# ---- uart_receiver ----
--- src/rtl/uart_receiver.sv ---
// 8N1 UART receiver with mid-bit sampling, single-entry output register and valid/ready handoff.
// Define UART_RX_PARITY_EN for 8E1 framing with an extra ParityError pulse output.
module uart_receiver #(
    parameter int ClockFreq = 50_000_000,
    parameter int BaudRate  = 115_200
) (
    input  logic       Clock,
    input  logic       Reset,
    input  logic       SIn,
    output logic [7:0] DataOut,
    output logic       DataOutValid,
    input  logic       DataOutReady,
    output logic       FramingError,
    output logic       Overrun
`ifdef UART_RX_PARITY_EN
    ,
    output logic       ParityError
`endif
);

    localparam int SymbolEdgeTime = ClockFreq / BaudRate;
    localparam int SampleTime     = SymbolEdgeTime / 2;
    localparam int CntW           = $clog2(SymbolEdgeTime + 1);
    localparam logic [CntW-1:0] SampleLast = CntW'(SampleTime - 1);
    localparam logic [CntW-1:0] EdgeLast   = CntW'(SymbolEdgeTime - 1);

    typedef enum logic [2:0] {
        IDLE,
        START,
        DATA,
`ifdef UART_RX_PARITY_EN
        PARITY,
`endif
        STOP,
        WAIT_HIGH
    } state_t;

    state_t          state, stateNext;
    logic            sync1, sIn;
    logic [CntW-1:0] cycleCnt;
    logic [2:0]      bitCnt;
    logic [7:0]      shiftReg;
    logic            cntClr, cntInc, dataTick, goodFrame, frameErr;
`ifdef UART_RX_PARITY_EN
    logic            parTick, parErr, parityBad;
`endif

    always_ff @(posedge Clock) begin
        if (Reset) state <= IDLE;
        else       state <= stateNext;
    end

    always_comb begin
        stateNext = state;
        cntClr    = 1'b0;
        cntInc    = 1'b0;
        dataTick  = 1'b0;
        goodFrame = 1'b0;
        frameErr  = 1'b0;
`ifdef UART_RX_PARITY_EN
        parTick   = 1'b0;
        parErr    = 1'b0;
`endif
        case (state)
            IDLE: begin
                cntClr = 1'b1;
                if (!sIn) stateNext = START;
            end
            START: begin
                // Re-check the line half a bit in to reject glitches.
                if (cycleCnt == SampleLast) begin
                    cntClr    = 1'b1;
                    stateNext = sIn ? IDLE : DATA;
                end else cntInc = 1'b1;
            end
            DATA: begin
                if (cycleCnt == EdgeLast) begin
                    cntClr   = 1'b1;
                    dataTick = 1'b1;
`ifdef UART_RX_PARITY_EN
                    if (bitCnt == 3'd7) stateNext = PARITY;
`else
                    if (bitCnt == 3'd7) stateNext = STOP;
`endif
                end else cntInc = 1'b1;
            end
`ifdef UART_RX_PARITY_EN
            PARITY: begin
                if (cycleCnt == EdgeLast) begin
                    cntClr    = 1'b1;
                    parTick   = 1'b1;
                    stateNext = STOP;
                end else cntInc = 1'b1;
            end
`endif
            STOP: begin
                if (cycleCnt == EdgeLast) begin
                    cntClr = 1'b1;
`ifdef UART_RX_PARITY_EN
                    parErr = parityBad;
                    goodFrame = sIn && !parityBad;
`else
                    goodFrame = sIn;
`endif
                    frameErr  = !sIn;
                    stateNext = sIn ? IDLE : WAIT_HIGH;
                end else cntInc = 1'b1;
            end
            WAIT_HIGH: begin
                if (sIn) stateNext = IDLE;
            end
            default: stateNext = IDLE;
        endcase
    end

    always_ff @(posedge Clock) begin
        if (Reset) begin
            sync1        <= 1'b1;
            sIn          <= 1'b1;
            cycleCnt     <= '0;
            bitCnt       <= '0;
            shiftReg     <= '0;
            DataOut      <= '0;
            DataOutValid <= 1'b0;
            FramingError <= 1'b0;
            Overrun      <= 1'b0;
`ifdef UART_RX_PARITY_EN
            parityBad    <= 1'b0;
            ParityError  <= 1'b0;
`endif
        end else begin
            sync1 <= SIn;
            sIn   <= sync1;
            if (cntClr)      cycleCnt <= '0;
            else if (cntInc) cycleCnt <= cycleCnt + 1'b1;
            if (state == IDLE) bitCnt <= '0;
            if (dataTick) begin
                shiftReg <= {sIn, shiftReg[7:1]};
                bitCnt   <= bitCnt + 1'b1;
            end
`ifdef UART_RX_PARITY_EN
            // Even parity: data bits plus parity bit must XOR to zero.
            if (parTick) parityBad <= ^{shiftReg, sIn};
            ParityError <= parErr;
`endif
            FramingError <= frameErr;
            Overrun      <= 1'b0;
            if (DataOutValid && DataOutReady) DataOutValid <= 1'b0;
            // A transfer in the same cycle frees the register for the new byte.
            if (goodFrame) begin
                if (!DataOutValid || DataOutReady) begin
                    DataOut      <= shiftReg;
                    DataOutValid <= 1'b1;
                end else Overrun <= 1'b1;
            end
        end
    end

endmodule
--- config.mk ---
export PLATFORM = sky130hd
export DESIGN_NAME = uart_receiver
export DESIGN_NICKNAME = d
export VERILOG_FILES = /design/src/rtl/uart_receiver.sv
export SDC_FILE = /design/constraint.sdc
export NUM_CORES = 1
export LEC_CHECK = 0
export CORE_MARGIN = 2
export CORE_UTILIZATION = 50
export CTS_CLUSTER_SIZE = 30
export DETAILED_ROUTE_END_ITERATION = 16
export GPL_TIMING_DRIVEN = 1
export PLACE_DENSITY_LB_ADDON = 0.08
export SYNTH_ARGS = -nofsm -noshare
export SYNTH_HDL_FRONTEND = slang
export SYNTH_SLANG_ARGS = --single-unit
--- constraint.sdc ---
create_clock -name Clock -period 1.6 [get_ports Clock]
set_input_delay 0.48 -clock Clock [delete_from_list [all_inputs] [get_ports Clock]]
set_output_delay 0.48 -clock Clock [all_outputs]
set_load 0.03 [all_outputs]
==> results.yml <==
# implementation run metrics
outcome:
  status: "finished, violations left"
  violations: "setup timing"
critical_path:
  crit_chain: "and2b_1 -> nand4_1 -> or4b_1 -> a211oi_2"
  end_kind: "flop"
  worst_ep_required_time_ps: 1870
route:
  dr_wl_met3_um: 148
  drt-total-wl_mm: 3.80
  drc: 0
  wl_met1_mm: 1.78
  maxUsedRoutingLayer: "met4"
  wl_per_cell_um: 14.0
  firstDrtPassIters: 4
power:
  p_leak_nw: 0.877
  powerSeq_mw: 0.904
grt:
  use_met1: 0.259
  grtUsageMet3: 0.0507
  met2_usage: 0.348
cells_and_area:
  biggestRegsByFlops: "cycleCnt: 9 flops, DataOut: 8 flops, shiftReg: 8 flops"
synthesis:
  yosysMostFrequentCell: "dfxtp_1"
  ys_top_logic_family: "simple AND/OR/NAND/NOR gates"
  ys_sh_simple: 0.257
sta:
  finalCritPeriodShare: 1.02
  setup_viol: 9
  setup_tns_ps: -115
  fin_ws_ps: -38.9
worst_hold_path:
  hold_path_class: "reg2reg"
place:
  place_worst_setup_slack_ps: -243
clocking:
  cts-root-buf: "clkbuf_4"
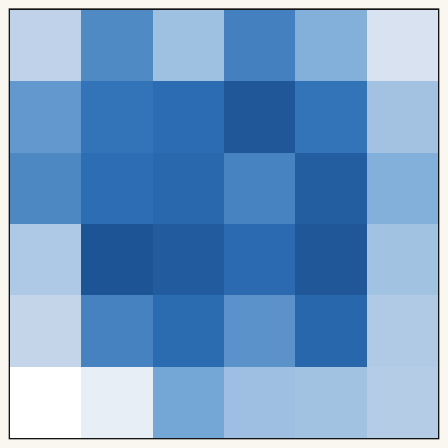
(uart_receiver/util_map.png)
6 x 6 tiles, from white (low) to dark blue (high), 0 to 100% covered.
The emptiest ninth of the die: south-west. 2.8% of the tiles are nearly empty. The densest ninth of the die: centre. 31% of the tiles are over 75% full.
core area: 3280 µm²
fin util: 0.665

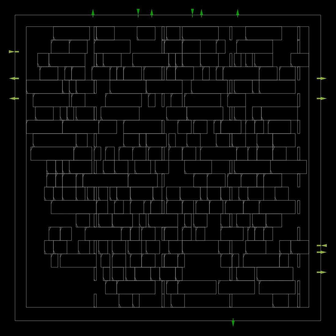
(uart_receiver/placed.png)
site row count: 21
fraction of area in registers: 0.336
fillcell total: 298
tap cells: 46
Flops: 36

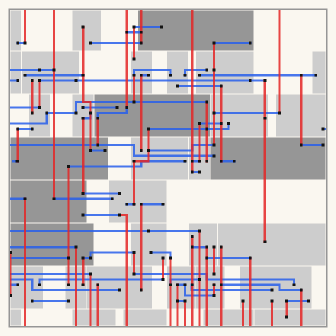
(uart_receiver/closeup.png)
Window x 37 to 57, y 37 to 57 µm. Cells in grey, sequential cells in the stronger grey; small squares are vias.
Key: blue = M1; red = M2
Sequential cells in the window: 6. Netlist names of flops here include DataOut (2), shiftReg (2). 27 logic cells have their middle in the window. Most frequent: dfxtp_1 (6), nor2_1 (6), mux2i_1 (5).


# ---- ram_arbiter ----
==> ram_arbiter/sizing.png <==
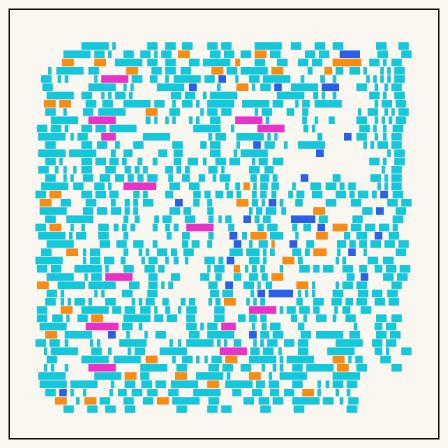
==> ram_arbiter/util_map.png <==
14 x 14 tiles, from white (low) to dark blue (high), 0 to 100% covered.
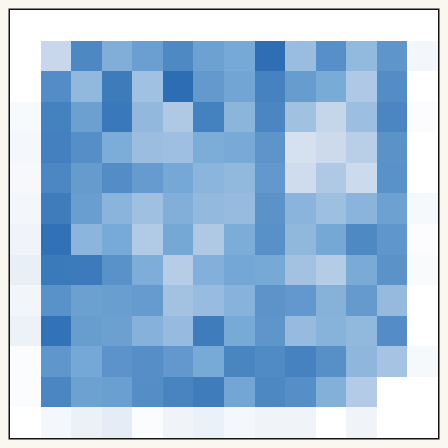
==> config.mk <==
export PLATFORM = sky130hd
export DESIGN_NAME = ram_arbiter
export DESIGN_NICKNAME = d
export VERILOG_FILES = /design/src/rtl/ram_arb_pkg.sv /design/src/rtl/store_merge.sv /design/src/rtl/ram_arbiter.sv
export SDC_FILE = /design/constraint.sdc
export NUM_CORES = 1
export LEC_CHECK = 0
export CAP_MARGIN = 5
export CELL_PAD_IN_SITES_DETAIL_PLACEMENT = 1
export CELL_PAD_IN_SITES_GLOBAL_PLACEMENT = 1
export CORE_MARGIN = 8
export CORE_UTILIZATION = 31
export CTS_CLUSTER_DIAMETER = 60
export CTS_CLUSTER_SIZE = 14
export DETAILED_ROUTE_END_ITERATION = 8
export GPL_ROUTABILITY_DRIVEN = 0
export PLACE_DENSITY_LB_ADDON = 0.1
export SYNTH_ARGS = -nofsm -noshare
export SYNTH_HDL_FRONTEND = slang
export SYNTH_SLANG_ARGS = --single-unit
export TNS_END_PERCENT = 20
==> constraint.sdc <==
create_clock -name CLK -period 5.65 [get_ports CLK]
set_input_delay 1.13 -clock CLK [delete_from_list [all_inputs] [get_ports CLK]]
set_output_delay 1.13 -clock CLK [all_outputs]
set_load 0.01 [all_outputs]
==> src/rtl/ram_arb_pkg.sv <==
// ram_arb_pkg: shared types and helpers for the two-port RAM arbiter.
//   size_t     - access size encoding (byte/half/word; 2'b11 is illegal)
//   state_t    - arbiter FSM state (IDLE: no response pending, RESP: response pending)
//   misaligned - flags an illegal size or an offset that does not suit the size
package ram_arb_pkg;

  typedef enum logic [1:0] {
    SZ_B = 2'b00,
    SZ_H = 2'b01,
    SZ_W = 2'b10
  } size_t;

  typedef enum logic {
    IDLE = 1'b0,
    RESP = 1'b1
  } state_t;

  // Error if the size is illegal or the byte offset breaks natural alignment.
  function automatic logic misaligned(input logic [1:0] size, input logic [1:0] off);
    logic err;
    case (size)
      SZ_B:    err = 1'b0;
      SZ_H:    err = off[0];
      SZ_W:    err = (off != 2'b00);
      default: err = 1'b1;
    endcase
    return err;
  endfunction

endpackage

==> src/rtl/store_merge.sv <==
// store_merge: combinational sub-word store merge.
//   i_old   - current RAM word (combinational read data)
//   i_wdata - right-aligned store data
//   i_size  - access size (size_t encoding)
//   i_off   - byte offset within the word
//   o_new   - word to write back: selected lanes from i_wdata, the rest from i_old
module store_merge
  import ram_arb_pkg::*;
(
  input  logic [31:0] i_old,
  input  logic [31:0] i_wdata,
  input  logic [1:0]  i_size,
  input  logic [1:0]  i_off,
  output logic [31:0] o_new
);

  always_comb begin
    o_new = i_old;
    case (i_size)
      SZ_B:    o_new[8*i_off +: 8] = i_wdata[7:0];
      SZ_H:    o_new[16*i_off[1] +: 16] = i_wdata[15:0];
      SZ_W:    o_new = i_wdata;
      // Illegal size never writes, so the merged value does not matter.
      default: o_new = i_old;
    endcase
  end

endmodule

==> src/rtl/ram_arbiter.sv <==
// ram_arbiter: round-robin arbiter sharing one single-port data RAM between
// port 0 (core load/store unit) and port 1 (loader/debug master).
//   CLK, RSTn              - clock, asynchronous active-low reset
//   pN_valid/ready         - request handshake (N = 0, 1)
//   pN_we/size/addr/wdata  - request: store flag, size, byte address, right-aligned data
//   pN_rvalid/rready       - registered, back-pressurable response handshake
//   pN_rdata/rerr          - pre-access RAM word, misalignment/illegal-size flag
//   mem_we/addr/wdata      - to RAM (synchronous write)
//   mem_rdata              - from RAM (combinational read)
module ram_arbiter
  import ram_arb_pkg::*;
#(
  parameter int unsigned ADDR_WORDS = 1024,
  parameter int unsigned DATA_W     = 32,
  localparam int unsigned WA        = $clog2(ADDR_WORDS)
) (
  input  logic              CLK,
  input  logic              RSTn,

  input  logic              p0_valid,
  output logic              p0_ready,
  input  logic              p0_we,
  input  logic [1:0]        p0_size,
  input  logic [WA+1:0]     p0_addr,
  input  logic [DATA_W-1:0] p0_wdata,
  output logic              p0_rvalid,
  input  logic              p0_rready,
  output logic [DATA_W-1:0] p0_rdata,
  output logic              p0_rerr,

  input  logic              p1_valid,
  output logic              p1_ready,
  input  logic              p1_we,
  input  logic [1:0]        p1_size,
  input  logic [WA+1:0]     p1_addr,
  input  logic [DATA_W-1:0] p1_wdata,
  output logic              p1_rvalid,
  input  logic              p1_rready,
  output logic [DATA_W-1:0] p1_rdata,
  output logic              p1_rerr,

  output logic              mem_we,
  output logic [WA-1:0]     mem_addr,
  output logic [DATA_W-1:0] mem_wdata,
  input  logic [DATA_W-1:0] mem_rdata
);

  state_t            r_state;
  logic              r_own;
  logic              r_rr_last;
  logic [1:0]        r_rvalid;
  logic [1:0]        r_rerr;
  logic [DATA_W-1:0] r_rdata [2];

  logic              w_grant;
  logic              w_any;
  logic              w_own_done;
  logic              w_can_accept;
  logic              w_accept;
  logic              w_we;
  logic [1:0]        w_size;
  logic [WA+1:0]     w_addr;
  logic [DATA_W-1:0] w_wdata;
  logic              w_err;
  logic [1:0]        w_rready;

  assign w_rready = {p1_rready, p0_rready};

  // Grant: lone requester wins; on contention the port that did not win last time.
  // With nothing valid the grant rests on port 0 so mem_addr follows port 0.
  always_comb begin
    w_any = p0_valid | p1_valid;
    if (p0_valid && p1_valid) begin
      w_grant = ~r_rr_last;
    end else begin
      w_grant = p1_valid;
    end
  end

  always_comb begin
    if (w_grant) begin
      w_we    = p1_we;
      w_size  = p1_size;
      w_addr  = p1_addr;
      w_wdata = p1_wdata;
    end else begin
      w_we    = p0_we;
      w_size  = p0_size;
      w_addr  = p0_addr;
      w_wdata = p0_wdata;
    end
  end

  assign w_err        = misaligned(w_size, w_addr[1:0]);
  assign w_own_done   = r_rvalid[r_own] & w_rready[r_own];
  assign w_can_accept = (r_state == IDLE) | w_own_done;
  // RSTn gating keeps ready and the RAM write low for the whole reset, including
  // a reset that lands mid-transaction.
  assign w_accept     = RSTn & w_can_accept & w_any;

  assign p0_ready  = RSTn & w_can_accept & ~w_grant;
  assign p1_ready  = RSTn & w_can_accept & w_grant;

  assign mem_addr  = w_addr[WA+1:2];
  assign mem_we    = w_accept & w_we & ~w_err;

  store_merge u_store_merge (
    .i_old   (mem_rdata),
    .i_wdata (w_wdata),
    .i_size  (w_size),
    .i_off   (w_addr[1:0]),
    .o_new   (mem_wdata)
  );

  always_ff @(posedge CLK or negedge RSTn) begin
    if (!RSTn) begin
      r_state    <= IDLE;
      r_own      <= 1'b0;
      r_rr_last  <= 1'b1;
      r_rvalid   <= 2'b00;
      r_rerr     <= 2'b00;
      r_rdata[0] <= '0;
      r_rdata[1] <= '0;
    end else begin
      for (int n = 0; n < 2; n++) begin
        if (r_rvalid[n] && w_rready[n]) begin
          r_rvalid[n] <= 1'b0;
        end
      end
      if (w_accept) begin
        // Later assignment overrides the consume-clear when the owner wins again.
        r_rvalid[w_grant] <= 1'b1;
        r_rdata[w_grant]  <= mem_rdata;
        r_rerr[w_grant]   <= w_err;
        r_own             <= w_grant;
        r_rr_last         <= w_grant;
        r_state           <= RESP;
      end else if (w_own_done) begin
        r_state <= IDLE;
      end
    end
  end

  assign p0_rvalid = r_rvalid[0];
  assign p1_rvalid = r_rvalid[1];
  assign p0_rdata  = r_rdata[0];
  assign p1_rdata  = r_rdata[1];
  assign p0_rerr   = r_rerr[0];
  assign p1_rerr   = r_rerr[1];

endmodule

==> results.yml <==
# implementation run metrics
synthesis:
  ys_ff: 71
  top_area_cell: "dfrtp_1"
  ys_async_sr_fraction: 1.00
  yosysCellCount: 563
  ys_seq_frac: 0.367
floorplan:
  tap_cells: 211
  die_h_um: 141
  core_um2: 15300
sta:
  hold_slack_ps: 478
  setup_tns_ps: 0
  setup_viol: 0
  drv_slew: 0
  skew_ps: 6.38
cells_and_area:
  final_nets: 939
  comb.multi_input.count: 448
job:
  cap_viol_max_count: 0
power:
  power-top-group: "combinational cells"
  power_mw: 3.02
route:
  dr_wl_met3_mm: 2.18
grt:
  use_met1: 0.282
  grtUsageMet3: 0.0837
clocking:
  cts_setup_buffers: 0
critical_path:
  crit_arrival_ps: 4410
outcome:
  status: "finished clean"
## Picture notes: ram_arbiter/sizing.png
Key: blue = x3 and x4 [cells 29, most used buf_4]; cyan = x1 and smaller [cells 720, most used clkdlybuf4s50_1]; orange = x2 [cells 47, most used mux2_2]; magenta = x6 and larger [cells 13, most used clkbuf_16]
nonclk buf count: 266
design area: 7870 µm²
post-route worst setup slack: 114 ps

## Picture notes: ram_arbiter/util_map.png
15% of the tiles are nearly empty. The fullest tile reaches 75%. The mean over all tiles is 38%. 1.0% of the tiles are over 75% full.
FP Util: 0.318
fin util: 0.516


# ---- poly1305_block_feeder ----
==> poly1305_block_feeder/util_map.png <==
36 x 36 tiles, from white (low) to dark blue (high), 0 to 100% covered.
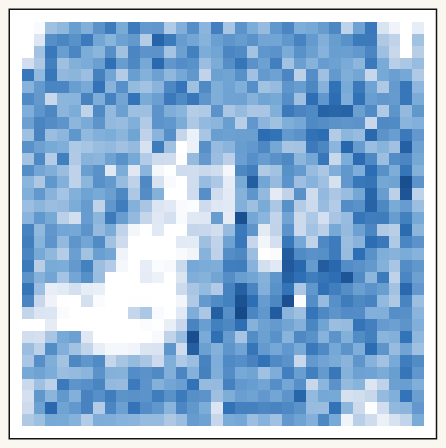
==> poly1305_block_feeder/placed.png <==
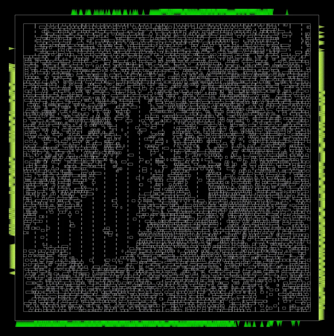
==> poly1305_block_feeder/pinout.png <==
Scale bar: 100 µm. Pins as bars across the die edge, other pins in grey.
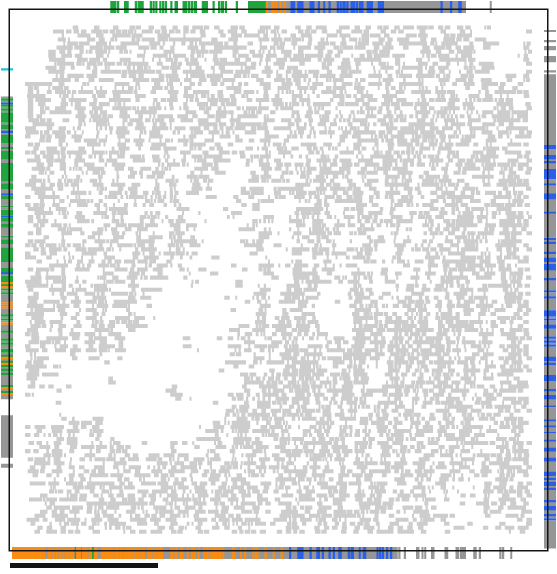
**src/rtl/poly1305_block_feeder.sv**
```systemverilog
// ---------------------------------------------------------------------------
// poly1305_block_feeder
//
// Front end and tag finisher for a Poly1305 per-block multiply/reduce engine.
// Incoming message bytes are packed little-endian into 16-byte blocks and
// padded the Poly1305 way. Each block goes to the external engine with a
// start/done handshake. The running accumulator is kept here. At the end of
// the message it is fully reduced mod p = 2^130-5, and the tag is produced as
// (acc + s) mod 2^128.
//
// Ports
//   clk         single clock, all logic on posedge
//   rst_i       synchronous active-high reset; aborts any message in flight
//   init        1-cycle pulse in IDLE: start a new message, key sampled now
//   msg_empty   sampled with init: 1 = zero-length message
//   key_r       raw r half of the key (clamped here)
//   key_s       s half of the key
//   byte_valid  message byte available
//   byte_data   message byte
//   byte_last   qualifies byte_valid: final byte of the message
//   byte_ready  feeder accepts a byte this cycle (COLLECT only)
//   pb_start    1-cycle start pulse to the block engine
//   pb_m        padded block {pad, 128 data bits}, stable until pb_done
//   pb_r        clamped r
//   pb_a        current accumulator, stable until pb_done
//   pb_a_in     engine result (< 2^130, not necessarily < p)
//   pb_done     engine result valid (only honoured in WAIT)
//   tag         final tag, held until the next tag is produced
//   tag_valid   1-cycle pulse while the new tag is presented
//   busy        high in every state except IDLE
// ---------------------------------------------------------------------------
module poly1305_block_feeder #(
    parameter int BLOCK_BYTES = 16
) (
    input  logic           clk,
    input  logic           rst_i,
    input  logic           init,
    input  logic           msg_empty,
    input  logic [127:0]   key_r,
    input  logic [127:0]   key_s,
    input  logic           byte_valid,
    input  logic [7:0]     byte_data,
    input  logic           byte_last,
    output logic           byte_ready,
    output logic           pb_start,
    output logic [128:0]   pb_m,
    output logic [127:0]   pb_r,
    output logic [129:0]   pb_a,
    input  logic [129:0]   pb_a_in,
    input  logic           pb_done,
    output logic [127:0]   tag,
    output logic           tag_valid,
    output logic           busy
);

    localparam int CntW = $clog2(BLOCK_BYTES);
    localparam logic [CntW-1:0] LastIdx = CntW'(BLOCK_BYTES - 1);
    localparam logic [127:0] RClamp = 128'h0ffffffc_0ffffffc_0ffffffc_0fffffff;
    localparam logic [129:0] PrimeP = 130'h3_ffffffff_ffffffff_ffffffff_fffffffb;

    typedef enum logic [2:0] {
        IDLE,
        COLLECT,
        ISSUE,
        WAIT,
        FINAL,
        TAG
    } state_t;

    state_t state_q, state_d;

    logic [127:0]  r_q;
    logic [127:0]  s_q;
    logic [129:0]  acc_q;
    logic [CntW-1:0] cnt_q;
    logic [127:0]  buf_q;
    logic          last_q;
    logic [128:0]  pb_m_q;
    logic [127:0]  tag_q;

    logic          byte_fire;
    logic          block_end;
    logic [127:0]  buf_next;
    logic [CntW:0] fill;
    logic [128:0]  pb_m_next;
    logic [129:0]  acc_red;
    logic [127:0]  tag_sum;

    assign byte_fire = byte_valid & byte_ready;
    assign block_end = byte_fire & ((cnt_q == LastIdx) | byte_last);

    // Buffer contents including the byte being accepted this cycle, so the
    // padded block can be built in the same cycle the final byte lands.
    always_comb begin
        buf_next = buf_q;
        buf_next[{cnt_q, 3'b000} +: 8] = byte_data;
    end

    // The pad bit sits just above the last data byte. With a full block the
    // byte count is 16, which lands the pad on bit 128, so full and partial
    // blocks share one expression; bytes above the count are still zero.
    assign fill      = {1'b0, cnt_q} + {{CntW{1'b0}}, 1'b1};
    assign pb_m_next = {1'b0, buf_next} | (129'd1 << {fill, 3'b000});

    // Final full reduction: the engine only guarantees acc < 2^130, and a
    // single conditional subtract of p is enough to land below p.
    assign acc_red = (acc_q >= PrimeP) ? (acc_q - PrimeP) : acc_q;

    // The carry out of the 128-bit add is discarded, giving mod 2^128.
    assign tag_sum = acc_red[127:0] + s_q;

    // State register.
    always_ff @(posedge clk) begin
        if (rst_i) begin
            state_q <= IDLE;
        end else begin
            state_q <= state_d;
        end
    end

    // Next-state logic: one block at a time, engine handshake in WAIT, then
    // a reduce cycle and a tag cycle before returning to IDLE.
    always_comb begin
        state_d = state_q;
        case (state_q)
            IDLE: begin
                if (init) begin
                    state_d = msg_empty ? FINAL : COLLECT;
                end
            end
            COLLECT: begin
                if (block_end) begin
                    state_d = ISSUE;
                end
            end
            ISSUE: begin
                state_d = WAIT;
            end
            WAIT: begin
                if (pb_done) begin
                    state_d = last_q ? FINAL : COLLECT;
                end
            end
            FINAL: begin
                state_d = TAG;
            end
            TAG: begin
                state_d = IDLE;
            end
            default: begin
                state_d = IDLE;
            end
        endcase
    end

    // Handshake and status outputs decoded from the current state.
    always_comb begin
        byte_ready = 1'b0;
        pb_start   = 1'b0;
        tag_valid  = 1'b0;
        busy       = (state_q != IDLE);
        case (state_q)
            COLLECT: byte_ready = 1'b1;
            ISSUE:   pb_start   = 1'b1;
            TAG:     tag_valid  = 1'b1;
            default: ;
        endcase
    end

    // Datapath registers. The tag is written on the way out of FINAL from the
    // reduced accumulator, so it is already on the tag port during the TAG
    // cycle when tag_valid pulses.
    always_ff @(posedge clk) begin
        if (rst_i) begin
            r_q    <= '0;
            s_q    <= '0;
            acc_q  <= '0;
            cnt_q  <= '0;
            buf_q  <= '0;
            last_q <= 1'b0;
            pb_m_q <= '0;
            tag_q  <= '0;
        end else begin
            case (state_q)
                IDLE: begin
                    if (init) begin
                        r_q    <= key_r & RClamp;
                        s_q    <= key_s;
                        acc_q  <= '0;
                        cnt_q  <= '0;
                        buf_q  <= '0;
                        last_q <= 1'b0;
                    end
                end
                COLLECT: begin
                    if (byte_fire) begin
                        buf_q <= buf_next;
                        cnt_q <= cnt_q + {{(CntW-1){1'b0}}, 1'b1};
                    end
                    if (block_end) begin
                        last_q <= byte_last;
                        pb_m_q <= pb_m_next;
                    end
                end
                WAIT: begin
                    if (pb_done) begin
                        acc_q <= pb_a_in;
                        buf_q <= '0;
                        cnt_q <= '0;
                    end
                end
                FINAL: begin
                    acc_q <= acc_red;
                    tag_q <= tag_sum;
                end
                default: ;
            endcase
        end
    end

    assign pb_m = pb_m_q;
    assign pb_r = r_q;
    assign pb_a = acc_q;
    assign tag  = tag_q;

endmodule

```
**config.mk**
```make
export PLATFORM = sky130hd
export DESIGN_NAME = poly1305_block_feeder
export DESIGN_NICKNAME = d
export VERILOG_FILES = /design/src/rtl/poly1305_block_feeder.sv
export SDC_FILE = /design/constraint.sdc
export NUM_CORES = 2
export LEC_CHECK = 0
export ABC_AREA = 0
export CAP_MARGIN = 20
export CORE_AREA = 10 10 352 354
export CTS_BUF_LIST = sky130_fd_sc_hd__clkbuf_4 sky130_fd_sc_hd__clkbuf_8
export DETAILED_ROUTE_END_ITERATION = 8
export DIE_AREA = 0 0 362 364
export GPL_ROUTABILITY_DRIVEN = 1
export GPL_TIMING_DRIVEN = 0
export PLACE_DENSITY = 0.55
export SYNTH_ARGS = -nofsm -noshare
export SYNTH_HDL_FRONTEND = slang
export SYNTH_SLANG_ARGS = --single-unit
```
**constraint.sdc**
```tcl
create_clock -name clk -period 5.3 [get_ports clk]
set_clock_uncertainty 0.05 [all_clocks]
set_input_delay 1.06 -clock clk [delete_from_list [all_inputs] [get_ports clk]]
set_output_delay 1.06 -clock clk [all_outputs]
set_load 0.02 [all_outputs]
```
==> results.yml <==
# implementation run metrics
synthesis:
  ys_async_sr_fraction: 0
  synthAoiAreaFrac: 0.233
  ys.flop_type: "dfxtp_1"
critical_path:
  slowest_delay_ps: 480
  path_depth: 23
  end_kind: "flop"
place:
  place_worst_setup_slack_ps: -2880
  placed_area_um2: 48400
power:
  internal-power_mw: 10.5
outcome:
  violations: "setup timing"
  status: "finished, violations left"
cells_and_area:
  clkCellAreaFrac: 0.0567
clocking:
  ctsHoldBuffers: 0
  htree_levels: 4
  cts_buffer_depth: 3
floorplan:
  dieWidth_um: 362
sta:
  finalCritPeriodShare: 1.08
  hold_slack_ps: 397
  fin_ws_ps: -421
  setup_viol: 77
  max_freq_mhz: 175
grt:
  busiest_layer: "met2"
  grt.total_usage: 0.300
About poly1305_block_feeder/util_map.png:
16% of the tiles are nearly empty. The emptiest ninth of the die: south-west. The fullest tile reaches 90%. 3.2% of the tiles are over 75% full.
core area: 117000 µm²
fin util: 0.476
FP Util: 0.320

About poly1305_block_feeder/placed.png:
site row count: 126
fraction of area in registers: 0.273

About poly1305_block_feeder/pinout.png:
Key: orange = key_r [pins 128, direction input, edge 113 south, 9 west, 6 north]; green = pb_m [pins 129, direction output, edge 73 west, 52 north, 4 south]; cyan = clk [pins 1, direction input, edge west]; blue = pb_a_in [pins 130, direction input, edge 64 east, 37 north, 24 south, 5 west]


# ---- i2c_addr_match ----
<file path="src/rtl/i2c_pkg.sv">
// Shared definitions for the I2C slave address decoder.
// Latency: n/a (types and constants only).
// Backpressure: n/a.
package i2c_pkg;

   // Address-phase decode states
   typedef enum logic [2:0] {
      IDLE     = 3'd0,
      BYTE1    = 3'd1,
      ACK1     = 3'd2,
      BYTE2    = 3'd3,
      RESOLVED = 3'd4
   } state_e;

   // Upper five bits of a 10-bit addressing header byte
   localparam logic [4:0] HDR_10BIT  = 5'b11110;
   // General-call address (with rw=0 it forms byte 0x00)
   localparam logic [6:0] GC_ADDR    = 7'h00;
   // START byte, never acknowledged
   localparam logic [7:0] START_BYTE = 8'h01;

   // 0000xxx and 1111xxx are reserved and never match a 7-bit slot
   function automatic logic is_reserved7(input logic [6:0] addr);
      return (addr[6:3] == 4'b0000) || (addr[6:3] == 4'b1111);
   endfunction

endpackage

</file>
<file path="src/rtl/i2c_addr_match_counter.sv">
// Small up-counter with synchronous clear (clear wins over increment).
// Latency: count updates on the clock edge after clr_i/inc_i.
// Backpressure: none.
module i2c_addr_match_counter #(
   parameter int WIDTH = 4
) (
   input  logic             clk_i,
   input  logic             rst_ni,
   input  logic             clr_i,
   input  logic             inc_i,
   output logic [WIDTH-1:0] count_o
);

   logic [WIDTH-1:0] count_q;
   logic [WIDTH-1:0] count_d;

   // Next count: clear has priority over increment
   always_comb begin
      count_d = count_q;
      if (clr_i) begin
         count_d = '0;
      end else if (inc_i) begin
         count_d = count_q + 1'b1;
      end
   end

   // Count register
   always_ff @(posedge clk_i or negedge rst_ni) begin
      if (!rst_ni) begin
         count_q <= '0;
      end else begin
         count_q <= count_d;
      end
   end

   assign count_o = count_q;

endmodule

</file>
<file path="src/rtl/i2c_addr_match.sv">
// I2C slave address-phase decoder: 7-bit, 10-bit and general-call matching against a slot table.
// Latency: done pulses one FPGA_clk cycle after the deciding SCL sample edge.
// Backpressure: none; paced by SCL sample edges, aborted by enable low or restart.
module i2c_addr_match
   import i2c_pkg::*;
#(
   parameter int NUM_ADDR   = 2,
   parameter bit TEN_BIT_EN = 1'b1,
   parameter bit GC_EN      = 1'b1,
   localparam int IDX_W     = (NUM_ADDR > 1) ? $clog2(NUM_ADDR) : 1
) (
   input  logic                   FPGA_clk,
   input  logic                   rst,
   input  logic                   SCL,
   input  logic                   SCL_prev,
   input  logic                   SDA,
   input  logic                   enable,
   input  logic                   restart,
   input  logic [NUM_ADDR*10-1:0] addr_table,
   input  logic [NUM_ADDR-1:0]    addr_is_10bit,
   output logic                   done,
   output logic                   selected,
   output logic                   general_call,
   output logic                   rw,
   output logic [IDX_W-1:0]       match_idx
);

   state_e           state_q, state_d;
   logic [7:0]       shift_q, shift_d;
   logic [1:0]       hdr_q, hdr_d;
   logic             done_q, done_d;
   logic             sel_q, sel_d;
   logic             gc_q, gc_d;
   logic             rw_q, rw_d;
   logic [IDX_W-1:0] idx_q, idx_d;
   logic             hist_vld_q, hist_vld_d;
   logic [IDX_W-1:0] hist_idx_q, hist_idx_d;
   logic [1:0]       hist_hi_q, hist_hi_d;

   logic             sample;
   logic             abort;
   logic [7:0]       byte_in;
   logic [3:0]       bit_cnt;
   logic             cnt_clr;
   logic             cnt_inc;

   logic             m7_hit;
   logic [IDX_W-1:0] m7_idx;
   logic             m10_hit;
   logic [IDX_W-1:0] m10_idx;
   logic             hdr_any;

   assign sample  = SCL & ~SCL_prev;
   assign abort   = ~enable | restart;
   // Byte as it will look once the current SDA bit is shifted in
   assign byte_in = {shift_q[6:0], SDA};
   // Every state entry (including aborts) restarts the bit count
   assign cnt_clr = (state_d != state_q) | abort;

   i2c_addr_match_counter #(
      .WIDTH (4)
   ) u_bit_cnt (
      .clk_i   (FPGA_clk),
      .rst_ni  (rst),
      .clr_i   (cnt_clr),
      .inc_i   (cnt_inc),
      .count_o (bit_cnt)
   );

   // Slot priority encoders; descending scan so the lowest index wins
   always_comb begin
      m7_hit  = 1'b0;
      m7_idx  = '0;
      m10_hit = 1'b0;
      m10_idx = '0;
      hdr_any = 1'b0;
      for (int i = NUM_ADDR - 1; i >= 0; i--) begin
         if (!addr_is_10bit[i] && (addr_table[10*i +: 7] == byte_in[7:1])) begin
            m7_hit = 1'b1;
            m7_idx = IDX_W'(i);
         end
         if (addr_is_10bit[i] && (addr_table[10*i +: 10] == {hdr_q, byte_in})) begin
            m10_hit = 1'b1;
            m10_idx = IDX_W'(i);
         end
         if (addr_is_10bit[i] && (addr_table[10*i+8 +: 2] == byte_in[2:1])) begin
            hdr_any = 1'b1;
         end
      end
   end

   // Next-state, decode results and 10-bit history
   always_comb begin
      state_d    = state_q;
      shift_d    = shift_q;
      hdr_d      = hdr_q;
      done_d     = 1'b0;
      sel_d      = sel_q;
      gc_d       = gc_q;
      rw_d       = rw_q;
      idx_d      = idx_q;
      hist_vld_d = hist_vld_q;
      hist_idx_d = hist_idx_q;
      hist_hi_d  = hist_hi_q;
      cnt_inc    = 1'b0;

      if (abort) begin
         // Any sample edge in this cycle is dropped along with the decode
         state_d = IDLE;
         shift_d = '0;
         sel_d   = 1'b0;
         gc_d    = 1'b0;
         rw_d    = 1'b0;
         idx_d   = '0;
         // A repeated START keeps the history so a 10-bit read can follow
         if (!enable && !restart) begin
            hist_vld_d = 1'b0;
         end
      end else begin
         case (state_q)
            IDLE: begin
               state_d = BYTE1;
               shift_d = '0;
            end

            BYTE1: begin
               if (sample) begin
                  shift_d = byte_in;
                  cnt_inc = 1'b1;
                  if (bit_cnt == 4'd7) begin
                     rw_d    = byte_in[0];
                     done_d  = 1'b1;
                     state_d = RESOLVED;
                     if (byte_in[7:3] == HDR_10BIT) begin
                        if (!TEN_BIT_EN) begin
                           hist_vld_d = 1'b0;
                        end else if (!byte_in[0]) begin
                           if (hdr_any) begin
                              // Second address byte still to come
                              state_d = ACK1;
                              done_d  = 1'b0;
                              hdr_d   = byte_in[2:1];
                           end else begin
                              hist_vld_d = 1'b0;
                           end
                        end else if (hist_vld_q && (hist_hi_q == byte_in[2:1])) begin
                           sel_d = 1'b1;
                           idx_d = hist_idx_q;
                        end else begin
                           hist_vld_d = 1'b0;
                        end
                     end else if (GC_EN && (byte_in == {GC_ADDR, 1'b0})) begin
                        sel_d = 1'b1;
                        gc_d  = 1'b1;
                        idx_d = '0;
                     end else if ((byte_in != START_BYTE) && !is_reserved7(byte_in[7:1]) && m7_hit) begin
                        sel_d = 1'b1;
                        idx_d = m7_idx;
                     end else begin
                        hist_vld_d = 1'b0;
                     end
                  end
               end
            end

            ACK1: begin
               // The ACK clock carries no address data
               if (sample) begin
                  state_d = BYTE2;
                  shift_d = '0;
               end
            end

            BYTE2: begin
               if (sample) begin
                  shift_d = byte_in;
                  cnt_inc = 1'b1;
                  if (bit_cnt == 4'd7) begin
                     done_d  = 1'b1;
                     rw_d    = 1'b0;
                     state_d = RESOLVED;
                     if (m10_hit) begin
                        sel_d      = 1'b1;
                        idx_d      = m10_idx;
                        hist_vld_d = 1'b1;
                        hist_idx_d = m10_idx;
                        hist_hi_d  = hdr_q;
                     end else begin
                        hist_vld_d = 1'b0;
                     end
                  end
               end
            end

            RESOLVED: begin
               // Result held, SCL ignored until enable drops or restart
            end

            default: begin
               state_d = IDLE;
            end
         endcase
      end
   end

   // State and result registers
   always_ff @(posedge FPGA_clk or negedge rst) begin
      if (!rst) begin
         state_q    <= IDLE;
         shift_q    <= '0;
         hdr_q      <= '0;
         done_q     <= 1'b0;
         sel_q      <= 1'b0;
         gc_q       <= 1'b0;
         rw_q       <= 1'b0;
         idx_q      <= '0;
         hist_vld_q <= 1'b0;
         hist_idx_q <= '0;
         hist_hi_q  <= '0;
      end else begin
         state_q    <= state_d;
         shift_q    <= shift_d;
         hdr_q      <= hdr_d;
         done_q     <= done_d;
         sel_q      <= sel_d;
         gc_q       <= gc_d;
         rw_q       <= rw_d;
         idx_q      <= idx_d;
         hist_vld_q <= hist_vld_d;
         hist_idx_q <= hist_idx_d;
         hist_hi_q  <= hist_hi_d;
      end
   end

   assign done         = done_q;
   assign selected     = sel_q;
   assign general_call = gc_q;
   assign rw           = rw_q;
   assign match_idx    = idx_q;

endmodule

</file>
<file path="config.mk">
export PLATFORM = sky130hd
export DESIGN_NAME = i2c_addr_match
export DESIGN_NICKNAME = d
export VERILOG_FILES = /design/src/rtl/i2c_pkg.sv /design/src/rtl/i2c_addr_match_counter.sv /design/src/rtl/i2c_addr_match.sv
export SDC_FILE = /design/constraint.sdc
export NUM_CORES = 1
export LEC_CHECK = 0
export CAP_MARGIN = 20
export CORE_UTILIZATION = 30
export DETAILED_ROUTE_END_ITERATION = 16
export GPL_TIMING_DRIVEN = 0
export RECOVER_POWER = 100
export SETUP_SLACK_MARGIN = 0.15
export SKIP_LAST_GASP = 1
export SYNTH_ARGS = -nofsm -noshare
export SYNTH_HDL_FRONTEND = slang
export SYNTH_HIERARCHICAL = 1
export SYNTH_SLANG_ARGS = --single-unit
</file>
<file path="constraint.sdc">
create_clock -name FPGA_clk -period 4.2 [get_ports FPGA_clk]
set_input_delay 1.26 -clock FPGA_clk [delete_from_list [all_inputs] [get_ports FPGA_clk]]
set_output_delay 1.26 -clock FPGA_clk [all_outputs]
set_load 0.01 [all_outputs]
</file>
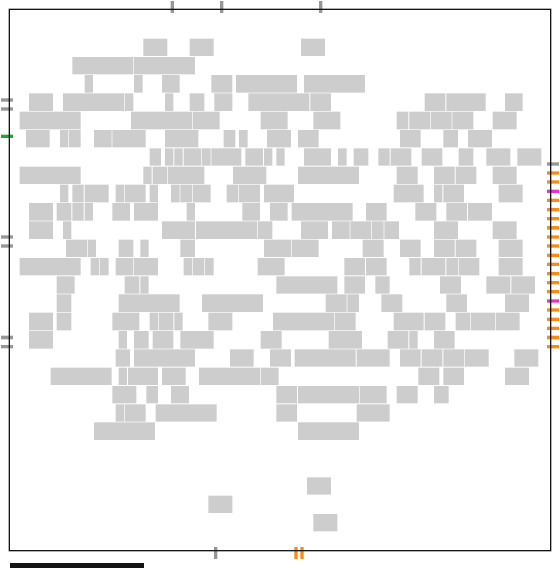
(i2c_addr_match/pinout.png)
Scale bar: 20 µm. Pins as bars across the die edge, other pins in grey.
Key: magenta = addr_is_10bit [pins 2, direction input, edge east]; orange = addr_table [pins 20, direction input, edge 18 east, 2 south]; green = rw [pins 1, direction output, edge west]
All pins by edge: 21 east, 7 west, 3 south, 3 north.
die height: 80.4 µm
die span in x: 80.4 µm
port bufs: 32

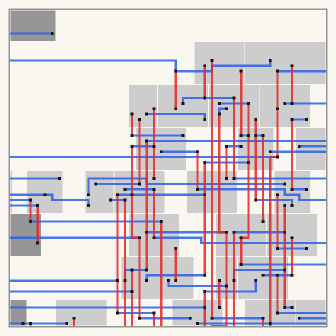
(i2c_addr_match/closeup.png)
Window x 50 to 70, y 50 to 70 µm. Cells in grey, sequential cells in the stronger grey; small squares are vias.
Key: red = M2; blue = M1
24 logic cells have their middle in the window. Sequential cells in the window: 0. Most frequent: xnor2_1 (13), nand4_1 (2), clkdlybuf4s50_1 (2).

==> results.yml <==
# implementation run metrics
grt:
  grtUsageMet3: 0.0136
  use_met1: 0.195
  grt_pass1_vias: 1445
  grt_first_pass_wirelength_mm: 7.09
synthesis:
  ys.flop_type: "dfrtp_1"
  netlist.area_leader.share: 0.340
  mux_share: 0.0611
  ys_sh_simple: 0.228
  ys_seq_frac: 0.340
  synth_cell_type_count: 49
cells_and_area:
  sh_seq_area: 0.272
  lay_top_count: "xnor2_1"
  final_util: 0.388
route:
  wl_per_cell_um: 14.4
  maxUsedRoutingLayer: "met4"
  viasPerCell: 4.90
critical_path:
  end_kind: "flop"
  reg2regPathDepth: 6
  crit_buf_inv: 1
  critical_path.top_delay_family: "simple AND/OR/NAND/NOR gates"
  cp-startpoint: "SCL_prev"
  path_depth: 7
  regToRegSetupSlack_ps: 1870
outcome:
  status: "finished clean"
job:
  cap_viol_max_count: 0
power:
  powerSeq_mw: 0.242
sta:
  drv_slew: 0
place:
  gp_routability_congestion: 0.792

# ---- regfile_write_arbiter_flat ----
==> regfile_write_arbiter_flat/closeup.png <==
Window x 78 to 98, y 55 to 75 µm. Cells in grey, sequential cells in the stronger grey; small squares are vias.
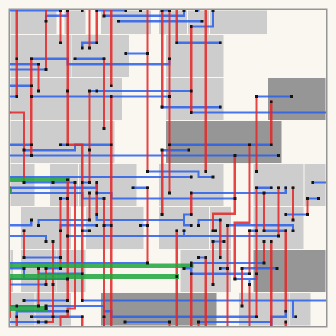
**config.mk**
```make
export PLATFORM = sky130hd
export DESIGN_NAME = regfile_write_arbiter_flat
export DESIGN_NICKNAME = d
export VERILOG_FILES = /design/src/rtl/regfile_write_arbiter_if.sv /design/src/rtl/regfile_write_arbiter.sv /design/src/flat_wrapper.sv
export SDC_FILE = /design/constraint.sdc
export NUM_CORES = 1
export LEC_CHECK = 0
export CAP_MARGIN = 20
export CORE_AREA = 4 4 113 83
export DETAILED_ROUTE_END_ITERATION = 16
export DIE_AREA = 0 0 117 87
export GPL_TIMING_DRIVEN = 0
export PLACE_DENSITY = 0.78
export SYNTH_ARGS = -nofsm -noshare
export SYNTH_HDL_FRONTEND = slang
export SYNTH_SLANG_ARGS = --single-unit
```
**constraint.sdc**
```tcl
create_clock -name clk -period 6.3 [get_ports clk]
set_input_delay 1.89 -clock clk [delete_from_list [all_inputs] [get_ports clk]]
set_output_delay 1.89 -clock clk [all_outputs]
set_load 0.03 [all_outputs]
```
**src/rtl/regfile_write_arbiter_if.sv**
```systemverilog
`default_nettype none
// ============================================================================
//  Module      : regfile_write_arbiter_if
//  Description : Bundles the decode claim/read-check signals, the ALU and
//                load write-back handshakes, and the register-file write port
//                driven by regfile_write_arbiter.
//                master : decode / execute / memory side plus register file
//                slave  : the arbiter itself
//  Ports       : claim_*  decode destination claim and its acceptance
//                use*/ra* decode read addresses, stall back to decode
//                alu_*    ALU write-back request/grant
//                mem_*    load write-back request/grant
//                rf_*     register file WE3/RA3/WD3
//                pc_drop  write to the PC register was discarded
//                busy     pending-write scoreboard (debug)
//  Revision    : 1.0  initial release
// ============================================================================
interface regfile_write_arbiter_if #(
  parameter int DATA_W = 32,
  parameter int ADDR_W = 4
);
  logic                   claim_valid;
  logic [ADDR_W-1:0]      claim_addr;
  logic                   claim_ready;
  logic                   use1;
  logic                   use2;
  logic [ADDR_W-1:0]      ra1;
  logic [ADDR_W-1:0]      ra2;
  logic                   stall;
  logic                   alu_valid;
  logic [ADDR_W-1:0]      alu_addr;
  logic [DATA_W-1:0]      alu_data;
  logic                   alu_ready;
  logic                   mem_valid;
  logic [ADDR_W-1:0]      mem_addr;
  logic [DATA_W-1:0]      mem_data;
  logic                   mem_ready;
  logic                   rf_we;
  logic [ADDR_W-1:0]      rf_wa;
  logic [DATA_W-1:0]      rf_wd;
  logic                   pc_drop;
  logic [(1<<ADDR_W)-1:0] busy;

  modport master (
    output claim_valid, claim_addr, use1, use2, ra1, ra2,
    output alu_valid, alu_addr, alu_data, mem_valid, mem_addr, mem_data,
    input  claim_ready, stall, alu_ready, mem_ready,
    input  rf_we, rf_wa, rf_wd, pc_drop, busy
  );

  modport slave (
    input  claim_valid, claim_addr, use1, use2, ra1, ra2,
    input  alu_valid, alu_addr, alu_data, mem_valid, mem_addr, mem_data,
    output claim_ready, stall, alu_ready, mem_ready,
    output rf_we, rf_wa, rf_wd, pc_drop, busy
  );
endinterface
`default_nettype wire

```
**src/rtl/regfile_write_arbiter.sv**
```systemverilog
`default_nettype none
// ============================================================================
//  Module      : regfile_write_arbiter
//  Description : Round-robin arbiter sharing the register file's single write
//                port between ALU and load write-back, with a per-register
//                pending-write scoreboard used by decode to stall reads.
//  Ports       : clk  posedge clock
//                rst  synchronous active-high reset
//                bus  regfile_write_arbiter_if.slave (claims, read checks,
//                     ALU/load requests, register file write port, debug)
//  Revision    : 1.0  initial release
// ============================================================================
module regfile_write_arbiter #(
  parameter int DATA_W = 32,
  parameter int ADDR_W = 4,
  parameter int PC_REG = 15
) (
  input  logic                    clk,
  input  logic                    rst,
  regfile_write_arbiter_if.slave  bus
);
  localparam int                c_NREG    = 1 << ADDR_W;
  localparam logic [ADDR_W-1:0] c_PC_ADDR = ADDR_W'(PC_REG);

  // State records which requester received the most recent grant.
  typedef enum logic [0:0] {
    S_LAST_ALU = 1'b0,
    S_LAST_MEM = 1'b1
  } last_t;

  last_t              r_last;
  logic               r_rf_we;
  logic [ADDR_W-1:0]  r_rf_wa;
  logic [DATA_W-1:0]  r_rf_wd;
  logic               r_pc_drop;
  logic [c_NREG-1:0]  r_busy;

  logic               w_gnt_alu;
  logic               w_gnt_mem;
  logic               w_gnt_any;
  logic [ADDR_W-1:0]  w_gnt_addr;
  logic [DATA_W-1:0]  w_gnt_data;
  logic               w_gnt_pc;
  logic               w_claim_ready;
  logic [c_NREG-1:0]  w_clr_vec;
  logic [c_NREG-1:0]  w_set_vec;

  // A lone request always wins; on a tie the requester that did not win
  // last time goes. Nothing is granted while reset is asserted.
  assign w_gnt_alu  = ~rst & bus.alu_valid & (~bus.mem_valid | (r_last == S_LAST_MEM));
  assign w_gnt_mem  = ~rst & bus.mem_valid & (~bus.alu_valid | (r_last == S_LAST_ALU));
  assign w_gnt_any  = w_gnt_alu | w_gnt_mem;
  assign w_gnt_addr = w_gnt_mem ? bus.mem_addr : bus.alu_addr;
  assign w_gnt_data = w_gnt_mem ? bus.mem_data : bus.alu_data;
  assign w_gnt_pc   = w_gnt_any & (w_gnt_addr == c_PC_ADDR);

  assign w_clr_vec  = w_gnt_any ? (c_NREG'(1) << w_gnt_addr) : '0;

  // A claim on a busy register is accepted only if that register's pending
  // write retires this very cycle (the new claim then re-sets the bit).
  assign w_claim_ready = ~rst & (~r_busy[bus.claim_addr] |
                                 (w_gnt_any & (w_gnt_addr == bus.claim_addr)));

  // The PC register is rewritten by the file every cycle, so it is never
  // tracked as pending.
  assign w_set_vec = (bus.claim_valid & w_claim_ready & (bus.claim_addr != c_PC_ADDR))
                     ? (c_NREG'(1) << bus.claim_addr) : '0;

  assign bus.alu_ready   = w_gnt_alu;
  assign bus.mem_ready   = w_gnt_mem;
  assign bus.claim_ready = w_claim_ready;
  // No forwarding: a register being written this cycle is not yet in the file.
  assign bus.stall       = (bus.use1 & r_busy[bus.ra1]) | (bus.use2 & r_busy[bus.ra2]);
  assign bus.rf_we       = r_rf_we;
  assign bus.rf_wa       = r_rf_wa;
  assign bus.rf_wd       = r_rf_wd;
  assign bus.pc_drop     = r_pc_drop;
  assign bus.busy        = r_busy;

  always_ff @(posedge clk) begin
    if (rst) begin
      r_last    <= S_LAST_MEM;
      r_rf_we   <= 1'b0;
      r_rf_wa   <= '0;
      r_rf_wd   <= '0;
      r_pc_drop <= 1'b0;
      r_busy    <= '0;
    end else begin
      if (w_gnt_alu) begin
        r_last <= S_LAST_ALU;
      end else if (w_gnt_mem) begin
        r_last <= S_LAST_MEM;
      end

      r_rf_we   <= w_gnt_any & ~w_gnt_pc;
      r_pc_drop <= w_gnt_pc;
      // Address/data hold their last written values when no write goes out.
      if (w_gnt_any & ~w_gnt_pc) begin
        r_rf_wa <= w_gnt_addr;
        r_rf_wd <= w_gnt_data;
      end

      // Set after clear so a same-cycle claim wins over the retiring write.
      r_busy <= (r_busy & ~w_clr_vec) | w_set_vec;
    end
  end
endmodule
`default_nettype wire

```
**src/flat_wrapper.sv**
```systemverilog
// flat-port wrapper written by rule: the top's interface ports become plain ports
module regfile_write_arbiter_flat 
#(
  parameter int DATA_W = 32,
  parameter int ADDR_W = 4,
  parameter int PC_REG = 15
)
  (clk, rst, bus_claim_valid, bus_claim_addr, bus_use1, bus_use2, bus_ra1, bus_ra2, bus_alu_valid, bus_alu_addr, bus_alu_data, bus_mem_valid, bus_mem_addr, bus_mem_data, bus_claim_ready, bus_stall, bus_alu_ready, bus_mem_ready, bus_rf_we, bus_rf_wa, bus_rf_wd, bus_pc_drop, bus_busy);
  regfile_write_arbiter_if #(.DATA_W(DATA_W), .ADDR_W(ADDR_W)) bus_i ();
  input  logic clk;
  input  logic rst;
  input wire logic [$bits(bus_i.claim_valid)-1:0] bus_claim_valid;
  input wire logic [$bits(bus_i.claim_addr)-1:0] bus_claim_addr;
  input wire logic [$bits(bus_i.use1)-1:0] bus_use1;
  input wire logic [$bits(bus_i.use2)-1:0] bus_use2;
  input wire logic [$bits(bus_i.ra1)-1:0] bus_ra1;
  input wire logic [$bits(bus_i.ra2)-1:0] bus_ra2;
  input wire logic [$bits(bus_i.alu_valid)-1:0] bus_alu_valid;
  input wire logic [$bits(bus_i.alu_addr)-1:0] bus_alu_addr;
  input wire logic [$bits(bus_i.alu_data)-1:0] bus_alu_data;
  input wire logic [$bits(bus_i.mem_valid)-1:0] bus_mem_valid;
  input wire logic [$bits(bus_i.mem_addr)-1:0] bus_mem_addr;
  input wire logic [$bits(bus_i.mem_data)-1:0] bus_mem_data;
  output wire logic [$bits(bus_i.claim_ready)-1:0] bus_claim_ready;
  output wire logic [$bits(bus_i.stall)-1:0] bus_stall;
  output wire logic [$bits(bus_i.alu_ready)-1:0] bus_alu_ready;
  output wire logic [$bits(bus_i.mem_ready)-1:0] bus_mem_ready;
  output wire logic [$bits(bus_i.rf_we)-1:0] bus_rf_we;
  output wire logic [$bits(bus_i.rf_wa)-1:0] bus_rf_wa;
  output wire logic [$bits(bus_i.rf_wd)-1:0] bus_rf_wd;
  output wire logic [$bits(bus_i.pc_drop)-1:0] bus_pc_drop;
  output wire logic [$bits(bus_i.busy)-1:0] bus_busy;
  assign bus_i.claim_valid = bus_claim_valid;
  assign bus_i.claim_addr = bus_claim_addr;
  assign bus_i.use1 = bus_use1;
  assign bus_i.use2 = bus_use2;
  assign bus_i.ra1 = bus_ra1;
  assign bus_i.ra2 = bus_ra2;
  assign bus_i.alu_valid = bus_alu_valid;
  assign bus_i.alu_addr = bus_alu_addr;
  assign bus_i.alu_data = bus_alu_data;
  assign bus_i.mem_valid = bus_mem_valid;
  assign bus_i.mem_addr = bus_mem_addr;
  assign bus_i.mem_data = bus_mem_data;
  assign bus_claim_ready = bus_i.claim_ready;
  assign bus_stall = bus_i.stall;
  assign bus_alu_ready = bus_i.alu_ready;
  assign bus_mem_ready = bus_i.mem_ready;
  assign bus_rf_we = bus_i.rf_we;
  assign bus_rf_wa = bus_i.rf_wa;
  assign bus_rf_wd = bus_i.rf_wd;
  assign bus_pc_drop = bus_i.pc_drop;
  assign bus_busy = bus_i.busy;
  regfile_write_arbiter #(.DATA_W(DATA_W), .ADDR_W(ADDR_W), .PC_REG(PC_REG)) u_core (.clk(clk), .rst(rst), .bus(bus_i));
endmodule
```
==> results.yml <==
# implementation run metrics
outcome:
  status: "finished clean"
cells_and_area:
  layout_top_cells: "clkdlybuf4s50_1, nand2_1, dfxtp_1"
  largest_register_ffs: 32
  combGateArea_um2: 1890
  drive_gt1_frac: 0.137
sta:
  tightest_slew_ps: 879
  skew_ps: 6.03
  slew_headroom: 0.397
  final-hold-violation-count: 0
grt:
  grtUsageMet3: 0.0479
synthesis:
  synthAoiAreaFrac: 0.263
  netlist.area_leader.share: 0.342
  common_cells: "nand2_1, dfxtp_1, nor2_1"
  yosysMostFrequentCell: "nand2_1"
  syn_inst: 365
  yosysCellCount: 365
critical_path:
  slowest_delay_ps: 550
  end_kind: "primary output"
  critical_path.top_delay_family: "buffers and inverters"
clocking:
  cts_tree: "built"
  cts_setup_buffers: 1
route:
  wl_met1_mm: 4.92
power:
  worst_ir_drop_vdd_v: 0.000126
Notes on regfile_write_arbiter_flat/closeup.png above:
Key: blue = M1; red = M2; green = M3
Most frequent: inv_1 (4), dfxtp_1 (4). Netlist names of flops here include u_core.bus.busy (4). 32 logic cells have their middle in the window. Sequential cells in the window: 4.


# ---- dac_spi_tx ----
==> dac_spi_tx/closeup.png <==
Window x 40 to 60, y 45 to 65 µm. Cells in grey, sequential cells in the stronger grey; small squares are vias.
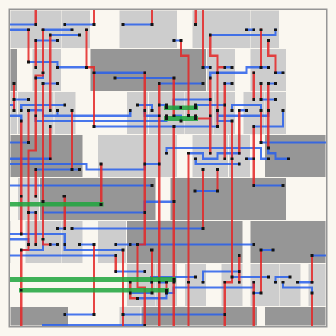
==> dac_spi_tx/util_map.png <==
7 x 7 tiles, from white (low) to dark blue (high), 0 to 100% covered.
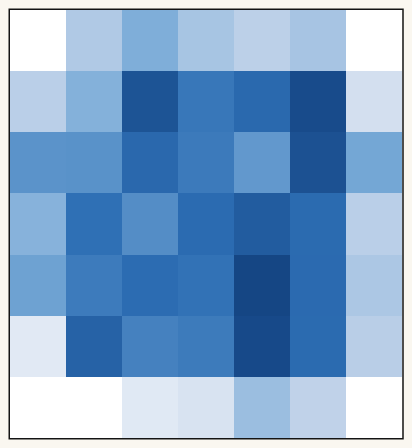
$ cat src/rtl/dac_spi_tx_pkg.sv
// Shared constants and types for the dual serial DAC transmitter.
// The frame word places the power-down bits just above the 12-bit sample.
package dac_spi_tx_pkg;

    localparam int BITS    = 12;
    localparam int OUTPUTS = 2;
    localparam int FRAME   = 16;

    typedef enum logic [1:0] {
        IDLE  = 2'd0,
        SHIFT = 2'd1,
        GAP   = 2'd2
    } state_t;

    typedef enum logic [1:0] {
        MODE_NORMAL = 2'b00,
        MODE_1K     = 2'b01,
        MODE_100K   = 2'b10,
        MODE_HIZ    = 2'b11
    } mode_t;

    function automatic logic [FRAME-1:0] frame_word(input logic [1:0] mode,
                                                    input logic [BITS-1:0] sample);
        return {2'b00, mode, sample};
    endfunction

endpackage

$ cat src/rtl/dac_shift_lane.sv
// One DAC data lane: a 16-bit parallel-load register shifted out MSB first.
// Zeros shift in behind the data, so the lane reads 0 once a full frame has left.
module dac_shift_lane
    import dac_spi_tx_pkg::*;
(
    input  logic             clk,
    input  logic             rst,
    input  logic             load,
    input  logic             shift,
    input  logic [FRAME-1:0] data,
    output logic             msb
);

    logic [FRAME-1:0] sr;

    always_ff @(posedge clk) begin
        if (rst) begin
            sr <= '0;
        end else if (load) begin
            sr <= data;
        end else if (shift) begin
            sr <= {sr[FRAME-2:0], 1'b0};
        end
    end

    assign msb = sr[FRAME-1];

endmodule

$ cat src/rtl/dac_spi_tx.sv
// Dual-lane serial DAC transmitter: shared SCLK/SYNC, one data line per channel.
// SCLK is divided from clk; data changes only on SCLK rising so it is stable at every fall.
module dac_spi_tx
    import dac_spi_tx_pkg::*;
#(
    parameter int DIV = 2
) (
    input  logic                           clk,
    input  logic                           rst,
    input  logic [OUTPUTS-1:0][BITS-1:0]   in,
    input  logic [1:0]                     mode,
    input  logic                           valid,
    output logic                           ready,
    output logic                           done,
    output logic                           sclk,
    output logic                           sync_n,
    output logic                           d0,
    output logic                           d1
);

    localparam int             DW       = $clog2(DIV + 1);
    localparam logic [DW-1:0]  DIV_LAST = DW'(DIV - 1);

    state_t         state;
    logic [DW-1:0]  div_cnt;
    logic [4:0]     bit_cnt;
    logic           div_wrap;
    logic           load;
    logic           shift_en;
    logic [OUTPUTS-1:0] lane_msb;

    assign div_wrap = (div_cnt == DIV_LAST);
    assign load     = (state == IDLE) && valid;
    // A wrap while sclk is low is a rising toggle: that is when both lanes advance.
    assign shift_en = (state == SHIFT) && div_wrap && !sclk;

    always_ff @(posedge clk) begin
        if (rst) begin
            state   <= IDLE;
            ready   <= 1'b1;
            done    <= 1'b0;
            sclk    <= 1'b1;
            sync_n  <= 1'b1;
            div_cnt <= '0;
            bit_cnt <= '0;
        end else begin
            done <= 1'b0;
            case (state)
                IDLE: begin
                    if (valid) begin
                        ready   <= 1'b0;
                        sync_n  <= 1'b0;
                        div_cnt <= '0;
                        bit_cnt <= '0;
                        state   <= SHIFT;
                    end
                end
                SHIFT: begin
                    if (div_wrap) begin
                        div_cnt <= '0;
                        if (sclk) begin
                            sclk <= 1'b0;
                        end else begin
                            sclk <= 1'b1;
                            if (bit_cnt == 5'(FRAME - 1)) begin
                                bit_cnt <= '0;
                                sync_n  <= 1'b1;
                                state   <= GAP;
                            end else begin
                                bit_cnt <= bit_cnt + 5'd1;
                            end
                        end
                    end else begin
                        div_cnt <= div_cnt + DW'(1);
                    end
                end
                GAP: begin
                    // Holds SYNC high long enough before the next frame can start.
                    if (div_wrap) begin
                        div_cnt <= '0;
                        ready   <= 1'b1;
                        done    <= 1'b1;
                        state   <= IDLE;
                    end else begin
                        div_cnt <= div_cnt + DW'(1);
                    end
                end
                default: begin
                    state <= IDLE;
                    ready <= 1'b1;
                end
            endcase
        end
    end

    for (genvar i = 0; i < OUTPUTS; i++) begin : g_lane
        dac_shift_lane u_lane (
            .clk   (clk),
            .rst   (rst),
            .load  (load),
            .shift (shift_en),
            .data  (frame_word(mode, in[i])),
            .msb   (lane_msb[i])
        );
    end

    assign d0 = lane_msb[0];
    assign d1 = lane_msb[1];

endmodule
$ cat config.mk
export PLATFORM = sky130hd
export DESIGN_NAME = dac_spi_tx
export DESIGN_NICKNAME = d
export VERILOG_FILES = /design/src/rtl/dac_spi_tx_pkg.sv /design/src/rtl/dac_shift_lane.sv /design/src/rtl/dac_spi_tx.sv
export SDC_FILE = /design/constraint.sdc
export NUM_CORES = 1
export LEC_CHECK = 0
export ABC_CLOCK_PERIOD_IN_PS = 1900
export CAP_MARGIN = 15
export CORE_ASPECT_RATIO = 1.1
export CORE_MARGIN = 3
export CORE_UTILIZATION = 50
export DETAILED_ROUTE_END_ITERATION = 10
export PLACE_DENSITY_LB_ADDON = 0.15
export SLEW_MARGIN = 25
export SYNTH_ARGS = -nofsm -noshare
export SYNTH_HDL_FRONTEND = slang
export SYNTH_SLANG_ARGS = --single-unit
$ cat constraint.sdc
create_clock -name clk -period 1.9 [get_ports clk]
set_input_delay 0.19 -clock clk [delete_from_list [all_inputs] [get_ports clk]]
set_output_delay 0.19 -clock clk [all_outputs]
set_load 0.02 [all_outputs]
==> results.yml <==
# implementation run metrics
worst_hold_path:
  hp-start: "g_lane[1].u_lane.sr[14]$_SDFFE_PP0P_"
  hold_depth: 2
cells_and_area:
  area_growth_pct: 25.5
  drive_gt1_frac: 0.118
  instances_no_fill: 329
route:
  wl_met2_mm: 1.98
  firstDrtPassIters: 4
  dr_wl_met3_um: 257
place:
  placed_area_um2: 2450
  dp.cells: 321
floorplan:
  tap_cells: 50
sta:
  slew_headroom: 0.777
synthesis:
  avgSynthCellArea_um2: 8.26
  xor_area_frac: 0
  ys_top_logic_family: "AND-OR/OR-AND gates"
  synth_warnings: 0
  ys.flop_type: "dfxtp_1"
outcome:
  status: "finished clean"
## Picture notes: dac_spi_tx/closeup.png
Key: blue = M1; green = M3; red = M2
Netlist names of flops here include g_lane.u_lane.sr (7). Most frequent: nand2_1 (12), dfxtp_1 (7). 36 logic cells have their middle in the window. Sequential cells in the window: 7.

## Picture notes: dac_spi_tx/util_map.png
The densest ninth of the die: centre. 29% of the tiles are over 75% full. The mean over all tiles is 51%. 10% of the tiles are nearly empty.


# ---- mem_arbiter ----
===== config.mk =====
export PLATFORM = sky130hd
export DESIGN_NAME = mem_arbiter
export DESIGN_NICKNAME = d
export VERILOG_FILES = /design/src/rtl/cpu_types_pkg.sv /design/src/rtl/arb_timeout_counter.sv /design/src/rtl/mem_arbiter.sv
export SDC_FILE = /design/constraint.sdc
export NUM_CORES = 1
export LEC_CHECK = 0
export ABC_AREA = 1
export CAP_MARGIN = 5
export CELL_PAD_IN_SITES_DETAIL_PLACEMENT = 0
export CELL_PAD_IN_SITES_GLOBAL_PLACEMENT = 1
export CORE_MARGIN = 3
export CORE_UTILIZATION = 13
export CTS_CLUSTER_SIZE = 40
export DETAILED_ROUTE_END_ITERATION = 12
export GPL_TIMING_DRIVEN = 1
export HOLD_SLACK_MARGIN = 0.03
export PLACE_DENSITY = 0.91
export SYNTH_ARGS = -nofsm -noshare
export SYNTH_HDL_FRONTEND = slang
export SYNTH_HIERARCHICAL = 1
export SYNTH_SLANG_ARGS = --single-unit

===== constraint.sdc =====
create_clock -name CLK -period 3.02 [get_ports CLK]
set_clock_uncertainty 0.2 [all_clocks]
set_input_delay 0.604 -clock CLK [delete_from_list [all_inputs] [get_ports CLK]]
set_output_delay 0.604 -clock CLK [all_outputs]
set_load 0.1 [all_outputs]

===== src/rtl/cpu_types_pkg.sv =====
// Shared types for the memory arbiter: RAM status, arbiter FSM states and grant owner.
package cpu_types_pkg;

  typedef enum logic [1:0] {
    FREE   = 2'd0,
    BUSY   = 2'd1,
    ACCESS = 2'd2,
    ERROR  = 2'd3
  } ramstate_t;

  typedef enum logic [1:0] {
    IDLE   = 2'd0,
    ISERVE = 2'd1,
    DSERVE = 2'd2
  } arb_state_t;

  typedef enum logic {
    GRANT_I = 1'b0,
    GRANT_D = 1'b1
  } grant_t;

  // ERROR ends an access just like ACCESS does; only the sticky flag differs.
  function automatic logic is_response(input ramstate_t s);
    return (s == ACCESS) || (s == ERROR);
  endfunction

endpackage


===== src/rtl/arb_timeout_counter.sv =====
// Counts serve cycles without a RAM response; expired flags the cycle in which
// the count reaches TIMEOUT.
module arb_timeout_counter #(
  parameter int TIMEOUT = 15
) (
  input  logic clk,
  input  logic rst,
  input  logic clear,
  input  logic enable,
  output logic expired
);

  localparam int CNT_W = (TIMEOUT < 2) ? 1 : $clog2(TIMEOUT);
  localparam logic [CNT_W-1:0] LAST = CNT_W'(TIMEOUT - 1);

  logic [CNT_W-1:0] count_q, count_d;

  always_comb begin
    count_d = count_q;
    if (clear) begin
      count_d = '0;
    end else if (enable) begin
      count_d = count_q + 1'b1;
    end
  end

  always_ff @(posedge clk) begin
    if (rst) begin
      count_q <= '0;
    end else begin
      count_q <= count_d;
    end
  end

  // The current unanswered cycle is the TIMEOUT-th one, so the count never wraps.
  assign expired = enable && !clear && (count_q == LAST);

endmodule


===== src/rtl/mem_arbiter.sv =====
// Arbitrates icache reads and dcache reads/writes onto one RAM port, with timeout and sticky error.
// Define ARB_ROUND_ROBIN_EN for round-robin arbitration; otherwise the dcache always wins.
module mem_arbiter
  import cpu_types_pkg::*;
#(
  parameter int TIMEOUT = 15,
  parameter int WORD_W  = 32
) (
  input  logic              CLK,
  input  logic              RST,
  input  logic              iREN,
  input  logic [WORD_W-1:0] iaddr,
  output logic              iwait,
  output logic [WORD_W-1:0] iload,
  input  logic              dREN,
  input  logic              dWEN,
  input  logic [WORD_W-1:0] daddr,
  input  logic [WORD_W-1:0] dstore,
  output logic              dwait,
  output logic [WORD_W-1:0] dload,
  output logic              ramREN,
  output logic              ramWEN,
  output logic [WORD_W-1:0] ramaddr,
  output logic [WORD_W-1:0] ramstore,
  input  logic [WORD_W-1:0] ramload,
  input  ramstate_t         ramstate,
  output logic              err
);

  arb_state_t state_q, state_d;
  logic       err_q, err_d;
  logic       dreq;
  logic       granted_req;
  logic       resp;
  logic       cnt_clear;
  logic       cnt_enable;
  logic       tmo_expired;
  logic       pick_d;

  assign dreq        = dREN | dWEN;
  assign resp        = is_response(ramstate);
  assign granted_req = (state_q == ISERVE) ? iREN :
                       (state_q == DSERVE) ? dreq : 1'b0;
  assign cnt_clear   = (state_q == IDLE);
  assign cnt_enable  = !RST && granted_req && !resp;

  arb_timeout_counter #(
    .TIMEOUT(TIMEOUT)
  ) u_timeout (
    .clk    (CLK),
    .rst    (RST),
    .clear  (cnt_clear),
    .enable (cnt_enable),
    .expired(tmo_expired)
  );

`ifdef ARB_ROUND_ROBIN_EN
  grant_t last_grant_q, last_grant_d;

  // On a tie the grant goes to whichever cache did not win last time.
  assign pick_d = dreq && (!iREN || (last_grant_q == GRANT_I));

  always_comb begin
    last_grant_d = last_grant_q;
    if ((state_q == IDLE) && (dreq || iREN)) begin
      last_grant_d = pick_d ? GRANT_D : GRANT_I;
    end
  end

  always_ff @(posedge CLK) begin
    if (RST) begin
      last_grant_q <= GRANT_I;
    end else begin
      last_grant_q <= last_grant_d;
    end
  end
`else
  assign pick_d = dreq;
`endif

  always_comb begin
    state_d  = state_q;
    err_d    = err_q;
    iwait    = iREN;
    dwait    = dreq;
    iload    = '0;
    dload    = '0;
    ramREN   = 1'b0;
    ramWEN   = 1'b0;
    ramaddr  = '0;
    ramstore = '0;
    // Under reset the block looks idle regardless of state, so no access can complete.
    if (!RST) begin
      unique case (state_q)
        IDLE: begin
          if (pick_d) begin
            state_d = DSERVE;
          end else if (iREN) begin
            state_d = ISERVE;
          end
        end
        ISERVE: begin
          if (!iREN) begin
            state_d = IDLE;
          end else begin
            ramREN  = 1'b1;
            ramaddr = iaddr;
            if (resp) begin
              iwait   = 1'b0;
              iload   = ramload;
              err_d   = err_q | (ramstate == ERROR);
              state_d = IDLE;
            end else if (tmo_expired) begin
              iwait   = 1'b0;
              err_d   = 1'b1;
              state_d = IDLE;
            end
          end
        end
        DSERVE: begin
          if (!dreq) begin
            state_d = IDLE;
          end else begin
            ramWEN   = dWEN;
            ramREN   = dREN & ~dWEN;
            ramaddr  = daddr;
            ramstore = dstore;
            if (resp) begin
              dwait   = 1'b0;
              dload   = ramload;
              err_d   = err_q | (ramstate == ERROR);
              state_d = IDLE;
            end else if (tmo_expired) begin
              dwait   = 1'b0;
              err_d   = 1'b1;
              state_d = IDLE;
            end
          end
        end
        default: begin
          state_d = IDLE;
        end
      endcase
    end
  end

  always_ff @(posedge CLK) begin
    if (RST) begin
      state_q <= IDLE;
      err_q   <= 1'b0;
    end else begin
      state_q <= state_d;
      err_q   <= err_d;
    end
  end

  assign err = err_q;

endmodule


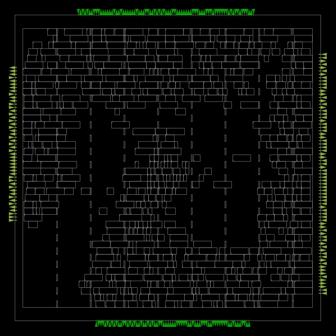
(mem_arbiter/placed.png)
fin util: 0.516
fraction of area in registers: 0.0204
core area: 13600 µm²

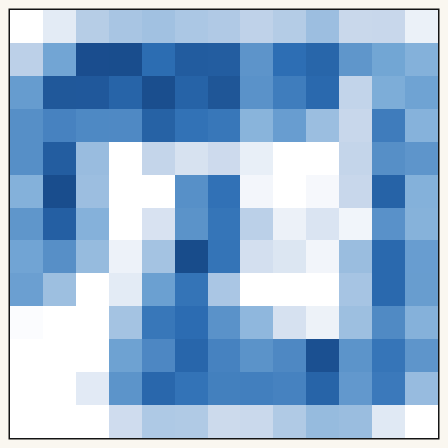
(mem_arbiter/util_map.png)
13 x 13 tiles, from white (low) to dark blue (high), 0 to 100% covered.
The mean over all tiles is 43%. The emptiest ninth of the die: south-west. The fullest tile reaches 89%. 14% of the tiles are nearly empty. 15% of the tiles are over 75% full.
FP Util: 0.136

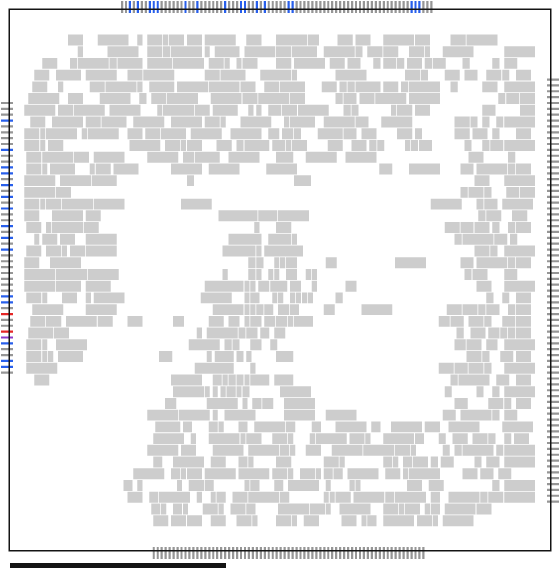
(mem_arbiter/pinout.png)
Scale bar: 50 µm. Pins as bars across the die edge, other pins in grey.
Key: purple = err [pins 1, direction output, edge west]; red = ramstate [pins 2, direction input, edge west]; blue = ramload [pins 32, direction input, edge 17 north, 15 west]

==> results.yml <==
# implementation run metrics
sta:
  max_freq_mhz: 345
place:
  dp.cells: 809
  place_worst_setup_slack_ps: -215
power:
  worst_ir_drop_vdd_v: 0.000136
synthesis:
  synthAoiAreaFrac: 0.131
  ys_top_logic_family: "simple AND/OR/NAND/NOR gates"
  synth.area.top_cells: "nand3_1, nor3_1, nand2_1"
cells_and_area:
  drive_gt1_frac: 0.485
  comb_area_share: 0.296
  n_all_inverters: 44
floorplan:
  dieWidth_um: 125
route:
  wl_met2_mm: 6.59
  dr_wl_met3_mm: 1.04
grt:
  antenna_found_initial: 0
outcome:
  status: "finished clean"

# ---- mpe_sched ----
[config.mk]
export PLATFORM = sky130hd
export DESIGN_NAME = mpe_sched
export DESIGN_NICKNAME = d
export VERILOG_FILES = /design/src/rtl/mpe_pkg.sv /design/src/rtl/mpe_addr_gen.sv /design/src/rtl/mpe_sched.sv
export SDC_FILE = /design/constraint.sdc
export NUM_CORES = 1
export LEC_CHECK = 0
export CAP_MARGIN = 0
export CORE_ASPECT_RATIO = 0.75
export CORE_MARGIN = 4
export CORE_UTILIZATION = 51
export CTS_CLUSTER_DIAMETER = 100
export DETAILED_ROUTE_END_ITERATION = 7
export PLACE_DENSITY = 0.88
export SETUP_SLACK_MARGIN = 0.2
export SLEW_MARGIN = 20
export SYNTH_ARGS = -nofsm -noshare
export SYNTH_HDL_FRONTEND = slang
export SYNTH_HIERARCHICAL = 1
export SYNTH_SLANG_ARGS = --single-unit
[constraint.sdc]
create_clock -name clk -period 4.5 [get_ports clk]
set_input_delay 0.9 -clock clk [delete_from_list [all_inputs] [get_ports clk]]
set_output_delay 0.9 -clock clk [all_outputs]
set_load 0.02 [all_outputs]
[src/rtl/mpe_pkg.sv]
// Shared types and default widths for the matrix_pe job sequencer.
package mpe_pkg;

  localparam int unsigned MPE_ADDR_W = 10;
  localparam int unsigned MPE_LEN_W  = 8;
  localparam int unsigned MPE_ROW_W  = 8;

  typedef enum logic [2:0] {
    ST_IDLE,
    ST_UOP,
    ST_STREAM,
    ST_WAIT,
    ST_DRAIN,
    ST_DONE
  } mpe_state_e;

  // Field widths follow the package defaults; the top casts into/out of them.
  typedef struct packed {
    logic [MPE_ADDR_W-1:0] n_base;
    logic [MPE_ADDR_W-1:0] w_base;
    logic [MPE_ADDR_W-1:0] o_base;
    logic [MPE_LEN_W-1:0]  len;
    logic [MPE_ROW_W-1:0]  rows;
  } mpe_desc_t;

endpackage

[src/rtl/mpe_addr_gen.sv]
// Beat/row counters and NRAM/WRAM read-address generation for one job.
module mpe_addr_gen
  import mpe_pkg::*;
#(
  parameter int unsigned ADDR_W = MPE_ADDR_W,
  parameter int unsigned LEN_W  = MPE_LEN_W,
  parameter int unsigned ROW_W  = MPE_ROW_W
) (
  input  logic              clk,
  input  logic              rst,
  input  logic              clear,
  input  logic              stream,
  input  logic              row_adv,
  input  logic [ADDR_W-1:0] n_base,
  input  logic [ADDR_W-1:0] w_base,
  input  logic [LEN_W-1:0]  len,
  output logic              rd_en,
  output logic [ADDR_W-1:0] nram_addr,
  output logic [ADDR_W-1:0] wram_addr,
  output logic              last_beat,
  output logic [ROW_W-1:0]  row
);

  logic [LEN_W-1:0]  beat_q, beat_d;
  logic [ROW_W-1:0]  row_q, row_d;
  logic [ADDR_W-1:0] row_off_q, row_off_d;

  always_comb begin
    last_beat = stream && (beat_q == (len - LEN_W'(1)));
    rd_en     = stream;
    nram_addr = '0;
    wram_addr = '0;
    if (stream) begin
      nram_addr = n_base + ADDR_W'(beat_q);
      wram_addr = w_base + row_off_q + ADDR_W'(beat_q);
    end
    row = row_q;
  end

  // row_off accumulates len per finished row, standing in for row*len.
  always_comb begin
    beat_d    = beat_q;
    row_d     = row_q;
    row_off_d = row_off_q;
    if (clear) begin
      beat_d    = '0;
      row_d     = '0;
      row_off_d = '0;
    end else begin
      if (stream) begin
        if (last_beat) begin
          beat_d    = '0;
          row_off_d = row_off_q + ADDR_W'(len);
        end else begin
          beat_d = beat_q + LEN_W'(1);
        end
      end
      if (row_adv) begin
        row_d = row_q + ROW_W'(1);
      end
    end
  end

  always_ff @(posedge clk) begin
    if (rst) begin
      beat_q    <= '0;
      row_q     <= '0;
      row_off_q <= '0;
    end else begin
      beat_q    <= beat_d;
      row_q     <= row_d;
      row_off_q <= row_off_d;
    end
  end

endmodule

[src/rtl/mpe_sched.sv]
// Job-level sequencer: issues per-row uops to matrix_pe, drives SRAM reads
// and writes returned PE results to the output buffer.
module mpe_sched
  import mpe_pkg::*;
#(
  parameter int unsigned ADDR_W = MPE_ADDR_W,
  parameter int unsigned LEN_W  = MPE_LEN_W,
  parameter int unsigned ROW_W  = MPE_ROW_W
) (
  input  logic              clk,
  input  logic              rst,
  input  logic              cmd_valid,
  output logic              cmd_ready,
  input  logic [ADDR_W-1:0] cmd_n_base,
  input  logic [ADDR_W-1:0] cmd_w_base,
  input  logic [ADDR_W-1:0] cmd_o_base,
  input  logic [LEN_W-1:0]  cmd_len,
  input  logic [ROW_W-1:0]  cmd_rows,
  output logic [LEN_W-1:0]  uop,
  output logic              uop_valid,
  input  logic              uop_ready,
  output logic              nram_rd_en,
  output logic [ADDR_W-1:0] nram_rd_addr,
  output logic              wram_rd_en,
  output logic [ADDR_W-1:0] wram_rd_addr,
  output logic              nram_data_valid,
  output logic              wram_data_valid,
  input  logic [31:0]       mpe_result,
  input  logic              mpe_vld,
  output logic              out_we,
  output logic [ADDR_W-1:0] out_addr,
  output logic [31:0]       out_wdata,
  output logic              busy,
  output logic              done,
  output logic              err
);

  mpe_state_e        state_q, state_d;
  mpe_desc_t         desc_q, desc_d;
  logic [ROW_W-1:0]  res_cnt_q, res_cnt_d;
  logic              err_q, err_d;
  logic              out_we_q, out_we_d;
  logic [ADDR_W-1:0] out_addr_q, out_addr_d;
  logic [31:0]       out_wdata_q, out_wdata_d;
  logic              nram_dv_q, nram_dv_d;
  logic              wram_dv_q, wram_dv_d;

  logic              accept, row_adv, stream, last_beat, rd_en, wr_fire;
  logic [ROW_W-1:0]  row;
  logic [ROW_W:0]    row_nxt;
  logic [ADDR_W-1:0] n_base, w_base, o_base;
  logic [LEN_W-1:0]  len;
  logic [ROW_W-1:0]  rows;

  assign n_base = ADDR_W'(desc_q.n_base);
  assign w_base = ADDR_W'(desc_q.w_base);
  assign o_base = ADDR_W'(desc_q.o_base);
  assign len    = LEN_W'(desc_q.len);
  assign rows   = ROW_W'(desc_q.rows);

  mpe_addr_gen #(
    .ADDR_W(ADDR_W),
    .LEN_W (LEN_W),
    .ROW_W (ROW_W)
  ) u_addr_gen (
    .clk      (clk),
    .rst      (rst),
    .clear    (accept),
    .stream   (stream),
    .row_adv  (row_adv),
    .n_base   (n_base),
    .w_base   (w_base),
    .len      (len),
    .rd_en    (rd_en),
    .nram_addr(nram_rd_addr),
    .wram_addr(wram_rd_addr),
    .last_beat(last_beat),
    .row      (row)
  );

  always_comb begin
    state_d   = state_q;
    accept    = 1'b0;
    row_adv   = 1'b0;
    stream    = 1'b0;
    cmd_ready = 1'b0;
    uop_valid = 1'b0;
    done      = 1'b0;
    row_nxt   = {1'b0, row} + {{ROW_W{1'b0}}, 1'b1};
    case (state_q)
      ST_IDLE: begin
        cmd_ready = 1'b1;
        if (cmd_valid) begin
          accept  = 1'b1;
          state_d = (cmd_len == '0 || cmd_rows == '0) ? ST_DONE : ST_UOP;
        end
      end
      ST_UOP: begin
        uop_valid = 1'b1;
        state_d   = ST_STREAM;
      end
      ST_STREAM: begin
        stream = 1'b1;
        if (last_beat) state_d = ST_WAIT;
      end
      ST_WAIT: begin
        if (uop_ready) begin
          row_adv = 1'b1;
          state_d = (row_nxt < {1'b0, rows}) ? ST_UOP : ST_DRAIN;
        end
      end
      ST_DRAIN: begin
        if (res_cnt_q == rows) state_d = ST_DONE;
      end
      ST_DONE: begin
        done    = 1'b1;
        state_d = ST_IDLE;
      end
      default: state_d = ST_IDLE;
    endcase
    busy = (state_q != ST_IDLE);
    uop  = uop_valid ? len : '0;
  end

  // Results are written whenever busy, so they may overlap later rows.
  always_comb begin
    wr_fire = mpe_vld && busy;
    desc_d  = desc_q;
    if (accept) begin
      desc_d.n_base = MPE_ADDR_W'(cmd_n_base);
      desc_d.w_base = MPE_ADDR_W'(cmd_w_base);
      desc_d.o_base = MPE_ADDR_W'(cmd_o_base);
      desc_d.len    = MPE_LEN_W'(cmd_len);
      desc_d.rows   = MPE_ROW_W'(cmd_rows);
    end
    res_cnt_d = res_cnt_q;
    if (accept) begin
      res_cnt_d = '0;
    end else if (wr_fire) begin
      res_cnt_d = res_cnt_q + ROW_W'(1);
    end
    err_d       = err_q | (mpe_vld & ~busy) | (uop_ready & (state_q != ST_WAIT));
    out_we_d    = wr_fire;
    out_addr_d  = wr_fire ? (o_base + ADDR_W'(res_cnt_q)) : '0;
    out_wdata_d = wr_fire ? mpe_result : '0;
    nram_dv_d   = rd_en;
    wram_dv_d   = rd_en;
  end

  always_ff @(posedge clk) begin
    if (rst) begin
      state_q     <= ST_IDLE;
      desc_q      <= '0;
      res_cnt_q   <= '0;
      err_q       <= 1'b0;
      out_we_q    <= 1'b0;
      out_addr_q  <= '0;
      out_wdata_q <= '0;
      nram_dv_q   <= 1'b0;
      wram_dv_q   <= 1'b0;
    end else begin
      state_q     <= state_d;
      desc_q      <= desc_d;
      res_cnt_q   <= res_cnt_d;
      err_q       <= err_d;
      out_we_q    <= out_we_d;
      out_addr_q  <= out_addr_d;
      out_wdata_q <= out_wdata_d;
      nram_dv_q   <= nram_dv_d;
      wram_dv_q   <= wram_dv_d;
    end
  end

  assign nram_rd_en      = rd_en;
  assign wram_rd_en      = rd_en;
  assign nram_data_valid = nram_dv_q;
  assign wram_data_valid = wram_dv_q;
  assign out_we          = out_we_q;
  assign out_addr        = out_addr_q;
  assign out_wdata       = out_wdata_q;
  assign err             = err_q;

endmodule
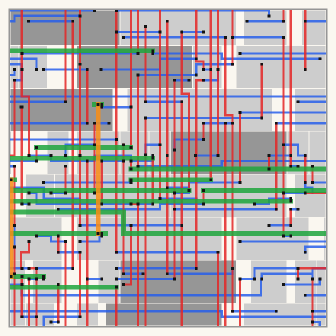
(mpe_sched/closeup.png)
Window x 97 to 117, y 72 to 92 µm. Cells in grey, sequential cells in the stronger grey; small squares are vias.
Key: orange = M4; green = M3; red = M2; blue = M1
30 logic cells have their middle in the window. Netlist names of flops here include w_base (4). Most frequent: nand2_1 (6), dfxtp_1 (6). Sequential cells in the window: 6.

==> results.yml <==
# implementation run metrics
sta:
  hold_slack_ps: 461
power:
  power_mw: 3.43
  powerSeq_mw: 1.27
route:
  firstDrtPassIters: 5
synthesis:
  synth_warnings: 6
  yosys.area_share.adder: 0.116
  yosysCellCount: 806
worst_hold_path:
  hold_depth: 2
grt:
  busiest_layer: "met2"
cells_and_area:
  area_growth_pct: 33.1
  buffers: 170
  antennaDiodeCount: 0
job:
  warning_count: 28
outcome:
  status: "finished clean"
clocking:
  cts-root-buf: "clkbuf_16"
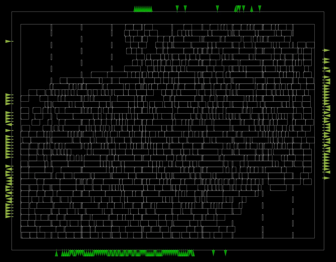
(mpe_sched/placed.png)
core area: 13200 µm²
site row count: 36
fin util: 0.703
Flops: 128


# ---- chan_1ofn_source ----
==> chan_1ofn_source/pinout.png <==
Scale bar: 20 µm. Pins as bars across the die edge, other pins in grey.
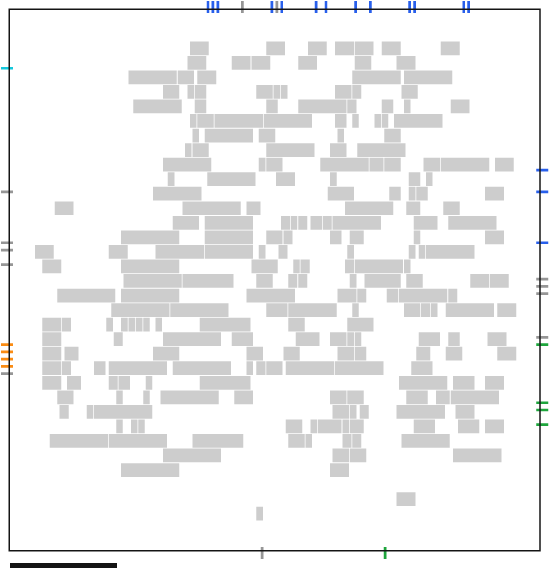
==> chan_1ofn_source/placed.png <==
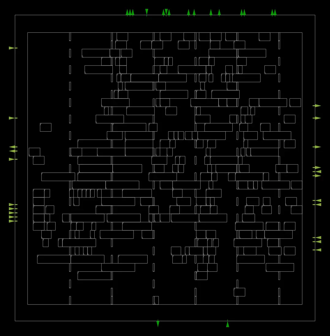
File: src/rtl/chan_pkg.sv
// rtl/chan_pkg.sv - shared types and helpers for the 1-of-N channel source
package chan_pkg;

    typedef enum logic [2:0] {
        ST_IDLE,
        ST_WAIT_READY,
        ST_DRIVE,
        ST_WAIT_ACK,
        ST_NEUTRAL
    } state_t;

    // Level of the synchronised enable that means "receiver ready"
    localparam bit ENABLE_SENSE = 1'b1;
    localparam bit ACK_SENSE    = 1'b0;

    // Ceiling log2, never less than 1 so a field always has at least one bit
    function automatic int clog2(input int value);
        int r;
        int v;
        r = 0;
        v = 1;
        while (v < value) begin
            v = v * 2;
            r = r + 1;
        end
        return (r < 1) ? 1 : r;
    endfunction

    // Extract digit k of width dbits from a packed table word
    function automatic int unsigned digit_at(input logic [31:0] word,
                                             input int unsigned k,
                                             input int unsigned dbits);
        logic [31:0] mask;
        mask = (32'd1 << dbits) - 32'd1;
        return (word >> (k * dbits)) & mask;
    endfunction

endpackage

File: src/rtl/sync2.sv
// rtl/sync2.sv - two-flop synchroniser with selectable reset value
module sync2 #(
    parameter bit RESET_VAL = 1'b0
) (
    input  logic clk,
    input  logic rst_n,
    input  logic d,
    output logic q
);

    logic meta;

    // Two-stage capture of an asynchronous level
    always_ff @(posedge clk or negedge rst_n) begin
        if (!rst_n) begin
            meta <= RESET_VAL;
            q    <= RESET_VAL;
        end else begin
            meta <= d;
            q    <= meta;
        end
    end

endmodule

File: src/rtl/chan_1ofn_source.sv
// rtl/chan_1ofn_source.sv - table-driven M-digit 1-of-N four-phase channel source
module chan_1ofn_source
    import chan_pkg::*;
#(
    parameter int RADIX              = 2,
    parameter int DIGITS             = 1,
    parameter int DEPTH              = 16,
    parameter bit ENABLE_ACTIVE_HIGH = 1'b1,
    localparam int DBITS = clog2(RADIX),
    localparam int DW    = DIGITS * DBITS,
    localparam int AW    = clog2(DEPTH),
    localparam int RW    = DIGITS * RADIX
) (
    input  logic          clk,
    input  logic          rst_n,
    input  logic          tbl_we,
    input  logic [AW-1:0] tbl_addr,
    input  logic [DW-1:0] tbl_wdata,
    input  logic [AW:0]   tbl_count,
    input  logic          loop_mode,
    input  logic          start,
    input  logic          release_n,
    input  logic          e_in,
    output logic [RW-1:0] d_out,
    output logic          busy,
    output logic          done,
    output logic          bad_value,
    output logic [15:0]   tok_count
);

    localparam bit READY_LEVEL = ENABLE_ACTIVE_HIGH ? ENABLE_SENSE : ACK_SENSE;
    localparam logic [RW-1:0] RAIL_ONE = {{(RW-1){1'b0}}, 1'b1};

    logic          rst_sync_n;
    logic          e_sync;
    logic          e_rdy;
    state_t        state;
    logic [AW-1:0] ptr;
    logic [AW:0]   count;
    logic [DW-1:0] tbl [DEPTH];
    logic [DW-1:0] rd_word;
    logic [RW-1:0] rails;
    logic          rd_bad;
    int unsigned   dig;
    logic          last;
    logic          fin;
    logic [AW-1:0] nxt_ptr;

    // Reset asserts immediately but releases on a clock edge
    sync2 #(.RESET_VAL(1'b0)) u_rst_sync (
        .clk   (clk),
        .rst_n (rst_n),
        .d     (1'b1),
        .q     (rst_sync_n)
    );

    // Receiver enable resets to the not-ready level for either sense
    sync2 #(.RESET_VAL(~READY_LEVEL)) u_e_sync (
        .clk   (clk),
        .rst_n (rst_n),
        .d     (e_in),
        .q     (e_sync)
    );

    assign e_rdy = (e_sync == READY_LEVEL);

    // Value table: no reset, writable at any time; reads see the pre-write value
    always_ff @(posedge clk) begin
        if (tbl_we) begin
            tbl[tbl_addr] <= tbl_wdata;
        end
    end

    assign rd_word = tbl[ptr];

    // Decode the current entry into one asserted rail per digit
    always_comb begin
        rails  = '0;
        rd_bad = 1'b0;
        dig    = 0;
        for (int k = 0; k < DIGITS; k++) begin
            dig = digit_at(32'(rd_word), k, DBITS);
            if (dig >= RADIX) begin
                rd_bad = 1'b1;
            end else begin
                rails = rails | (RAIL_ONE << (k * RADIX + int'(dig)));
            end
        end
    end

    // Pointer advance shared by the skip and the normal completion paths
    always_comb begin
        last    = ({1'b0, ptr} == (count - 1'b1));
        fin     = last && !loop_mode;
        nxt_ptr = last ? '0 : ptr + 1'b1;
    end

    // Handshake sequencer; rails and status only ever change from here
    always_ff @(posedge clk or negedge rst_sync_n) begin
        if (!rst_sync_n) begin
            state     <= ST_IDLE;
            ptr       <= '0;
            count     <= '0;
            d_out     <= '0;
            busy      <= 1'b0;
            done      <= 1'b0;
            bad_value <= 1'b0;
            tok_count <= '0;
        end else begin
            case (state)
                ST_IDLE: begin
                    if (start) begin
                        if (tbl_count != '0) begin
                            ptr   <= '0;
                            count <= tbl_count;
                            busy  <= 1'b1;
                            done  <= 1'b0;
                            state <= ST_WAIT_READY;
                        end else begin
                            done <= 1'b1;
                        end
                    end
                end
                ST_WAIT_READY: begin
                    d_out <= '0;
                    if (e_rdy && release_n) begin
                        state <= ST_DRIVE;
                    end
                end
                ST_DRIVE: begin
                    if (rd_bad) begin
                        bad_value <= 1'b1;
                        ptr       <= nxt_ptr;
                        if (fin) begin
                            busy  <= 1'b0;
                            done  <= 1'b1;
                            state <= ST_IDLE;
                        end else begin
                            state <= ST_WAIT_READY;
                        end
                    end else begin
                        d_out <= rails;
                        state <= ST_WAIT_ACK;
                    end
                end
                ST_WAIT_ACK: begin
                    if (!e_rdy) begin
                        state <= ST_NEUTRAL;
                    end
                end
                ST_NEUTRAL: begin
                    d_out     <= '0;
                    tok_count <= tok_count + 16'd1;
                    ptr       <= nxt_ptr;
                    if (fin) begin
                        busy  <= 1'b0;
                        done  <= 1'b1;
                        state <= ST_IDLE;
                    end else begin
                        state <= ST_WAIT_READY;
                    end
                end
                default: state <= ST_IDLE;
            endcase
        end
    end

endmodule

File: config.mk
export PLATFORM = sky130hd
export DESIGN_NAME = chan_1ofn_source
export DESIGN_NICKNAME = d
export VERILOG_FILES = /design/src/rtl/chan_pkg.sv /design/src/rtl/sync2.sv /design/src/rtl/chan_1ofn_source.sv
export SDC_FILE = /design/constraint.sdc
export NUM_CORES = 1
export LEC_CHECK = 0
export CAP_MARGIN = 20
export CORE_AREA = 4 4 95 97
export DETAILED_ROUTE_END_ITERATION = 16
export DIE_AREA = 0 0 99 101
export PLACE_DENSITY_LB_ADDON = 0.2
export SYNTH_ARGS = -nofsm -noshare
export SYNTH_HDL_FRONTEND = slang
export SYNTH_SLANG_ARGS = --single-unit
File: constraint.sdc
create_clock -name clk -period 2.05 [get_ports clk]
set_clock_uncertainty 0.05 [all_clocks]
set_input_delay 0.205 -clock clk [delete_from_list [all_inputs] [get_ports clk]]
set_output_delay 0.205 -clock clk [all_outputs]
set_load 0.03 [all_outputs]
==> results.yml <==
# implementation run metrics
outcome:
  status: "finished clean"
critical_path:
  r2r_start: "count[0]$_DFFE_PN0P_"
  cpMaxStageDelayCell: "dfrtp_1"
  crit_arrival_ps: 2090
  worst_ep_required_time_ps: 2250
  path_depth: 7
clocking:
  cts_setup_buffers: 0
sta:
  hold_slack_ps: 61.8
  setup_viol: 0
  max_freq_mhz: 530
place:
  place_hpwl_mm: 3.45
synthesis:
  avgSynthCellArea_um2: 12.1
  synth.area.top_cells: "dfrtp_1, edfxtp_1, xnor2_1"
  top_area_cell: "dfrtp_1"
  syn_inst: 201
  ys_chip_area_um2: 2420
  ys.flop_type: "dfrtp_1"
power:
  pg_comb_mw: 0.837
  power_mw: 2.96
  p_comb_frac: 0.282
  clock_power_share: 0.234
worst_hold_path:
  hold_path_class: "in2async"
cells_and_area:
  fillers: 796
  final_nets: 261
grt:
  antenna_found_initial: 0
route:
  vias: 1607
About chan_1ofn_source/pinout.png:
Key: green = tbl_count [pins 5, direction input, edge 4 east, 1 south]; orange = tbl_addr [pins 4, direction input, edge west]; blue = tok_count [pins 16, direction output, edge 13 north, 3 east]; cyan = clk [pins 1, direction input, edge west]
All pins by edge: 15 north, 11 east, 10 west, 2 south.
die span in x: 99 µm
port bufs: 36
die height: 101 µm

About chan_1ofn_source/placed.png:
core area: 8130 µm²
site row count: 33
fin util: 0.370
tap cells: 105
fraction of area in registers: 0.459


# ---- mino_vote_ctrl ----
===== src/rtl/mino_vote_ctrl.sv =====
// mino_vote_ctrl
// Collects one vote bit from each of three redundant voters, waits a bounded
// number of cycles for stragglers, and reports the minority of the three
// votes on a valid/ready result port. Also counts rounds in which the votes
// that actually arrived disagreed.
//
// Handshakes: a transfer happens on a rising clk edge where valid and ready
// are both 1. Valid may rise at any time and must not depend on ready.
// Ready depends only on controller state, never on the same-cycle valid.
//
// Ports:
//   clk, rst_n     clock, asynchronous active-low reset
//   v_valid[2:0]   voter i presents a vote
//   v_bit[2:0]     vote values, sampled on v_valid[i] & v_ready[i]
//   v_ready[2:0]   controller accepts voter i this cycle
//   res_valid      result available (HOLD)
//   res_ready      consumer takes the result
//   res_out        minority of the latched votes
//   res_timeout    at least one vote was forced to 0 by the timeout
//   clr_cnt        synchronous clear of mismatch_cnt (wins over increment)
//   mismatch_cnt   saturating count of rounds with disagreeing received votes
//   dbg_state      current FSM state, for checkers

module mino_vote_ctrl #(
  parameter int TIMEOUT = 15,
  parameter int CNT_W   = 8
) (
  input  logic             clk,
  input  logic             rst_n,
  input  logic [2:0]       v_valid,
  input  logic [2:0]       v_bit,
  output logic [2:0]       v_ready,
  output logic             res_valid,
  input  logic             res_ready,
  output logic             res_out,
  output logic             res_timeout,
  input  logic             clr_cnt,
  output logic [CNT_W-1:0] mismatch_cnt,
  output logic [1:0]       dbg_state
);

  typedef enum logic [1:0] {
    S_IDLE    = 2'd0,
    S_COLLECT = 2'd1,
    S_EVAL    = 2'd2,
    S_HOLD    = 2'd3
  } state_t;

  localparam logic [7:0]       TMO_LAST = 8'(TIMEOUT - 1);
  localparam logic [CNT_W-1:0] CNT_MAX  = {CNT_W{1'b1}};

  state_t     state_q, state_d;
  logic [2:0] got_q, got_d;
  logic [2:0] vote_q, vote_d;
  logic [7:0] timer_q, timer_d;
  logic       tflag_q, tflag_d;

  logic [2:0] acc;
  logic [2:0] got_acc;
  logic [2:0] vote_acc;
  logic       majority;
  logic       mismatch;

  assign v_ready   = (state_q == S_IDLE || state_q == S_COLLECT) ? ~got_q : 3'b000;
  assign res_valid = (state_q == S_HOLD);
  assign dbg_state = state_q;

  assign acc      = v_valid & v_ready;
  assign got_acc  = got_q | acc;
  assign vote_acc = (acc & v_bit) | (~acc & vote_q);

  // Missing votes are already 0 in vote_q after a timeout, so the majority
  // can use vote_q directly; mismatch only looks at votes that arrived.
  assign majority = (vote_q[0] & vote_q[1]) | (vote_q[1] & vote_q[2]) |
                    (vote_q[2] & vote_q[0]);
  assign mismatch = (|(got_q & vote_q)) & (|(got_q & ~vote_q));

  always_comb begin
    state_d = state_q;
    got_d   = got_q;
    vote_d  = vote_q;
    timer_d = timer_q;
    tflag_d = tflag_q;
    case (state_q)
      S_IDLE: begin
        got_d  = got_acc;
        vote_d = vote_acc;
        if (got_acc == 3'b111) begin
          state_d = S_EVAL;
        end else if (|acc) begin
          state_d = S_COLLECT;
          timer_d = 8'd0;
        end
      end
      S_COLLECT: begin
        got_d   = got_acc;
        vote_d  = vote_acc;
        timer_d = timer_q + 8'd1;
        // A complete set wins over a timeout in the same cycle.
        if (got_acc == 3'b111) begin
          state_d = S_EVAL;
        end else if (timer_q == TMO_LAST) begin
          state_d = S_EVAL;
          tflag_d = 1'b1;
          vote_d  = vote_acc & got_acc;
        end
      end
      S_EVAL: begin
        state_d = S_HOLD;
      end
      S_HOLD: begin
        if (res_ready) begin
          state_d = S_IDLE;
          got_d   = 3'b000;
          timer_d = 8'd0;
          tflag_d = 1'b0;
        end
      end
      default: begin
        state_d = S_IDLE;
      end
    endcase
  end

  always_ff @(posedge clk or negedge rst_n) begin
    if (!rst_n) begin
      state_q <= S_IDLE;
      got_q   <= 3'b000;
      vote_q  <= 3'b000;
      timer_q <= 8'd0;
      tflag_q <= 1'b0;
    end else begin
      state_q <= state_d;
      got_q   <= got_d;
      vote_q  <= vote_d;
      timer_q <= timer_d;
      tflag_q <= tflag_d;
    end
  end

  always_ff @(posedge clk or negedge rst_n) begin
    if (!rst_n) begin
      res_out     <= 1'b0;
      res_timeout <= 1'b0;
    end else if (state_q == S_EVAL) begin
      res_out     <= ~majority;
      res_timeout <= tflag_q;
    end
  end

  always_ff @(posedge clk or negedge rst_n) begin
    if (!rst_n) begin
      mismatch_cnt <= '0;
    end else if (clr_cnt) begin
      mismatch_cnt <= '0;
    end else if (state_q == S_EVAL && mismatch && mismatch_cnt != CNT_MAX) begin
      mismatch_cnt <= mismatch_cnt + CNT_W'(1);
    end
  end

endmodule


===== config.mk =====
export PLATFORM = sky130hd
export DESIGN_NAME = mino_vote_ctrl
export DESIGN_NICKNAME = d
export VERILOG_FILES = /design/src/rtl/mino_vote_ctrl.sv
export SDC_FILE = /design/constraint.sdc
export NUM_CORES = 1
export LEC_CHECK = 0
export CAP_MARGIN = 30
export CORE_MARGIN = 10
export CORE_UTILIZATION = 43
export CTS_CLUSTER_DIAMETER = 150
export CTS_CLUSTER_SIZE = 16
export DETAILED_ROUTE_END_ITERATION = 10
export MAX_ROUTING_LAYER = met4
export PLACE_DENSITY = 0.75
export SLEW_MARGIN = 20
export SYNTH_ARGS = -nofsm -noshare
export SYNTH_HDL_FRONTEND = slang
export SYNTH_SLANG_ARGS = --single-unit

===== constraint.sdc =====
create_clock -name clk -period 3.44 [get_ports clk]
set_input_delay 0.516 -clock clk [delete_from_list [all_inputs] [get_ports clk]]
set_output_delay 0.516 -clock clk [all_outputs]
set_load 0.01 [all_outputs]

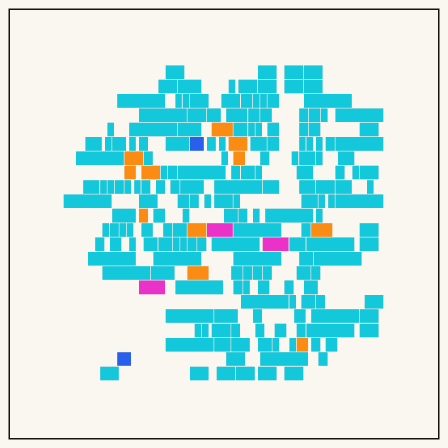
(mino_vote_ctrl/sizing.png)
Key: magenta = x6 and larger [cells 3, most used clkbuf_8]; orange = x2 [cells 11]; cyan = x1 and smaller [cells 188, most used dfrtp_1]; blue = x3 and x4 [cells 2, most used buf_4]
post-route worst setup slack: 791 ps
design area: 1950 µm²
area delta synth->final: 21.4%
nonclk buf count: 27

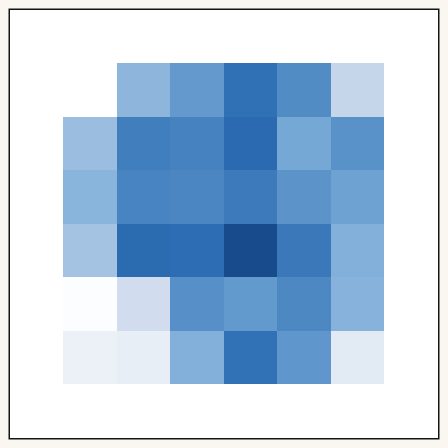
(mino_vote_ctrl/util_map.png)
8 x 8 tiles, from white (low) to dark blue (high), 0 to 100% covered.
47% of the tiles are nearly empty. The densest ninth of the die: centre. The fullest tile reaches 89%. The emptiest ninth of the die: south-west.
core area: 3630 µm²
fin util: 0.537
FP Util: 0.442

==> results.yml <==
# implementation run metrics
power:
  worst_ir_drop_vdd_v: 0.000245
  power_mw: 1.37
  pg_comb_mw: 0.702
route:
  postRouteAntennaNets: 0
  drt-initial-drc-count: 106
  maxUsedRoutingLayer: "met4"
synthesis:
  top_area_cell: "dfrtp_1"
  ys.flop_type: "dfrtp_1"
  xor_area_frac: 0.0218
  synth-edff-count: 0
critical_path:
  timing.rr.end: "timer_q[6]$_DFFE_PN0P_"
  path_depth: 8
  endpoint: "timer_q[6]$_DFFE_PN0P_"
  crit_arrival_ps: 2850
  crit_buf_inv: 2
  startpoint_type: "flop"
  cpMaxStageDelayCell: "or4b_2"
job:
  warning_count: 30
cells_and_area:
  nClkBuffers: 3
  instances_no_fill: 252
  layout_top_cells: "dfrtp_1, clkdlybuf4s50_1, nand2_1"
  n_all_inverters: 16
  comb_area_share: 0.433
sta:
  tightest_slew_ps: 953
clocking:
  cts_tree: "built"
  path_clk_slew_ps: 90
  cts_resized: 0
  cts-root-buf: "clkbuf_8"
grt:
  antenna_found_initial: 0
outcome:
  status: "finished clean"

# ---- touch_point_filter ----
==> touch_point_filter/placed.png <==
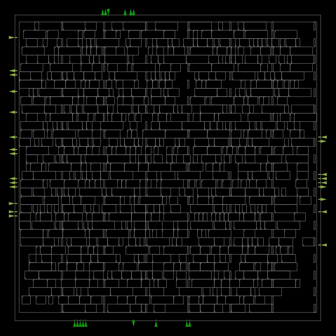
==> touch_point_filter/sizing.png <==
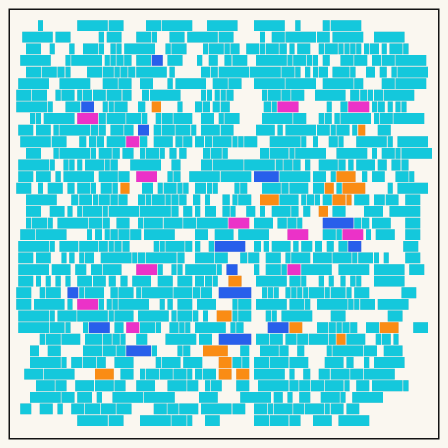
==> touch_point_filter/closeup.png <==
Window x 65 to 85, y 65 to 85 µm. Cells in grey, sequential cells in the stronger grey; small squares are vias.
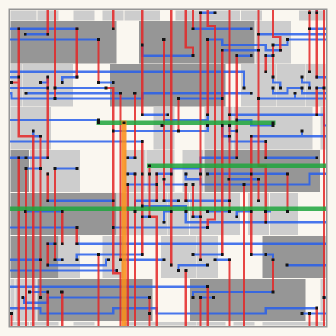
<file path="config.mk">
export PLATFORM = sky130hd
export DESIGN_NAME = touch_point_filter
export DESIGN_NICKNAME = d
export VERILOG_FILES = /design/src/rtl/touch_point_filter.sv
export SDC_FILE = /design/constraint.sdc
export NUM_CORES = 1
export LEC_CHECK = 0
export CORE_UTILIZATION = 65
export CTS_CLUSTER_DIAMETER = 30
export DETAILED_ROUTE_END_ITERATION = 8
export PLACE_DENSITY_LB_ADDON = 0.15
export SLEW_MARGIN = 30
export SYNTH_ARGS = -nofsm -noshare
export SYNTH_HDL_FRONTEND = slang
export SYNTH_SLANG_ARGS = --single-unit
</file>
<file path="constraint.sdc">
create_clock -name CLOCK -period 6.8 [get_ports CLOCK]
set_input_delay 1.36 -clock CLOCK [delete_from_list [all_inputs] [get_ports CLOCK]]
set_output_delay 1.36 -clock CLOCK [all_outputs]
set_load 0.01 [all_outputs]
</file>
<file path="src/rtl/touch_point_filter.sv">
// Averages a batch of 2**SAMPLES_LOG2 raw touch samples; emits the mean only when every axis stays within SPREAD.
// Registered outputs: verdict pulses 2 edges after the last sample; no backpressure, samples arriving in CHECK are dropped.
module touch_point_filter #(
  parameter int          SAMPLES_LOG2 = 2,
  parameter logic [7:0]  SPREAD       = 8'd8,
  parameter logic [23:0] TIMEOUT      = 24'd5000000
) (
  input  logic        CLOCK,
  input  logic        RESET,
  input  logic        iDone,
  input  logic [15:0] iData,
  output logic        oDone,
  output logic [15:0] oData,
  output logic        oReject,
  output logic        oTimeout
);

  localparam int SUM_W = 8 + SAMPLES_LOG2;
  localparam int CNT_W = SAMPLES_LOG2 + 1;
  localparam int N     = 1 << SAMPLES_LOG2;

  typedef enum logic [1:0] {
    S_IDLE    = 2'd0,
    S_COLLECT = 2'd1,
    S_CHECK   = 2'd2
  } state_t;

  state_t             r_state;
  logic [SUM_W-1:0]   r_sum_x;
  logic [SUM_W-1:0]   r_sum_y;
  logic [7:0]         r_min_x;
  logic [7:0]         r_max_x;
  logic [7:0]         r_min_y;
  logic [7:0]         r_max_y;
  logic [CNT_W-1:0]   r_cnt;
  logic [23:0]        r_timer;
  logic               r_done;
  logic               r_reject;
  logic               r_timeout;
  logic [15:0]        r_data;

  state_t             w_state_nxt;
  logic [SUM_W-1:0]   w_sum_x_nxt;
  logic [SUM_W-1:0]   w_sum_y_nxt;
  logic [7:0]         w_min_x_nxt;
  logic [7:0]         w_max_x_nxt;
  logic [7:0]         w_min_y_nxt;
  logic [7:0]         w_max_y_nxt;
  logic [CNT_W-1:0]   w_cnt_nxt;
  logic [23:0]        w_timer_nxt;
  logic               w_done_nxt;
  logic               w_reject_nxt;
  logic               w_timeout_nxt;
  logic [15:0]        w_data_nxt;

  logic [7:0]         w_x;
  logic [7:0]         w_y;
  logic [CNT_W-1:0]   w_cnt_inc;
  logic [7:0]         w_spread_x;
  logic [7:0]         w_spread_y;
  logic [7:0]         w_avg_x;
  logic [7:0]         w_avg_y;
  logic               w_spread_ok;

  assign w_x         = iData[15:8];
  assign w_y         = iData[7:0];
  assign w_cnt_inc   = r_cnt + CNT_W'(1);
  assign w_spread_x  = r_max_x - r_min_x;
  assign w_spread_y  = r_max_y - r_min_y;
  assign w_spread_ok = (w_spread_x <= SPREAD) && (w_spread_y <= SPREAD);
  // Sums carry SAMPLES_LOG2 extra bits, so the top 8 bits are the truncated mean.
  assign w_avg_x     = r_sum_x[SUM_W-1:SAMPLES_LOG2];
  assign w_avg_y     = r_sum_y[SUM_W-1:SAMPLES_LOG2];

  always_comb begin
    w_state_nxt   = r_state;
    w_sum_x_nxt   = r_sum_x;
    w_sum_y_nxt   = r_sum_y;
    w_min_x_nxt   = r_min_x;
    w_max_x_nxt   = r_max_x;
    w_min_y_nxt   = r_min_y;
    w_max_y_nxt   = r_max_y;
    w_cnt_nxt     = r_cnt;
    w_timer_nxt   = r_timer;
    w_done_nxt    = 1'b0;
    w_reject_nxt  = 1'b0;
    w_timeout_nxt = 1'b0;
    w_data_nxt    = r_data;

    case (r_state)
      S_IDLE: begin
        if (iDone) begin
          w_sum_x_nxt = SUM_W'(w_x);
          w_sum_y_nxt = SUM_W'(w_y);
          w_min_x_nxt = w_x;
          w_max_x_nxt = w_x;
          w_min_y_nxt = w_y;
          w_max_y_nxt = w_y;
          w_cnt_nxt   = CNT_W'(1);
          w_timer_nxt = 24'd0;
          w_state_nxt = S_COLLECT;
        end
      end

      S_COLLECT: begin
        if (iDone) begin
          w_sum_x_nxt = r_sum_x + SUM_W'(w_x);
          w_sum_y_nxt = r_sum_y + SUM_W'(w_y);
          w_min_x_nxt = (w_x < r_min_x) ? w_x : r_min_x;
          w_max_x_nxt = (w_x > r_max_x) ? w_x : r_max_x;
          w_min_y_nxt = (w_y < r_min_y) ? w_y : r_min_y;
          w_max_y_nxt = (w_y > r_max_y) ? w_y : r_max_y;
          w_cnt_nxt   = w_cnt_inc;
          w_timer_nxt = 24'd0;
          if (w_cnt_inc == CNT_W'(N)) begin
            w_state_nxt = S_CHECK;
          end
        end else if (r_timer == TIMEOUT - 24'd1) begin
          w_timeout_nxt = 1'b1;
          w_sum_x_nxt   = '0;
          w_sum_y_nxt   = '0;
          w_min_x_nxt   = 8'd0;
          w_max_x_nxt   = 8'd0;
          w_min_y_nxt   = 8'd0;
          w_max_y_nxt   = 8'd0;
          w_cnt_nxt     = '0;
          w_timer_nxt   = 24'd0;
          w_state_nxt   = S_IDLE;
        end else begin
          w_timer_nxt = r_timer + 24'd1;
        end
      end

      S_CHECK: begin
        // A sample arriving in this cycle is intentionally ignored.
        if (w_spread_ok) begin
          w_done_nxt = 1'b1;
          w_data_nxt = {w_avg_x, w_avg_y};
        end else begin
          w_reject_nxt = 1'b1;
        end
        w_sum_x_nxt = '0;
        w_sum_y_nxt = '0;
        w_min_x_nxt = 8'd0;
        w_max_x_nxt = 8'd0;
        w_min_y_nxt = 8'd0;
        w_max_y_nxt = 8'd0;
        w_cnt_nxt   = '0;
        w_timer_nxt = 24'd0;
        w_state_nxt = S_IDLE;
      end

      default: begin
        w_state_nxt = S_IDLE;
      end
    endcase
  end

  always_ff @(posedge CLOCK) begin
    if (RESET) begin
      r_state   <= S_IDLE;
      r_sum_x   <= '0;
      r_sum_y   <= '0;
      r_min_x   <= 8'd0;
      r_max_x   <= 8'd0;
      r_min_y   <= 8'd0;
      r_max_y   <= 8'd0;
      r_cnt     <= '0;
      r_timer   <= 24'd0;
      r_done    <= 1'b0;
      r_reject  <= 1'b0;
      r_timeout <= 1'b0;
      r_data    <= 16'd0;
    end else begin
      r_state   <= w_state_nxt;
      r_sum_x   <= w_sum_x_nxt;
      r_sum_y   <= w_sum_y_nxt;
      r_min_x   <= w_min_x_nxt;
      r_max_x   <= w_max_x_nxt;
      r_min_y   <= w_min_y_nxt;
      r_max_y   <= w_max_y_nxt;
      r_cnt     <= w_cnt_nxt;
      r_timer   <= w_timer_nxt;
      r_done    <= w_done_nxt;
      r_reject  <= w_reject_nxt;
      r_timeout <= w_timeout_nxt;
      r_data    <= w_data_nxt;
    end
  end

  assign oDone    = r_done;
  assign oReject  = r_reject;
  assign oTimeout = r_timeout;
  assign oData    = r_data;

endmodule

</file>
==> results.yml <==
# implementation run metrics
synthesis:
  synth_area_um2: 6270
  synthAoiAreaFrac: 0.163
  synth.area.top_cells: "dfxtp_1, ha_1, mux2i_1"
  synth-edff-count: 0
sta:
  skew_ps: 13.7
  setup_viol: 0
  slew_headroom: 0.405
  hold_slack_ps: 467
critical_path:
  end_kind: "flop"
  crit_chain: "clkdlybuf4s50_1 -> nor2b_1 -> or2_2 -> a31oi_2 -> buf_4 -> or2_2 -> a41oi_1"
  regToRegSetupSlack_ps: 3660
outcome:
  status: "finished clean"
power:
  power_mw: 1.48
  worst_ir_drop_vdd_v: 0.000173
  p_switching_mw: 0.519
  powerSeq_mw: 0.648
cells_and_area:
  buffer_area_frac: 0.0568
route:
  viasPerCell: 5.87
clocking:
  clock_sinks: 100
Notes on touch_point_filter/placed.png above:
tap cells: 129
fin util: 0.744

Notes on touch_point_filter/sizing.png above:
Key: magenta = x6 and larger [cells 12, most used clkbuf_8]; cyan = x1 and smaller [cells 721, most used dfxtp_1]; blue = x3 and x4 [cells 14, most used buf_4]; orange = x2 [cells 20, most used or2_2]

Notes on touch_point_filter/closeup.png above:
Key: green = M3; orange = M4; blue = M1; red = M2
Sequential cells in the window: 8. Netlist names of flops here include r_timer (7), r_state (1). 31 logic cells have their middle in the window. Most frequent: dfxtp_1 (8), nor2_1 (6).


# ---- alu_seq ----
==> alu_seq/util_map.png <==
31 x 31 tiles, from white (low) to dark blue (high), 0 to 100% covered.
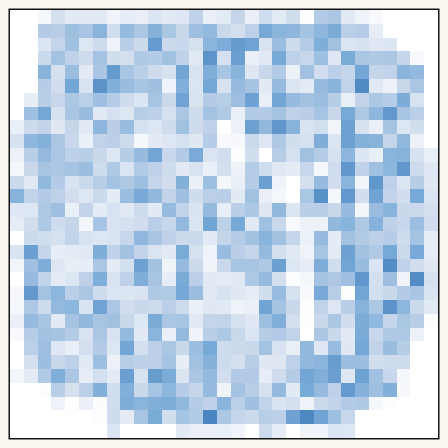
==> alu_seq/pinout.png <==
Scale bar: 100 µm. Pins as bars across the die edge, other pins in grey.
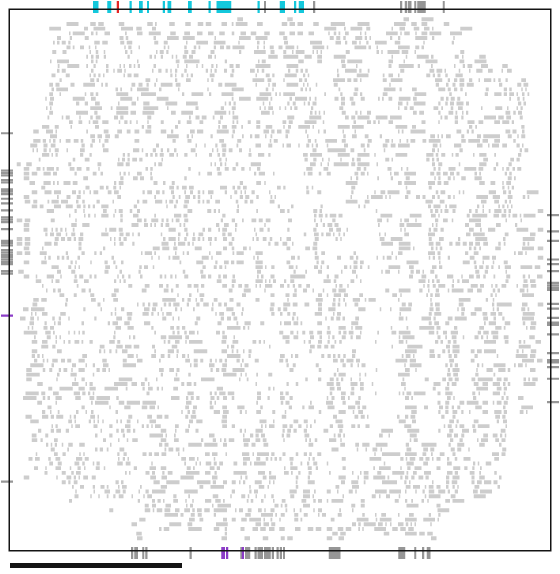
==> alu_seq/placed.png <==
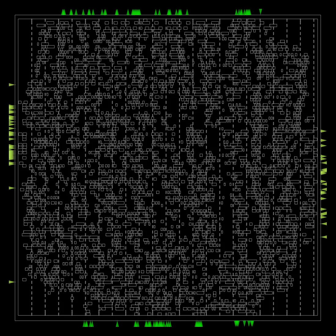
File: src/rtl/alu_seq.sv
// alu_seq: sequential ALU. Single-cycle logic/arith/shift/compare ops, plus
// a multi-cycle unsigned shift-add multiplier and restoring divider that share
// one double-width accumulator.
//
// state | meaning
// IDLE  | ready; accepts start, single-cycle ops complete here
// MUL   | shift-add multiply, one multiplier bit per clock
// DIV   | restoring divide, one quotient bit per clock
module alu_seq #(
   parameter int WIDTH = 32,
   parameter int SHW   = 5
) (
   input  logic             clock,
   input  logic             reset,
   input  logic             start,
   input  logic [4:0]       op,
   input  logic [WIDTH-1:0] a,
   input  logic [WIDTH-1:0] b,
   output logic [WIDTH-1:0] s,
   output logic [WIDTH-1:0] hi,
   output logic             z,
   output logic             busy,
   output logic             done
);

   typedef enum logic [1:0] {IDLE, MUL, DIV} state_t;

   state_t                 state_q, state_d;
   logic [WIDTH-1:0]       s_q, s_d, hi_q, hi_d, opnd_q, opnd_d;
   logic [2*WIDTH-1:0]     acc_q, acc_d;
   logic [SHW-1:0]         cnt_q, cnt_d;
   logic                   z_q, z_d, done_q, done_d;

   logic [SHW-1:0]         sh;
   logic signed [WIDTH-1:0] sra_v;
   logic [WIDTH-1:0]       alu_s, alu_hi;
   logic                   go_mul, go_div;
   logic [WIDTH:0]         mul_sum, div_trial;
   logic [2*WIDTH-1:0]     mul_next, div_next;

   // Single-cycle result decode; MULU and nonzero-divisor DIVU flag the FSM instead.
   always_comb begin
      sh     = a[SHW-1:0];
      sra_v  = $signed(b) >>> sh;
      alu_s  = '0;
      alu_hi = '0;
      go_mul = 1'b0;
      go_div = 1'b0;
      if (!op[4]) begin
         case (op[2:0])
            3'b000:  alu_s = a + b;
            3'b100:  alu_s = a - b;
            3'b001:  alu_s = a & b;
            3'b101:  alu_s = a | b;
            3'b010:  alu_s = a ^ b;
            3'b110:  alu_s = b << (WIDTH/2);
            3'b011:  if (!op[3]) alu_s = b << sh;
            3'b111:  alu_s = op[3] ? sra_v : (b >> sh);
            default: alu_s = '0;
         endcase
      end else begin
         case (op[3:0])
            4'b0000: go_mul = 1'b1;
            4'b0001: begin
               if (b == '0) begin
                  alu_s  = '1;
                  alu_hi = a;
               end else begin
                  go_div = 1'b1;
               end
            end
            4'b0010: alu_s = {{(WIDTH-1){1'b0}}, ($signed(a) < $signed(b))};
            4'b0011: alu_s = {{(WIDTH-1){1'b0}}, (a < b)};
            default: alu_s = '0;
         endcase
      end
   end

   // One iteration of multiply (acc = {partial, multiplier}) and divide (acc = {rem, quotient}).
   always_comb begin
      mul_sum   = {1'b0, acc_q[2*WIDTH-1:WIDTH]} + (acc_q[0] ? {1'b0, opnd_q} : '0);
      mul_next  = {mul_sum, acc_q[WIDTH-1:1]};
      div_trial = {acc_q[2*WIDTH-1:WIDTH], acc_q[WIDTH-1]} - {1'b0, opnd_q};
      if (!div_trial[WIDTH])
         div_next = {div_trial[WIDTH-1:0], acc_q[WIDTH-2:0], 1'b1};
      else
         div_next = {acc_q[2*WIDTH-2:0], 1'b0};
   end

   // Next-state and result logic; results hold while busy.
   always_comb begin
      state_d = state_q;
      s_d     = s_q;
      hi_d    = hi_q;
      opnd_d  = opnd_q;
      acc_d   = acc_q;
      cnt_d   = cnt_q;
      done_d  = 1'b0;
      case (state_q)
         IDLE: begin
            if (start) begin
               if (go_mul) begin
                  state_d = MUL;
                  acc_d   = {{WIDTH{1'b0}}, b};
                  opnd_d  = a;
                  cnt_d   = SHW'(WIDTH-1);
               end else if (go_div) begin
                  state_d = DIV;
                  acc_d   = {{WIDTH{1'b0}}, a};
                  opnd_d  = b;
                  cnt_d   = SHW'(WIDTH-1);
               end else begin
                  s_d    = alu_s;
                  hi_d   = alu_hi;
                  done_d = 1'b1;
               end
            end
         end
         MUL: begin
            acc_d = mul_next;
            cnt_d = cnt_q - 1'b1;
            if (cnt_q == '0) begin
               s_d     = mul_next[WIDTH-1:0];
               hi_d    = mul_next[2*WIDTH-1:WIDTH];
               done_d  = 1'b1;
               state_d = IDLE;
            end
         end
         DIV: begin
            acc_d = div_next;
            cnt_d = cnt_q - 1'b1;
            if (cnt_q == '0) begin
               s_d     = div_next[WIDTH-1:0];
               hi_d    = div_next[2*WIDTH-1:WIDTH];
               done_d  = 1'b1;
               state_d = IDLE;
            end
         end
         default: state_d = IDLE;
      endcase
      z_d = (s_d == '0);
   end

   // State and result registers with synchronous reset.
   always_ff @(posedge clock) begin
      if (reset) begin
         state_q <= IDLE;
         s_q     <= '0;
         hi_q    <= '0;
         z_q     <= 1'b1;
         done_q  <= 1'b0;
         opnd_q  <= '0;
         acc_q   <= '0;
         cnt_q   <= '0;
      end else begin
         state_q <= state_d;
         s_q     <= s_d;
         hi_q    <= hi_d;
         z_q     <= z_d;
         done_q  <= done_d;
         opnd_q  <= opnd_d;
         acc_q   <= acc_d;
         cnt_q   <= cnt_d;
      end
   end

   assign s    = s_q;
   assign hi   = hi_q;
   assign z    = z_q;
   assign done = done_q;
   assign busy = (state_q != IDLE);

endmodule

File: config.mk
export PLATFORM = sky130hd
export DESIGN_NAME = alu_seq
export DESIGN_NICKNAME = d
export VERILOG_FILES = /design/src/rtl/alu_seq.sv
export SDC_FILE = /design/constraint.sdc
export NUM_CORES = 1
export LEC_CHECK = 0
export CAP_MARGIN = 20
export CELL_PAD_IN_SITES_DETAIL_PLACEMENT = 1
export CELL_PAD_IN_SITES_GLOBAL_PLACEMENT = 2
export CORE_MARGIN = 3
export CORE_UTILIZATION = 24
export DETAILED_ROUTE_END_ITERATION = 12
export PLACE_DENSITY_LB_ADDON = 0.1
export SYNTH_ARGS = -nofsm -noshare
export SYNTH_HDL_FRONTEND = slang
export SYNTH_SLANG_ARGS = --single-unit
File: constraint.sdc
create_clock -name clock -period 7.08 [get_ports clock]
set_clock_uncertainty 0.1 [all_clocks]
set_input_delay 1.416 -clock clock [delete_from_list [all_inputs] [get_ports clock]]
set_output_delay 1.416 -clock clock [all_outputs]
set_load 0.05 [all_outputs]
==> results.yml <==
# implementation run metrics
outcome:
  status: "finished clean"
sta:
  finalCritPeriodShare: 0.923
  min_period_ps: 6530
cells_and_area:
  largest_register_ffs: 64
  top_register: "acc_q"
  nClkBuffers: 18
  fin_area_um2: 26500
  area_growth_pct: 16.5
  sh_seq_area: 0.127
  antennaDiodeCount: 1
synthesis:
  synth_cell_type_count: 93
  synthAoiAreaFrac: 0.337
  ys_async_sr_fraction: 0
route:
  drc: 0
  drt-initial-drc-count: 2261
power:
  internal-power_mw: 2.09
  powerSeq_mw: 1.01
  p_switching_mw: 1.70
grt:
  grt_pass1_vias: 27406
  antenna_found_initial: 6
  grt_first_pass_wirelength_mm: 209
worst_hold_path:
  hp-start: "hi[11]$_SDFFE_PP0P_"
floorplan:
  tap_cells: 1254
critical_path:
  cpMaxStageDelayCell: "clkdlybuf4s50_1"
clocking:
  cts_resized: 0
## Picture notes: alu_seq/util_map.png
The mean over all tiles is 25%. The fullest tile reaches 65%. 10% of the tiles are nearly empty.

## Picture notes: alu_seq/pinout.png
Key: cyan = s [pins 32, direction output, edge north]; purple = op [pins 5, direction input, edge 4 south, 1 west]; red = z [pins 1, direction output, edge north]
All pins by edge: 46 north, 41 south, 30 west, 22 east.

## Picture notes: alu_seq/placed.png
Flops: 169
Post-Layout Cell Count: 4528



==> screenshots <==
Placed standard cells.
(a)
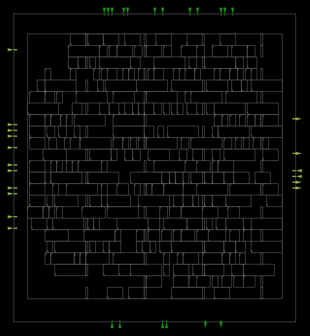
(b)
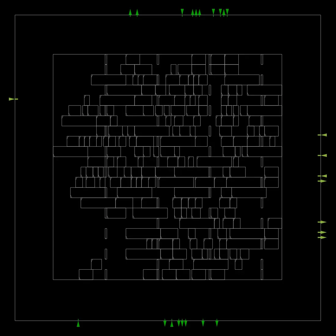
(c)
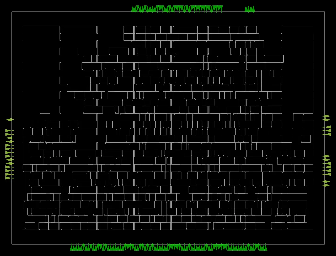
(d)
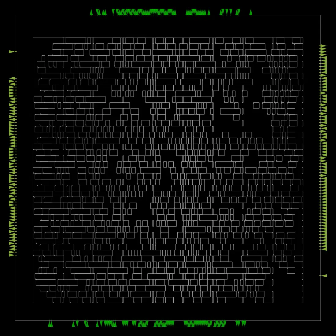
(e)
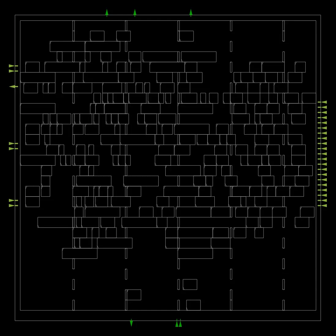
- (c) = regfile_write_arbiter_flat
- (d) = ram_arbiter
- (e) = i2c_addr_match
- (a) = dac_spi_tx
- (b) = mino_vote_ctrl
- most cells: (d)
- fewest cells: (b)


## Gallery

Zoomed window.
image #1
Window x 84 to 104, y 84 to 104 µm. Cells in grey, sequential cells in the stronger grey; small squares are vias.
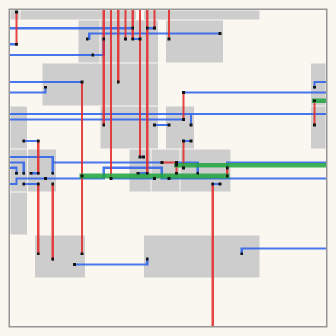
image #2
Window x 51 to 71, y 51 to 71 µm. Cells in grey, sequential cells in the stronger grey; small squares are vias.
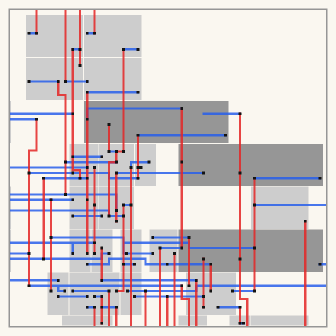
image #3
Window x 64 to 84, y 66 to 86 µm. Cells in grey, sequential cells in the stronger grey; small squares are vias.
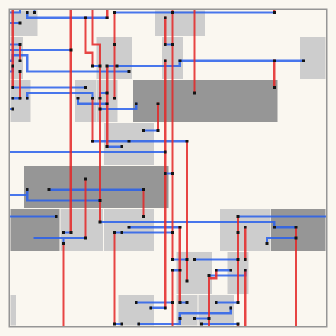
image #4
Window x 226 to 246, y 226 to 246 µm. Cells in grey, sequential cells in the stronger grey; small squares are vias.
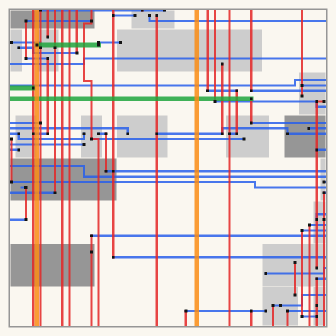
image #5
Window x 262 to 282, y 263 to 283 µm. Cells in grey, sequential cells in the stronger grey; small squares are vias.
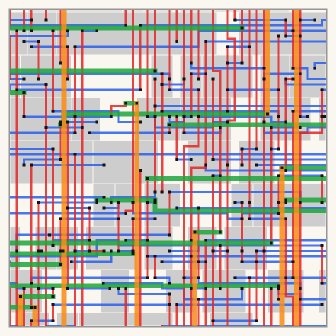
image #6
Window x 96 to 116, y 96 to 116 µm. Cells in grey, sequential cells in the stronger grey; small squares are vias.
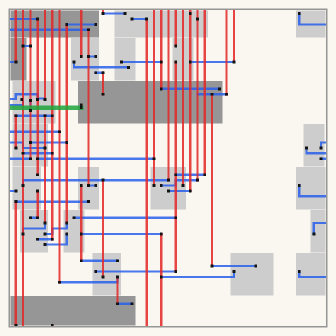
| picture | from |
|---|---|
| image #2 | mino_vote_ctrl |
| image #3 | chan_1ofn_source |
| image #6 | ram_arbiter |
| image #5 | poly1305_block_feeder |
| image #4 | alu_seq |
| image #1 | mem_arbiter |

Power figures rest on the tool's default switching activity, not on a simulated workload.
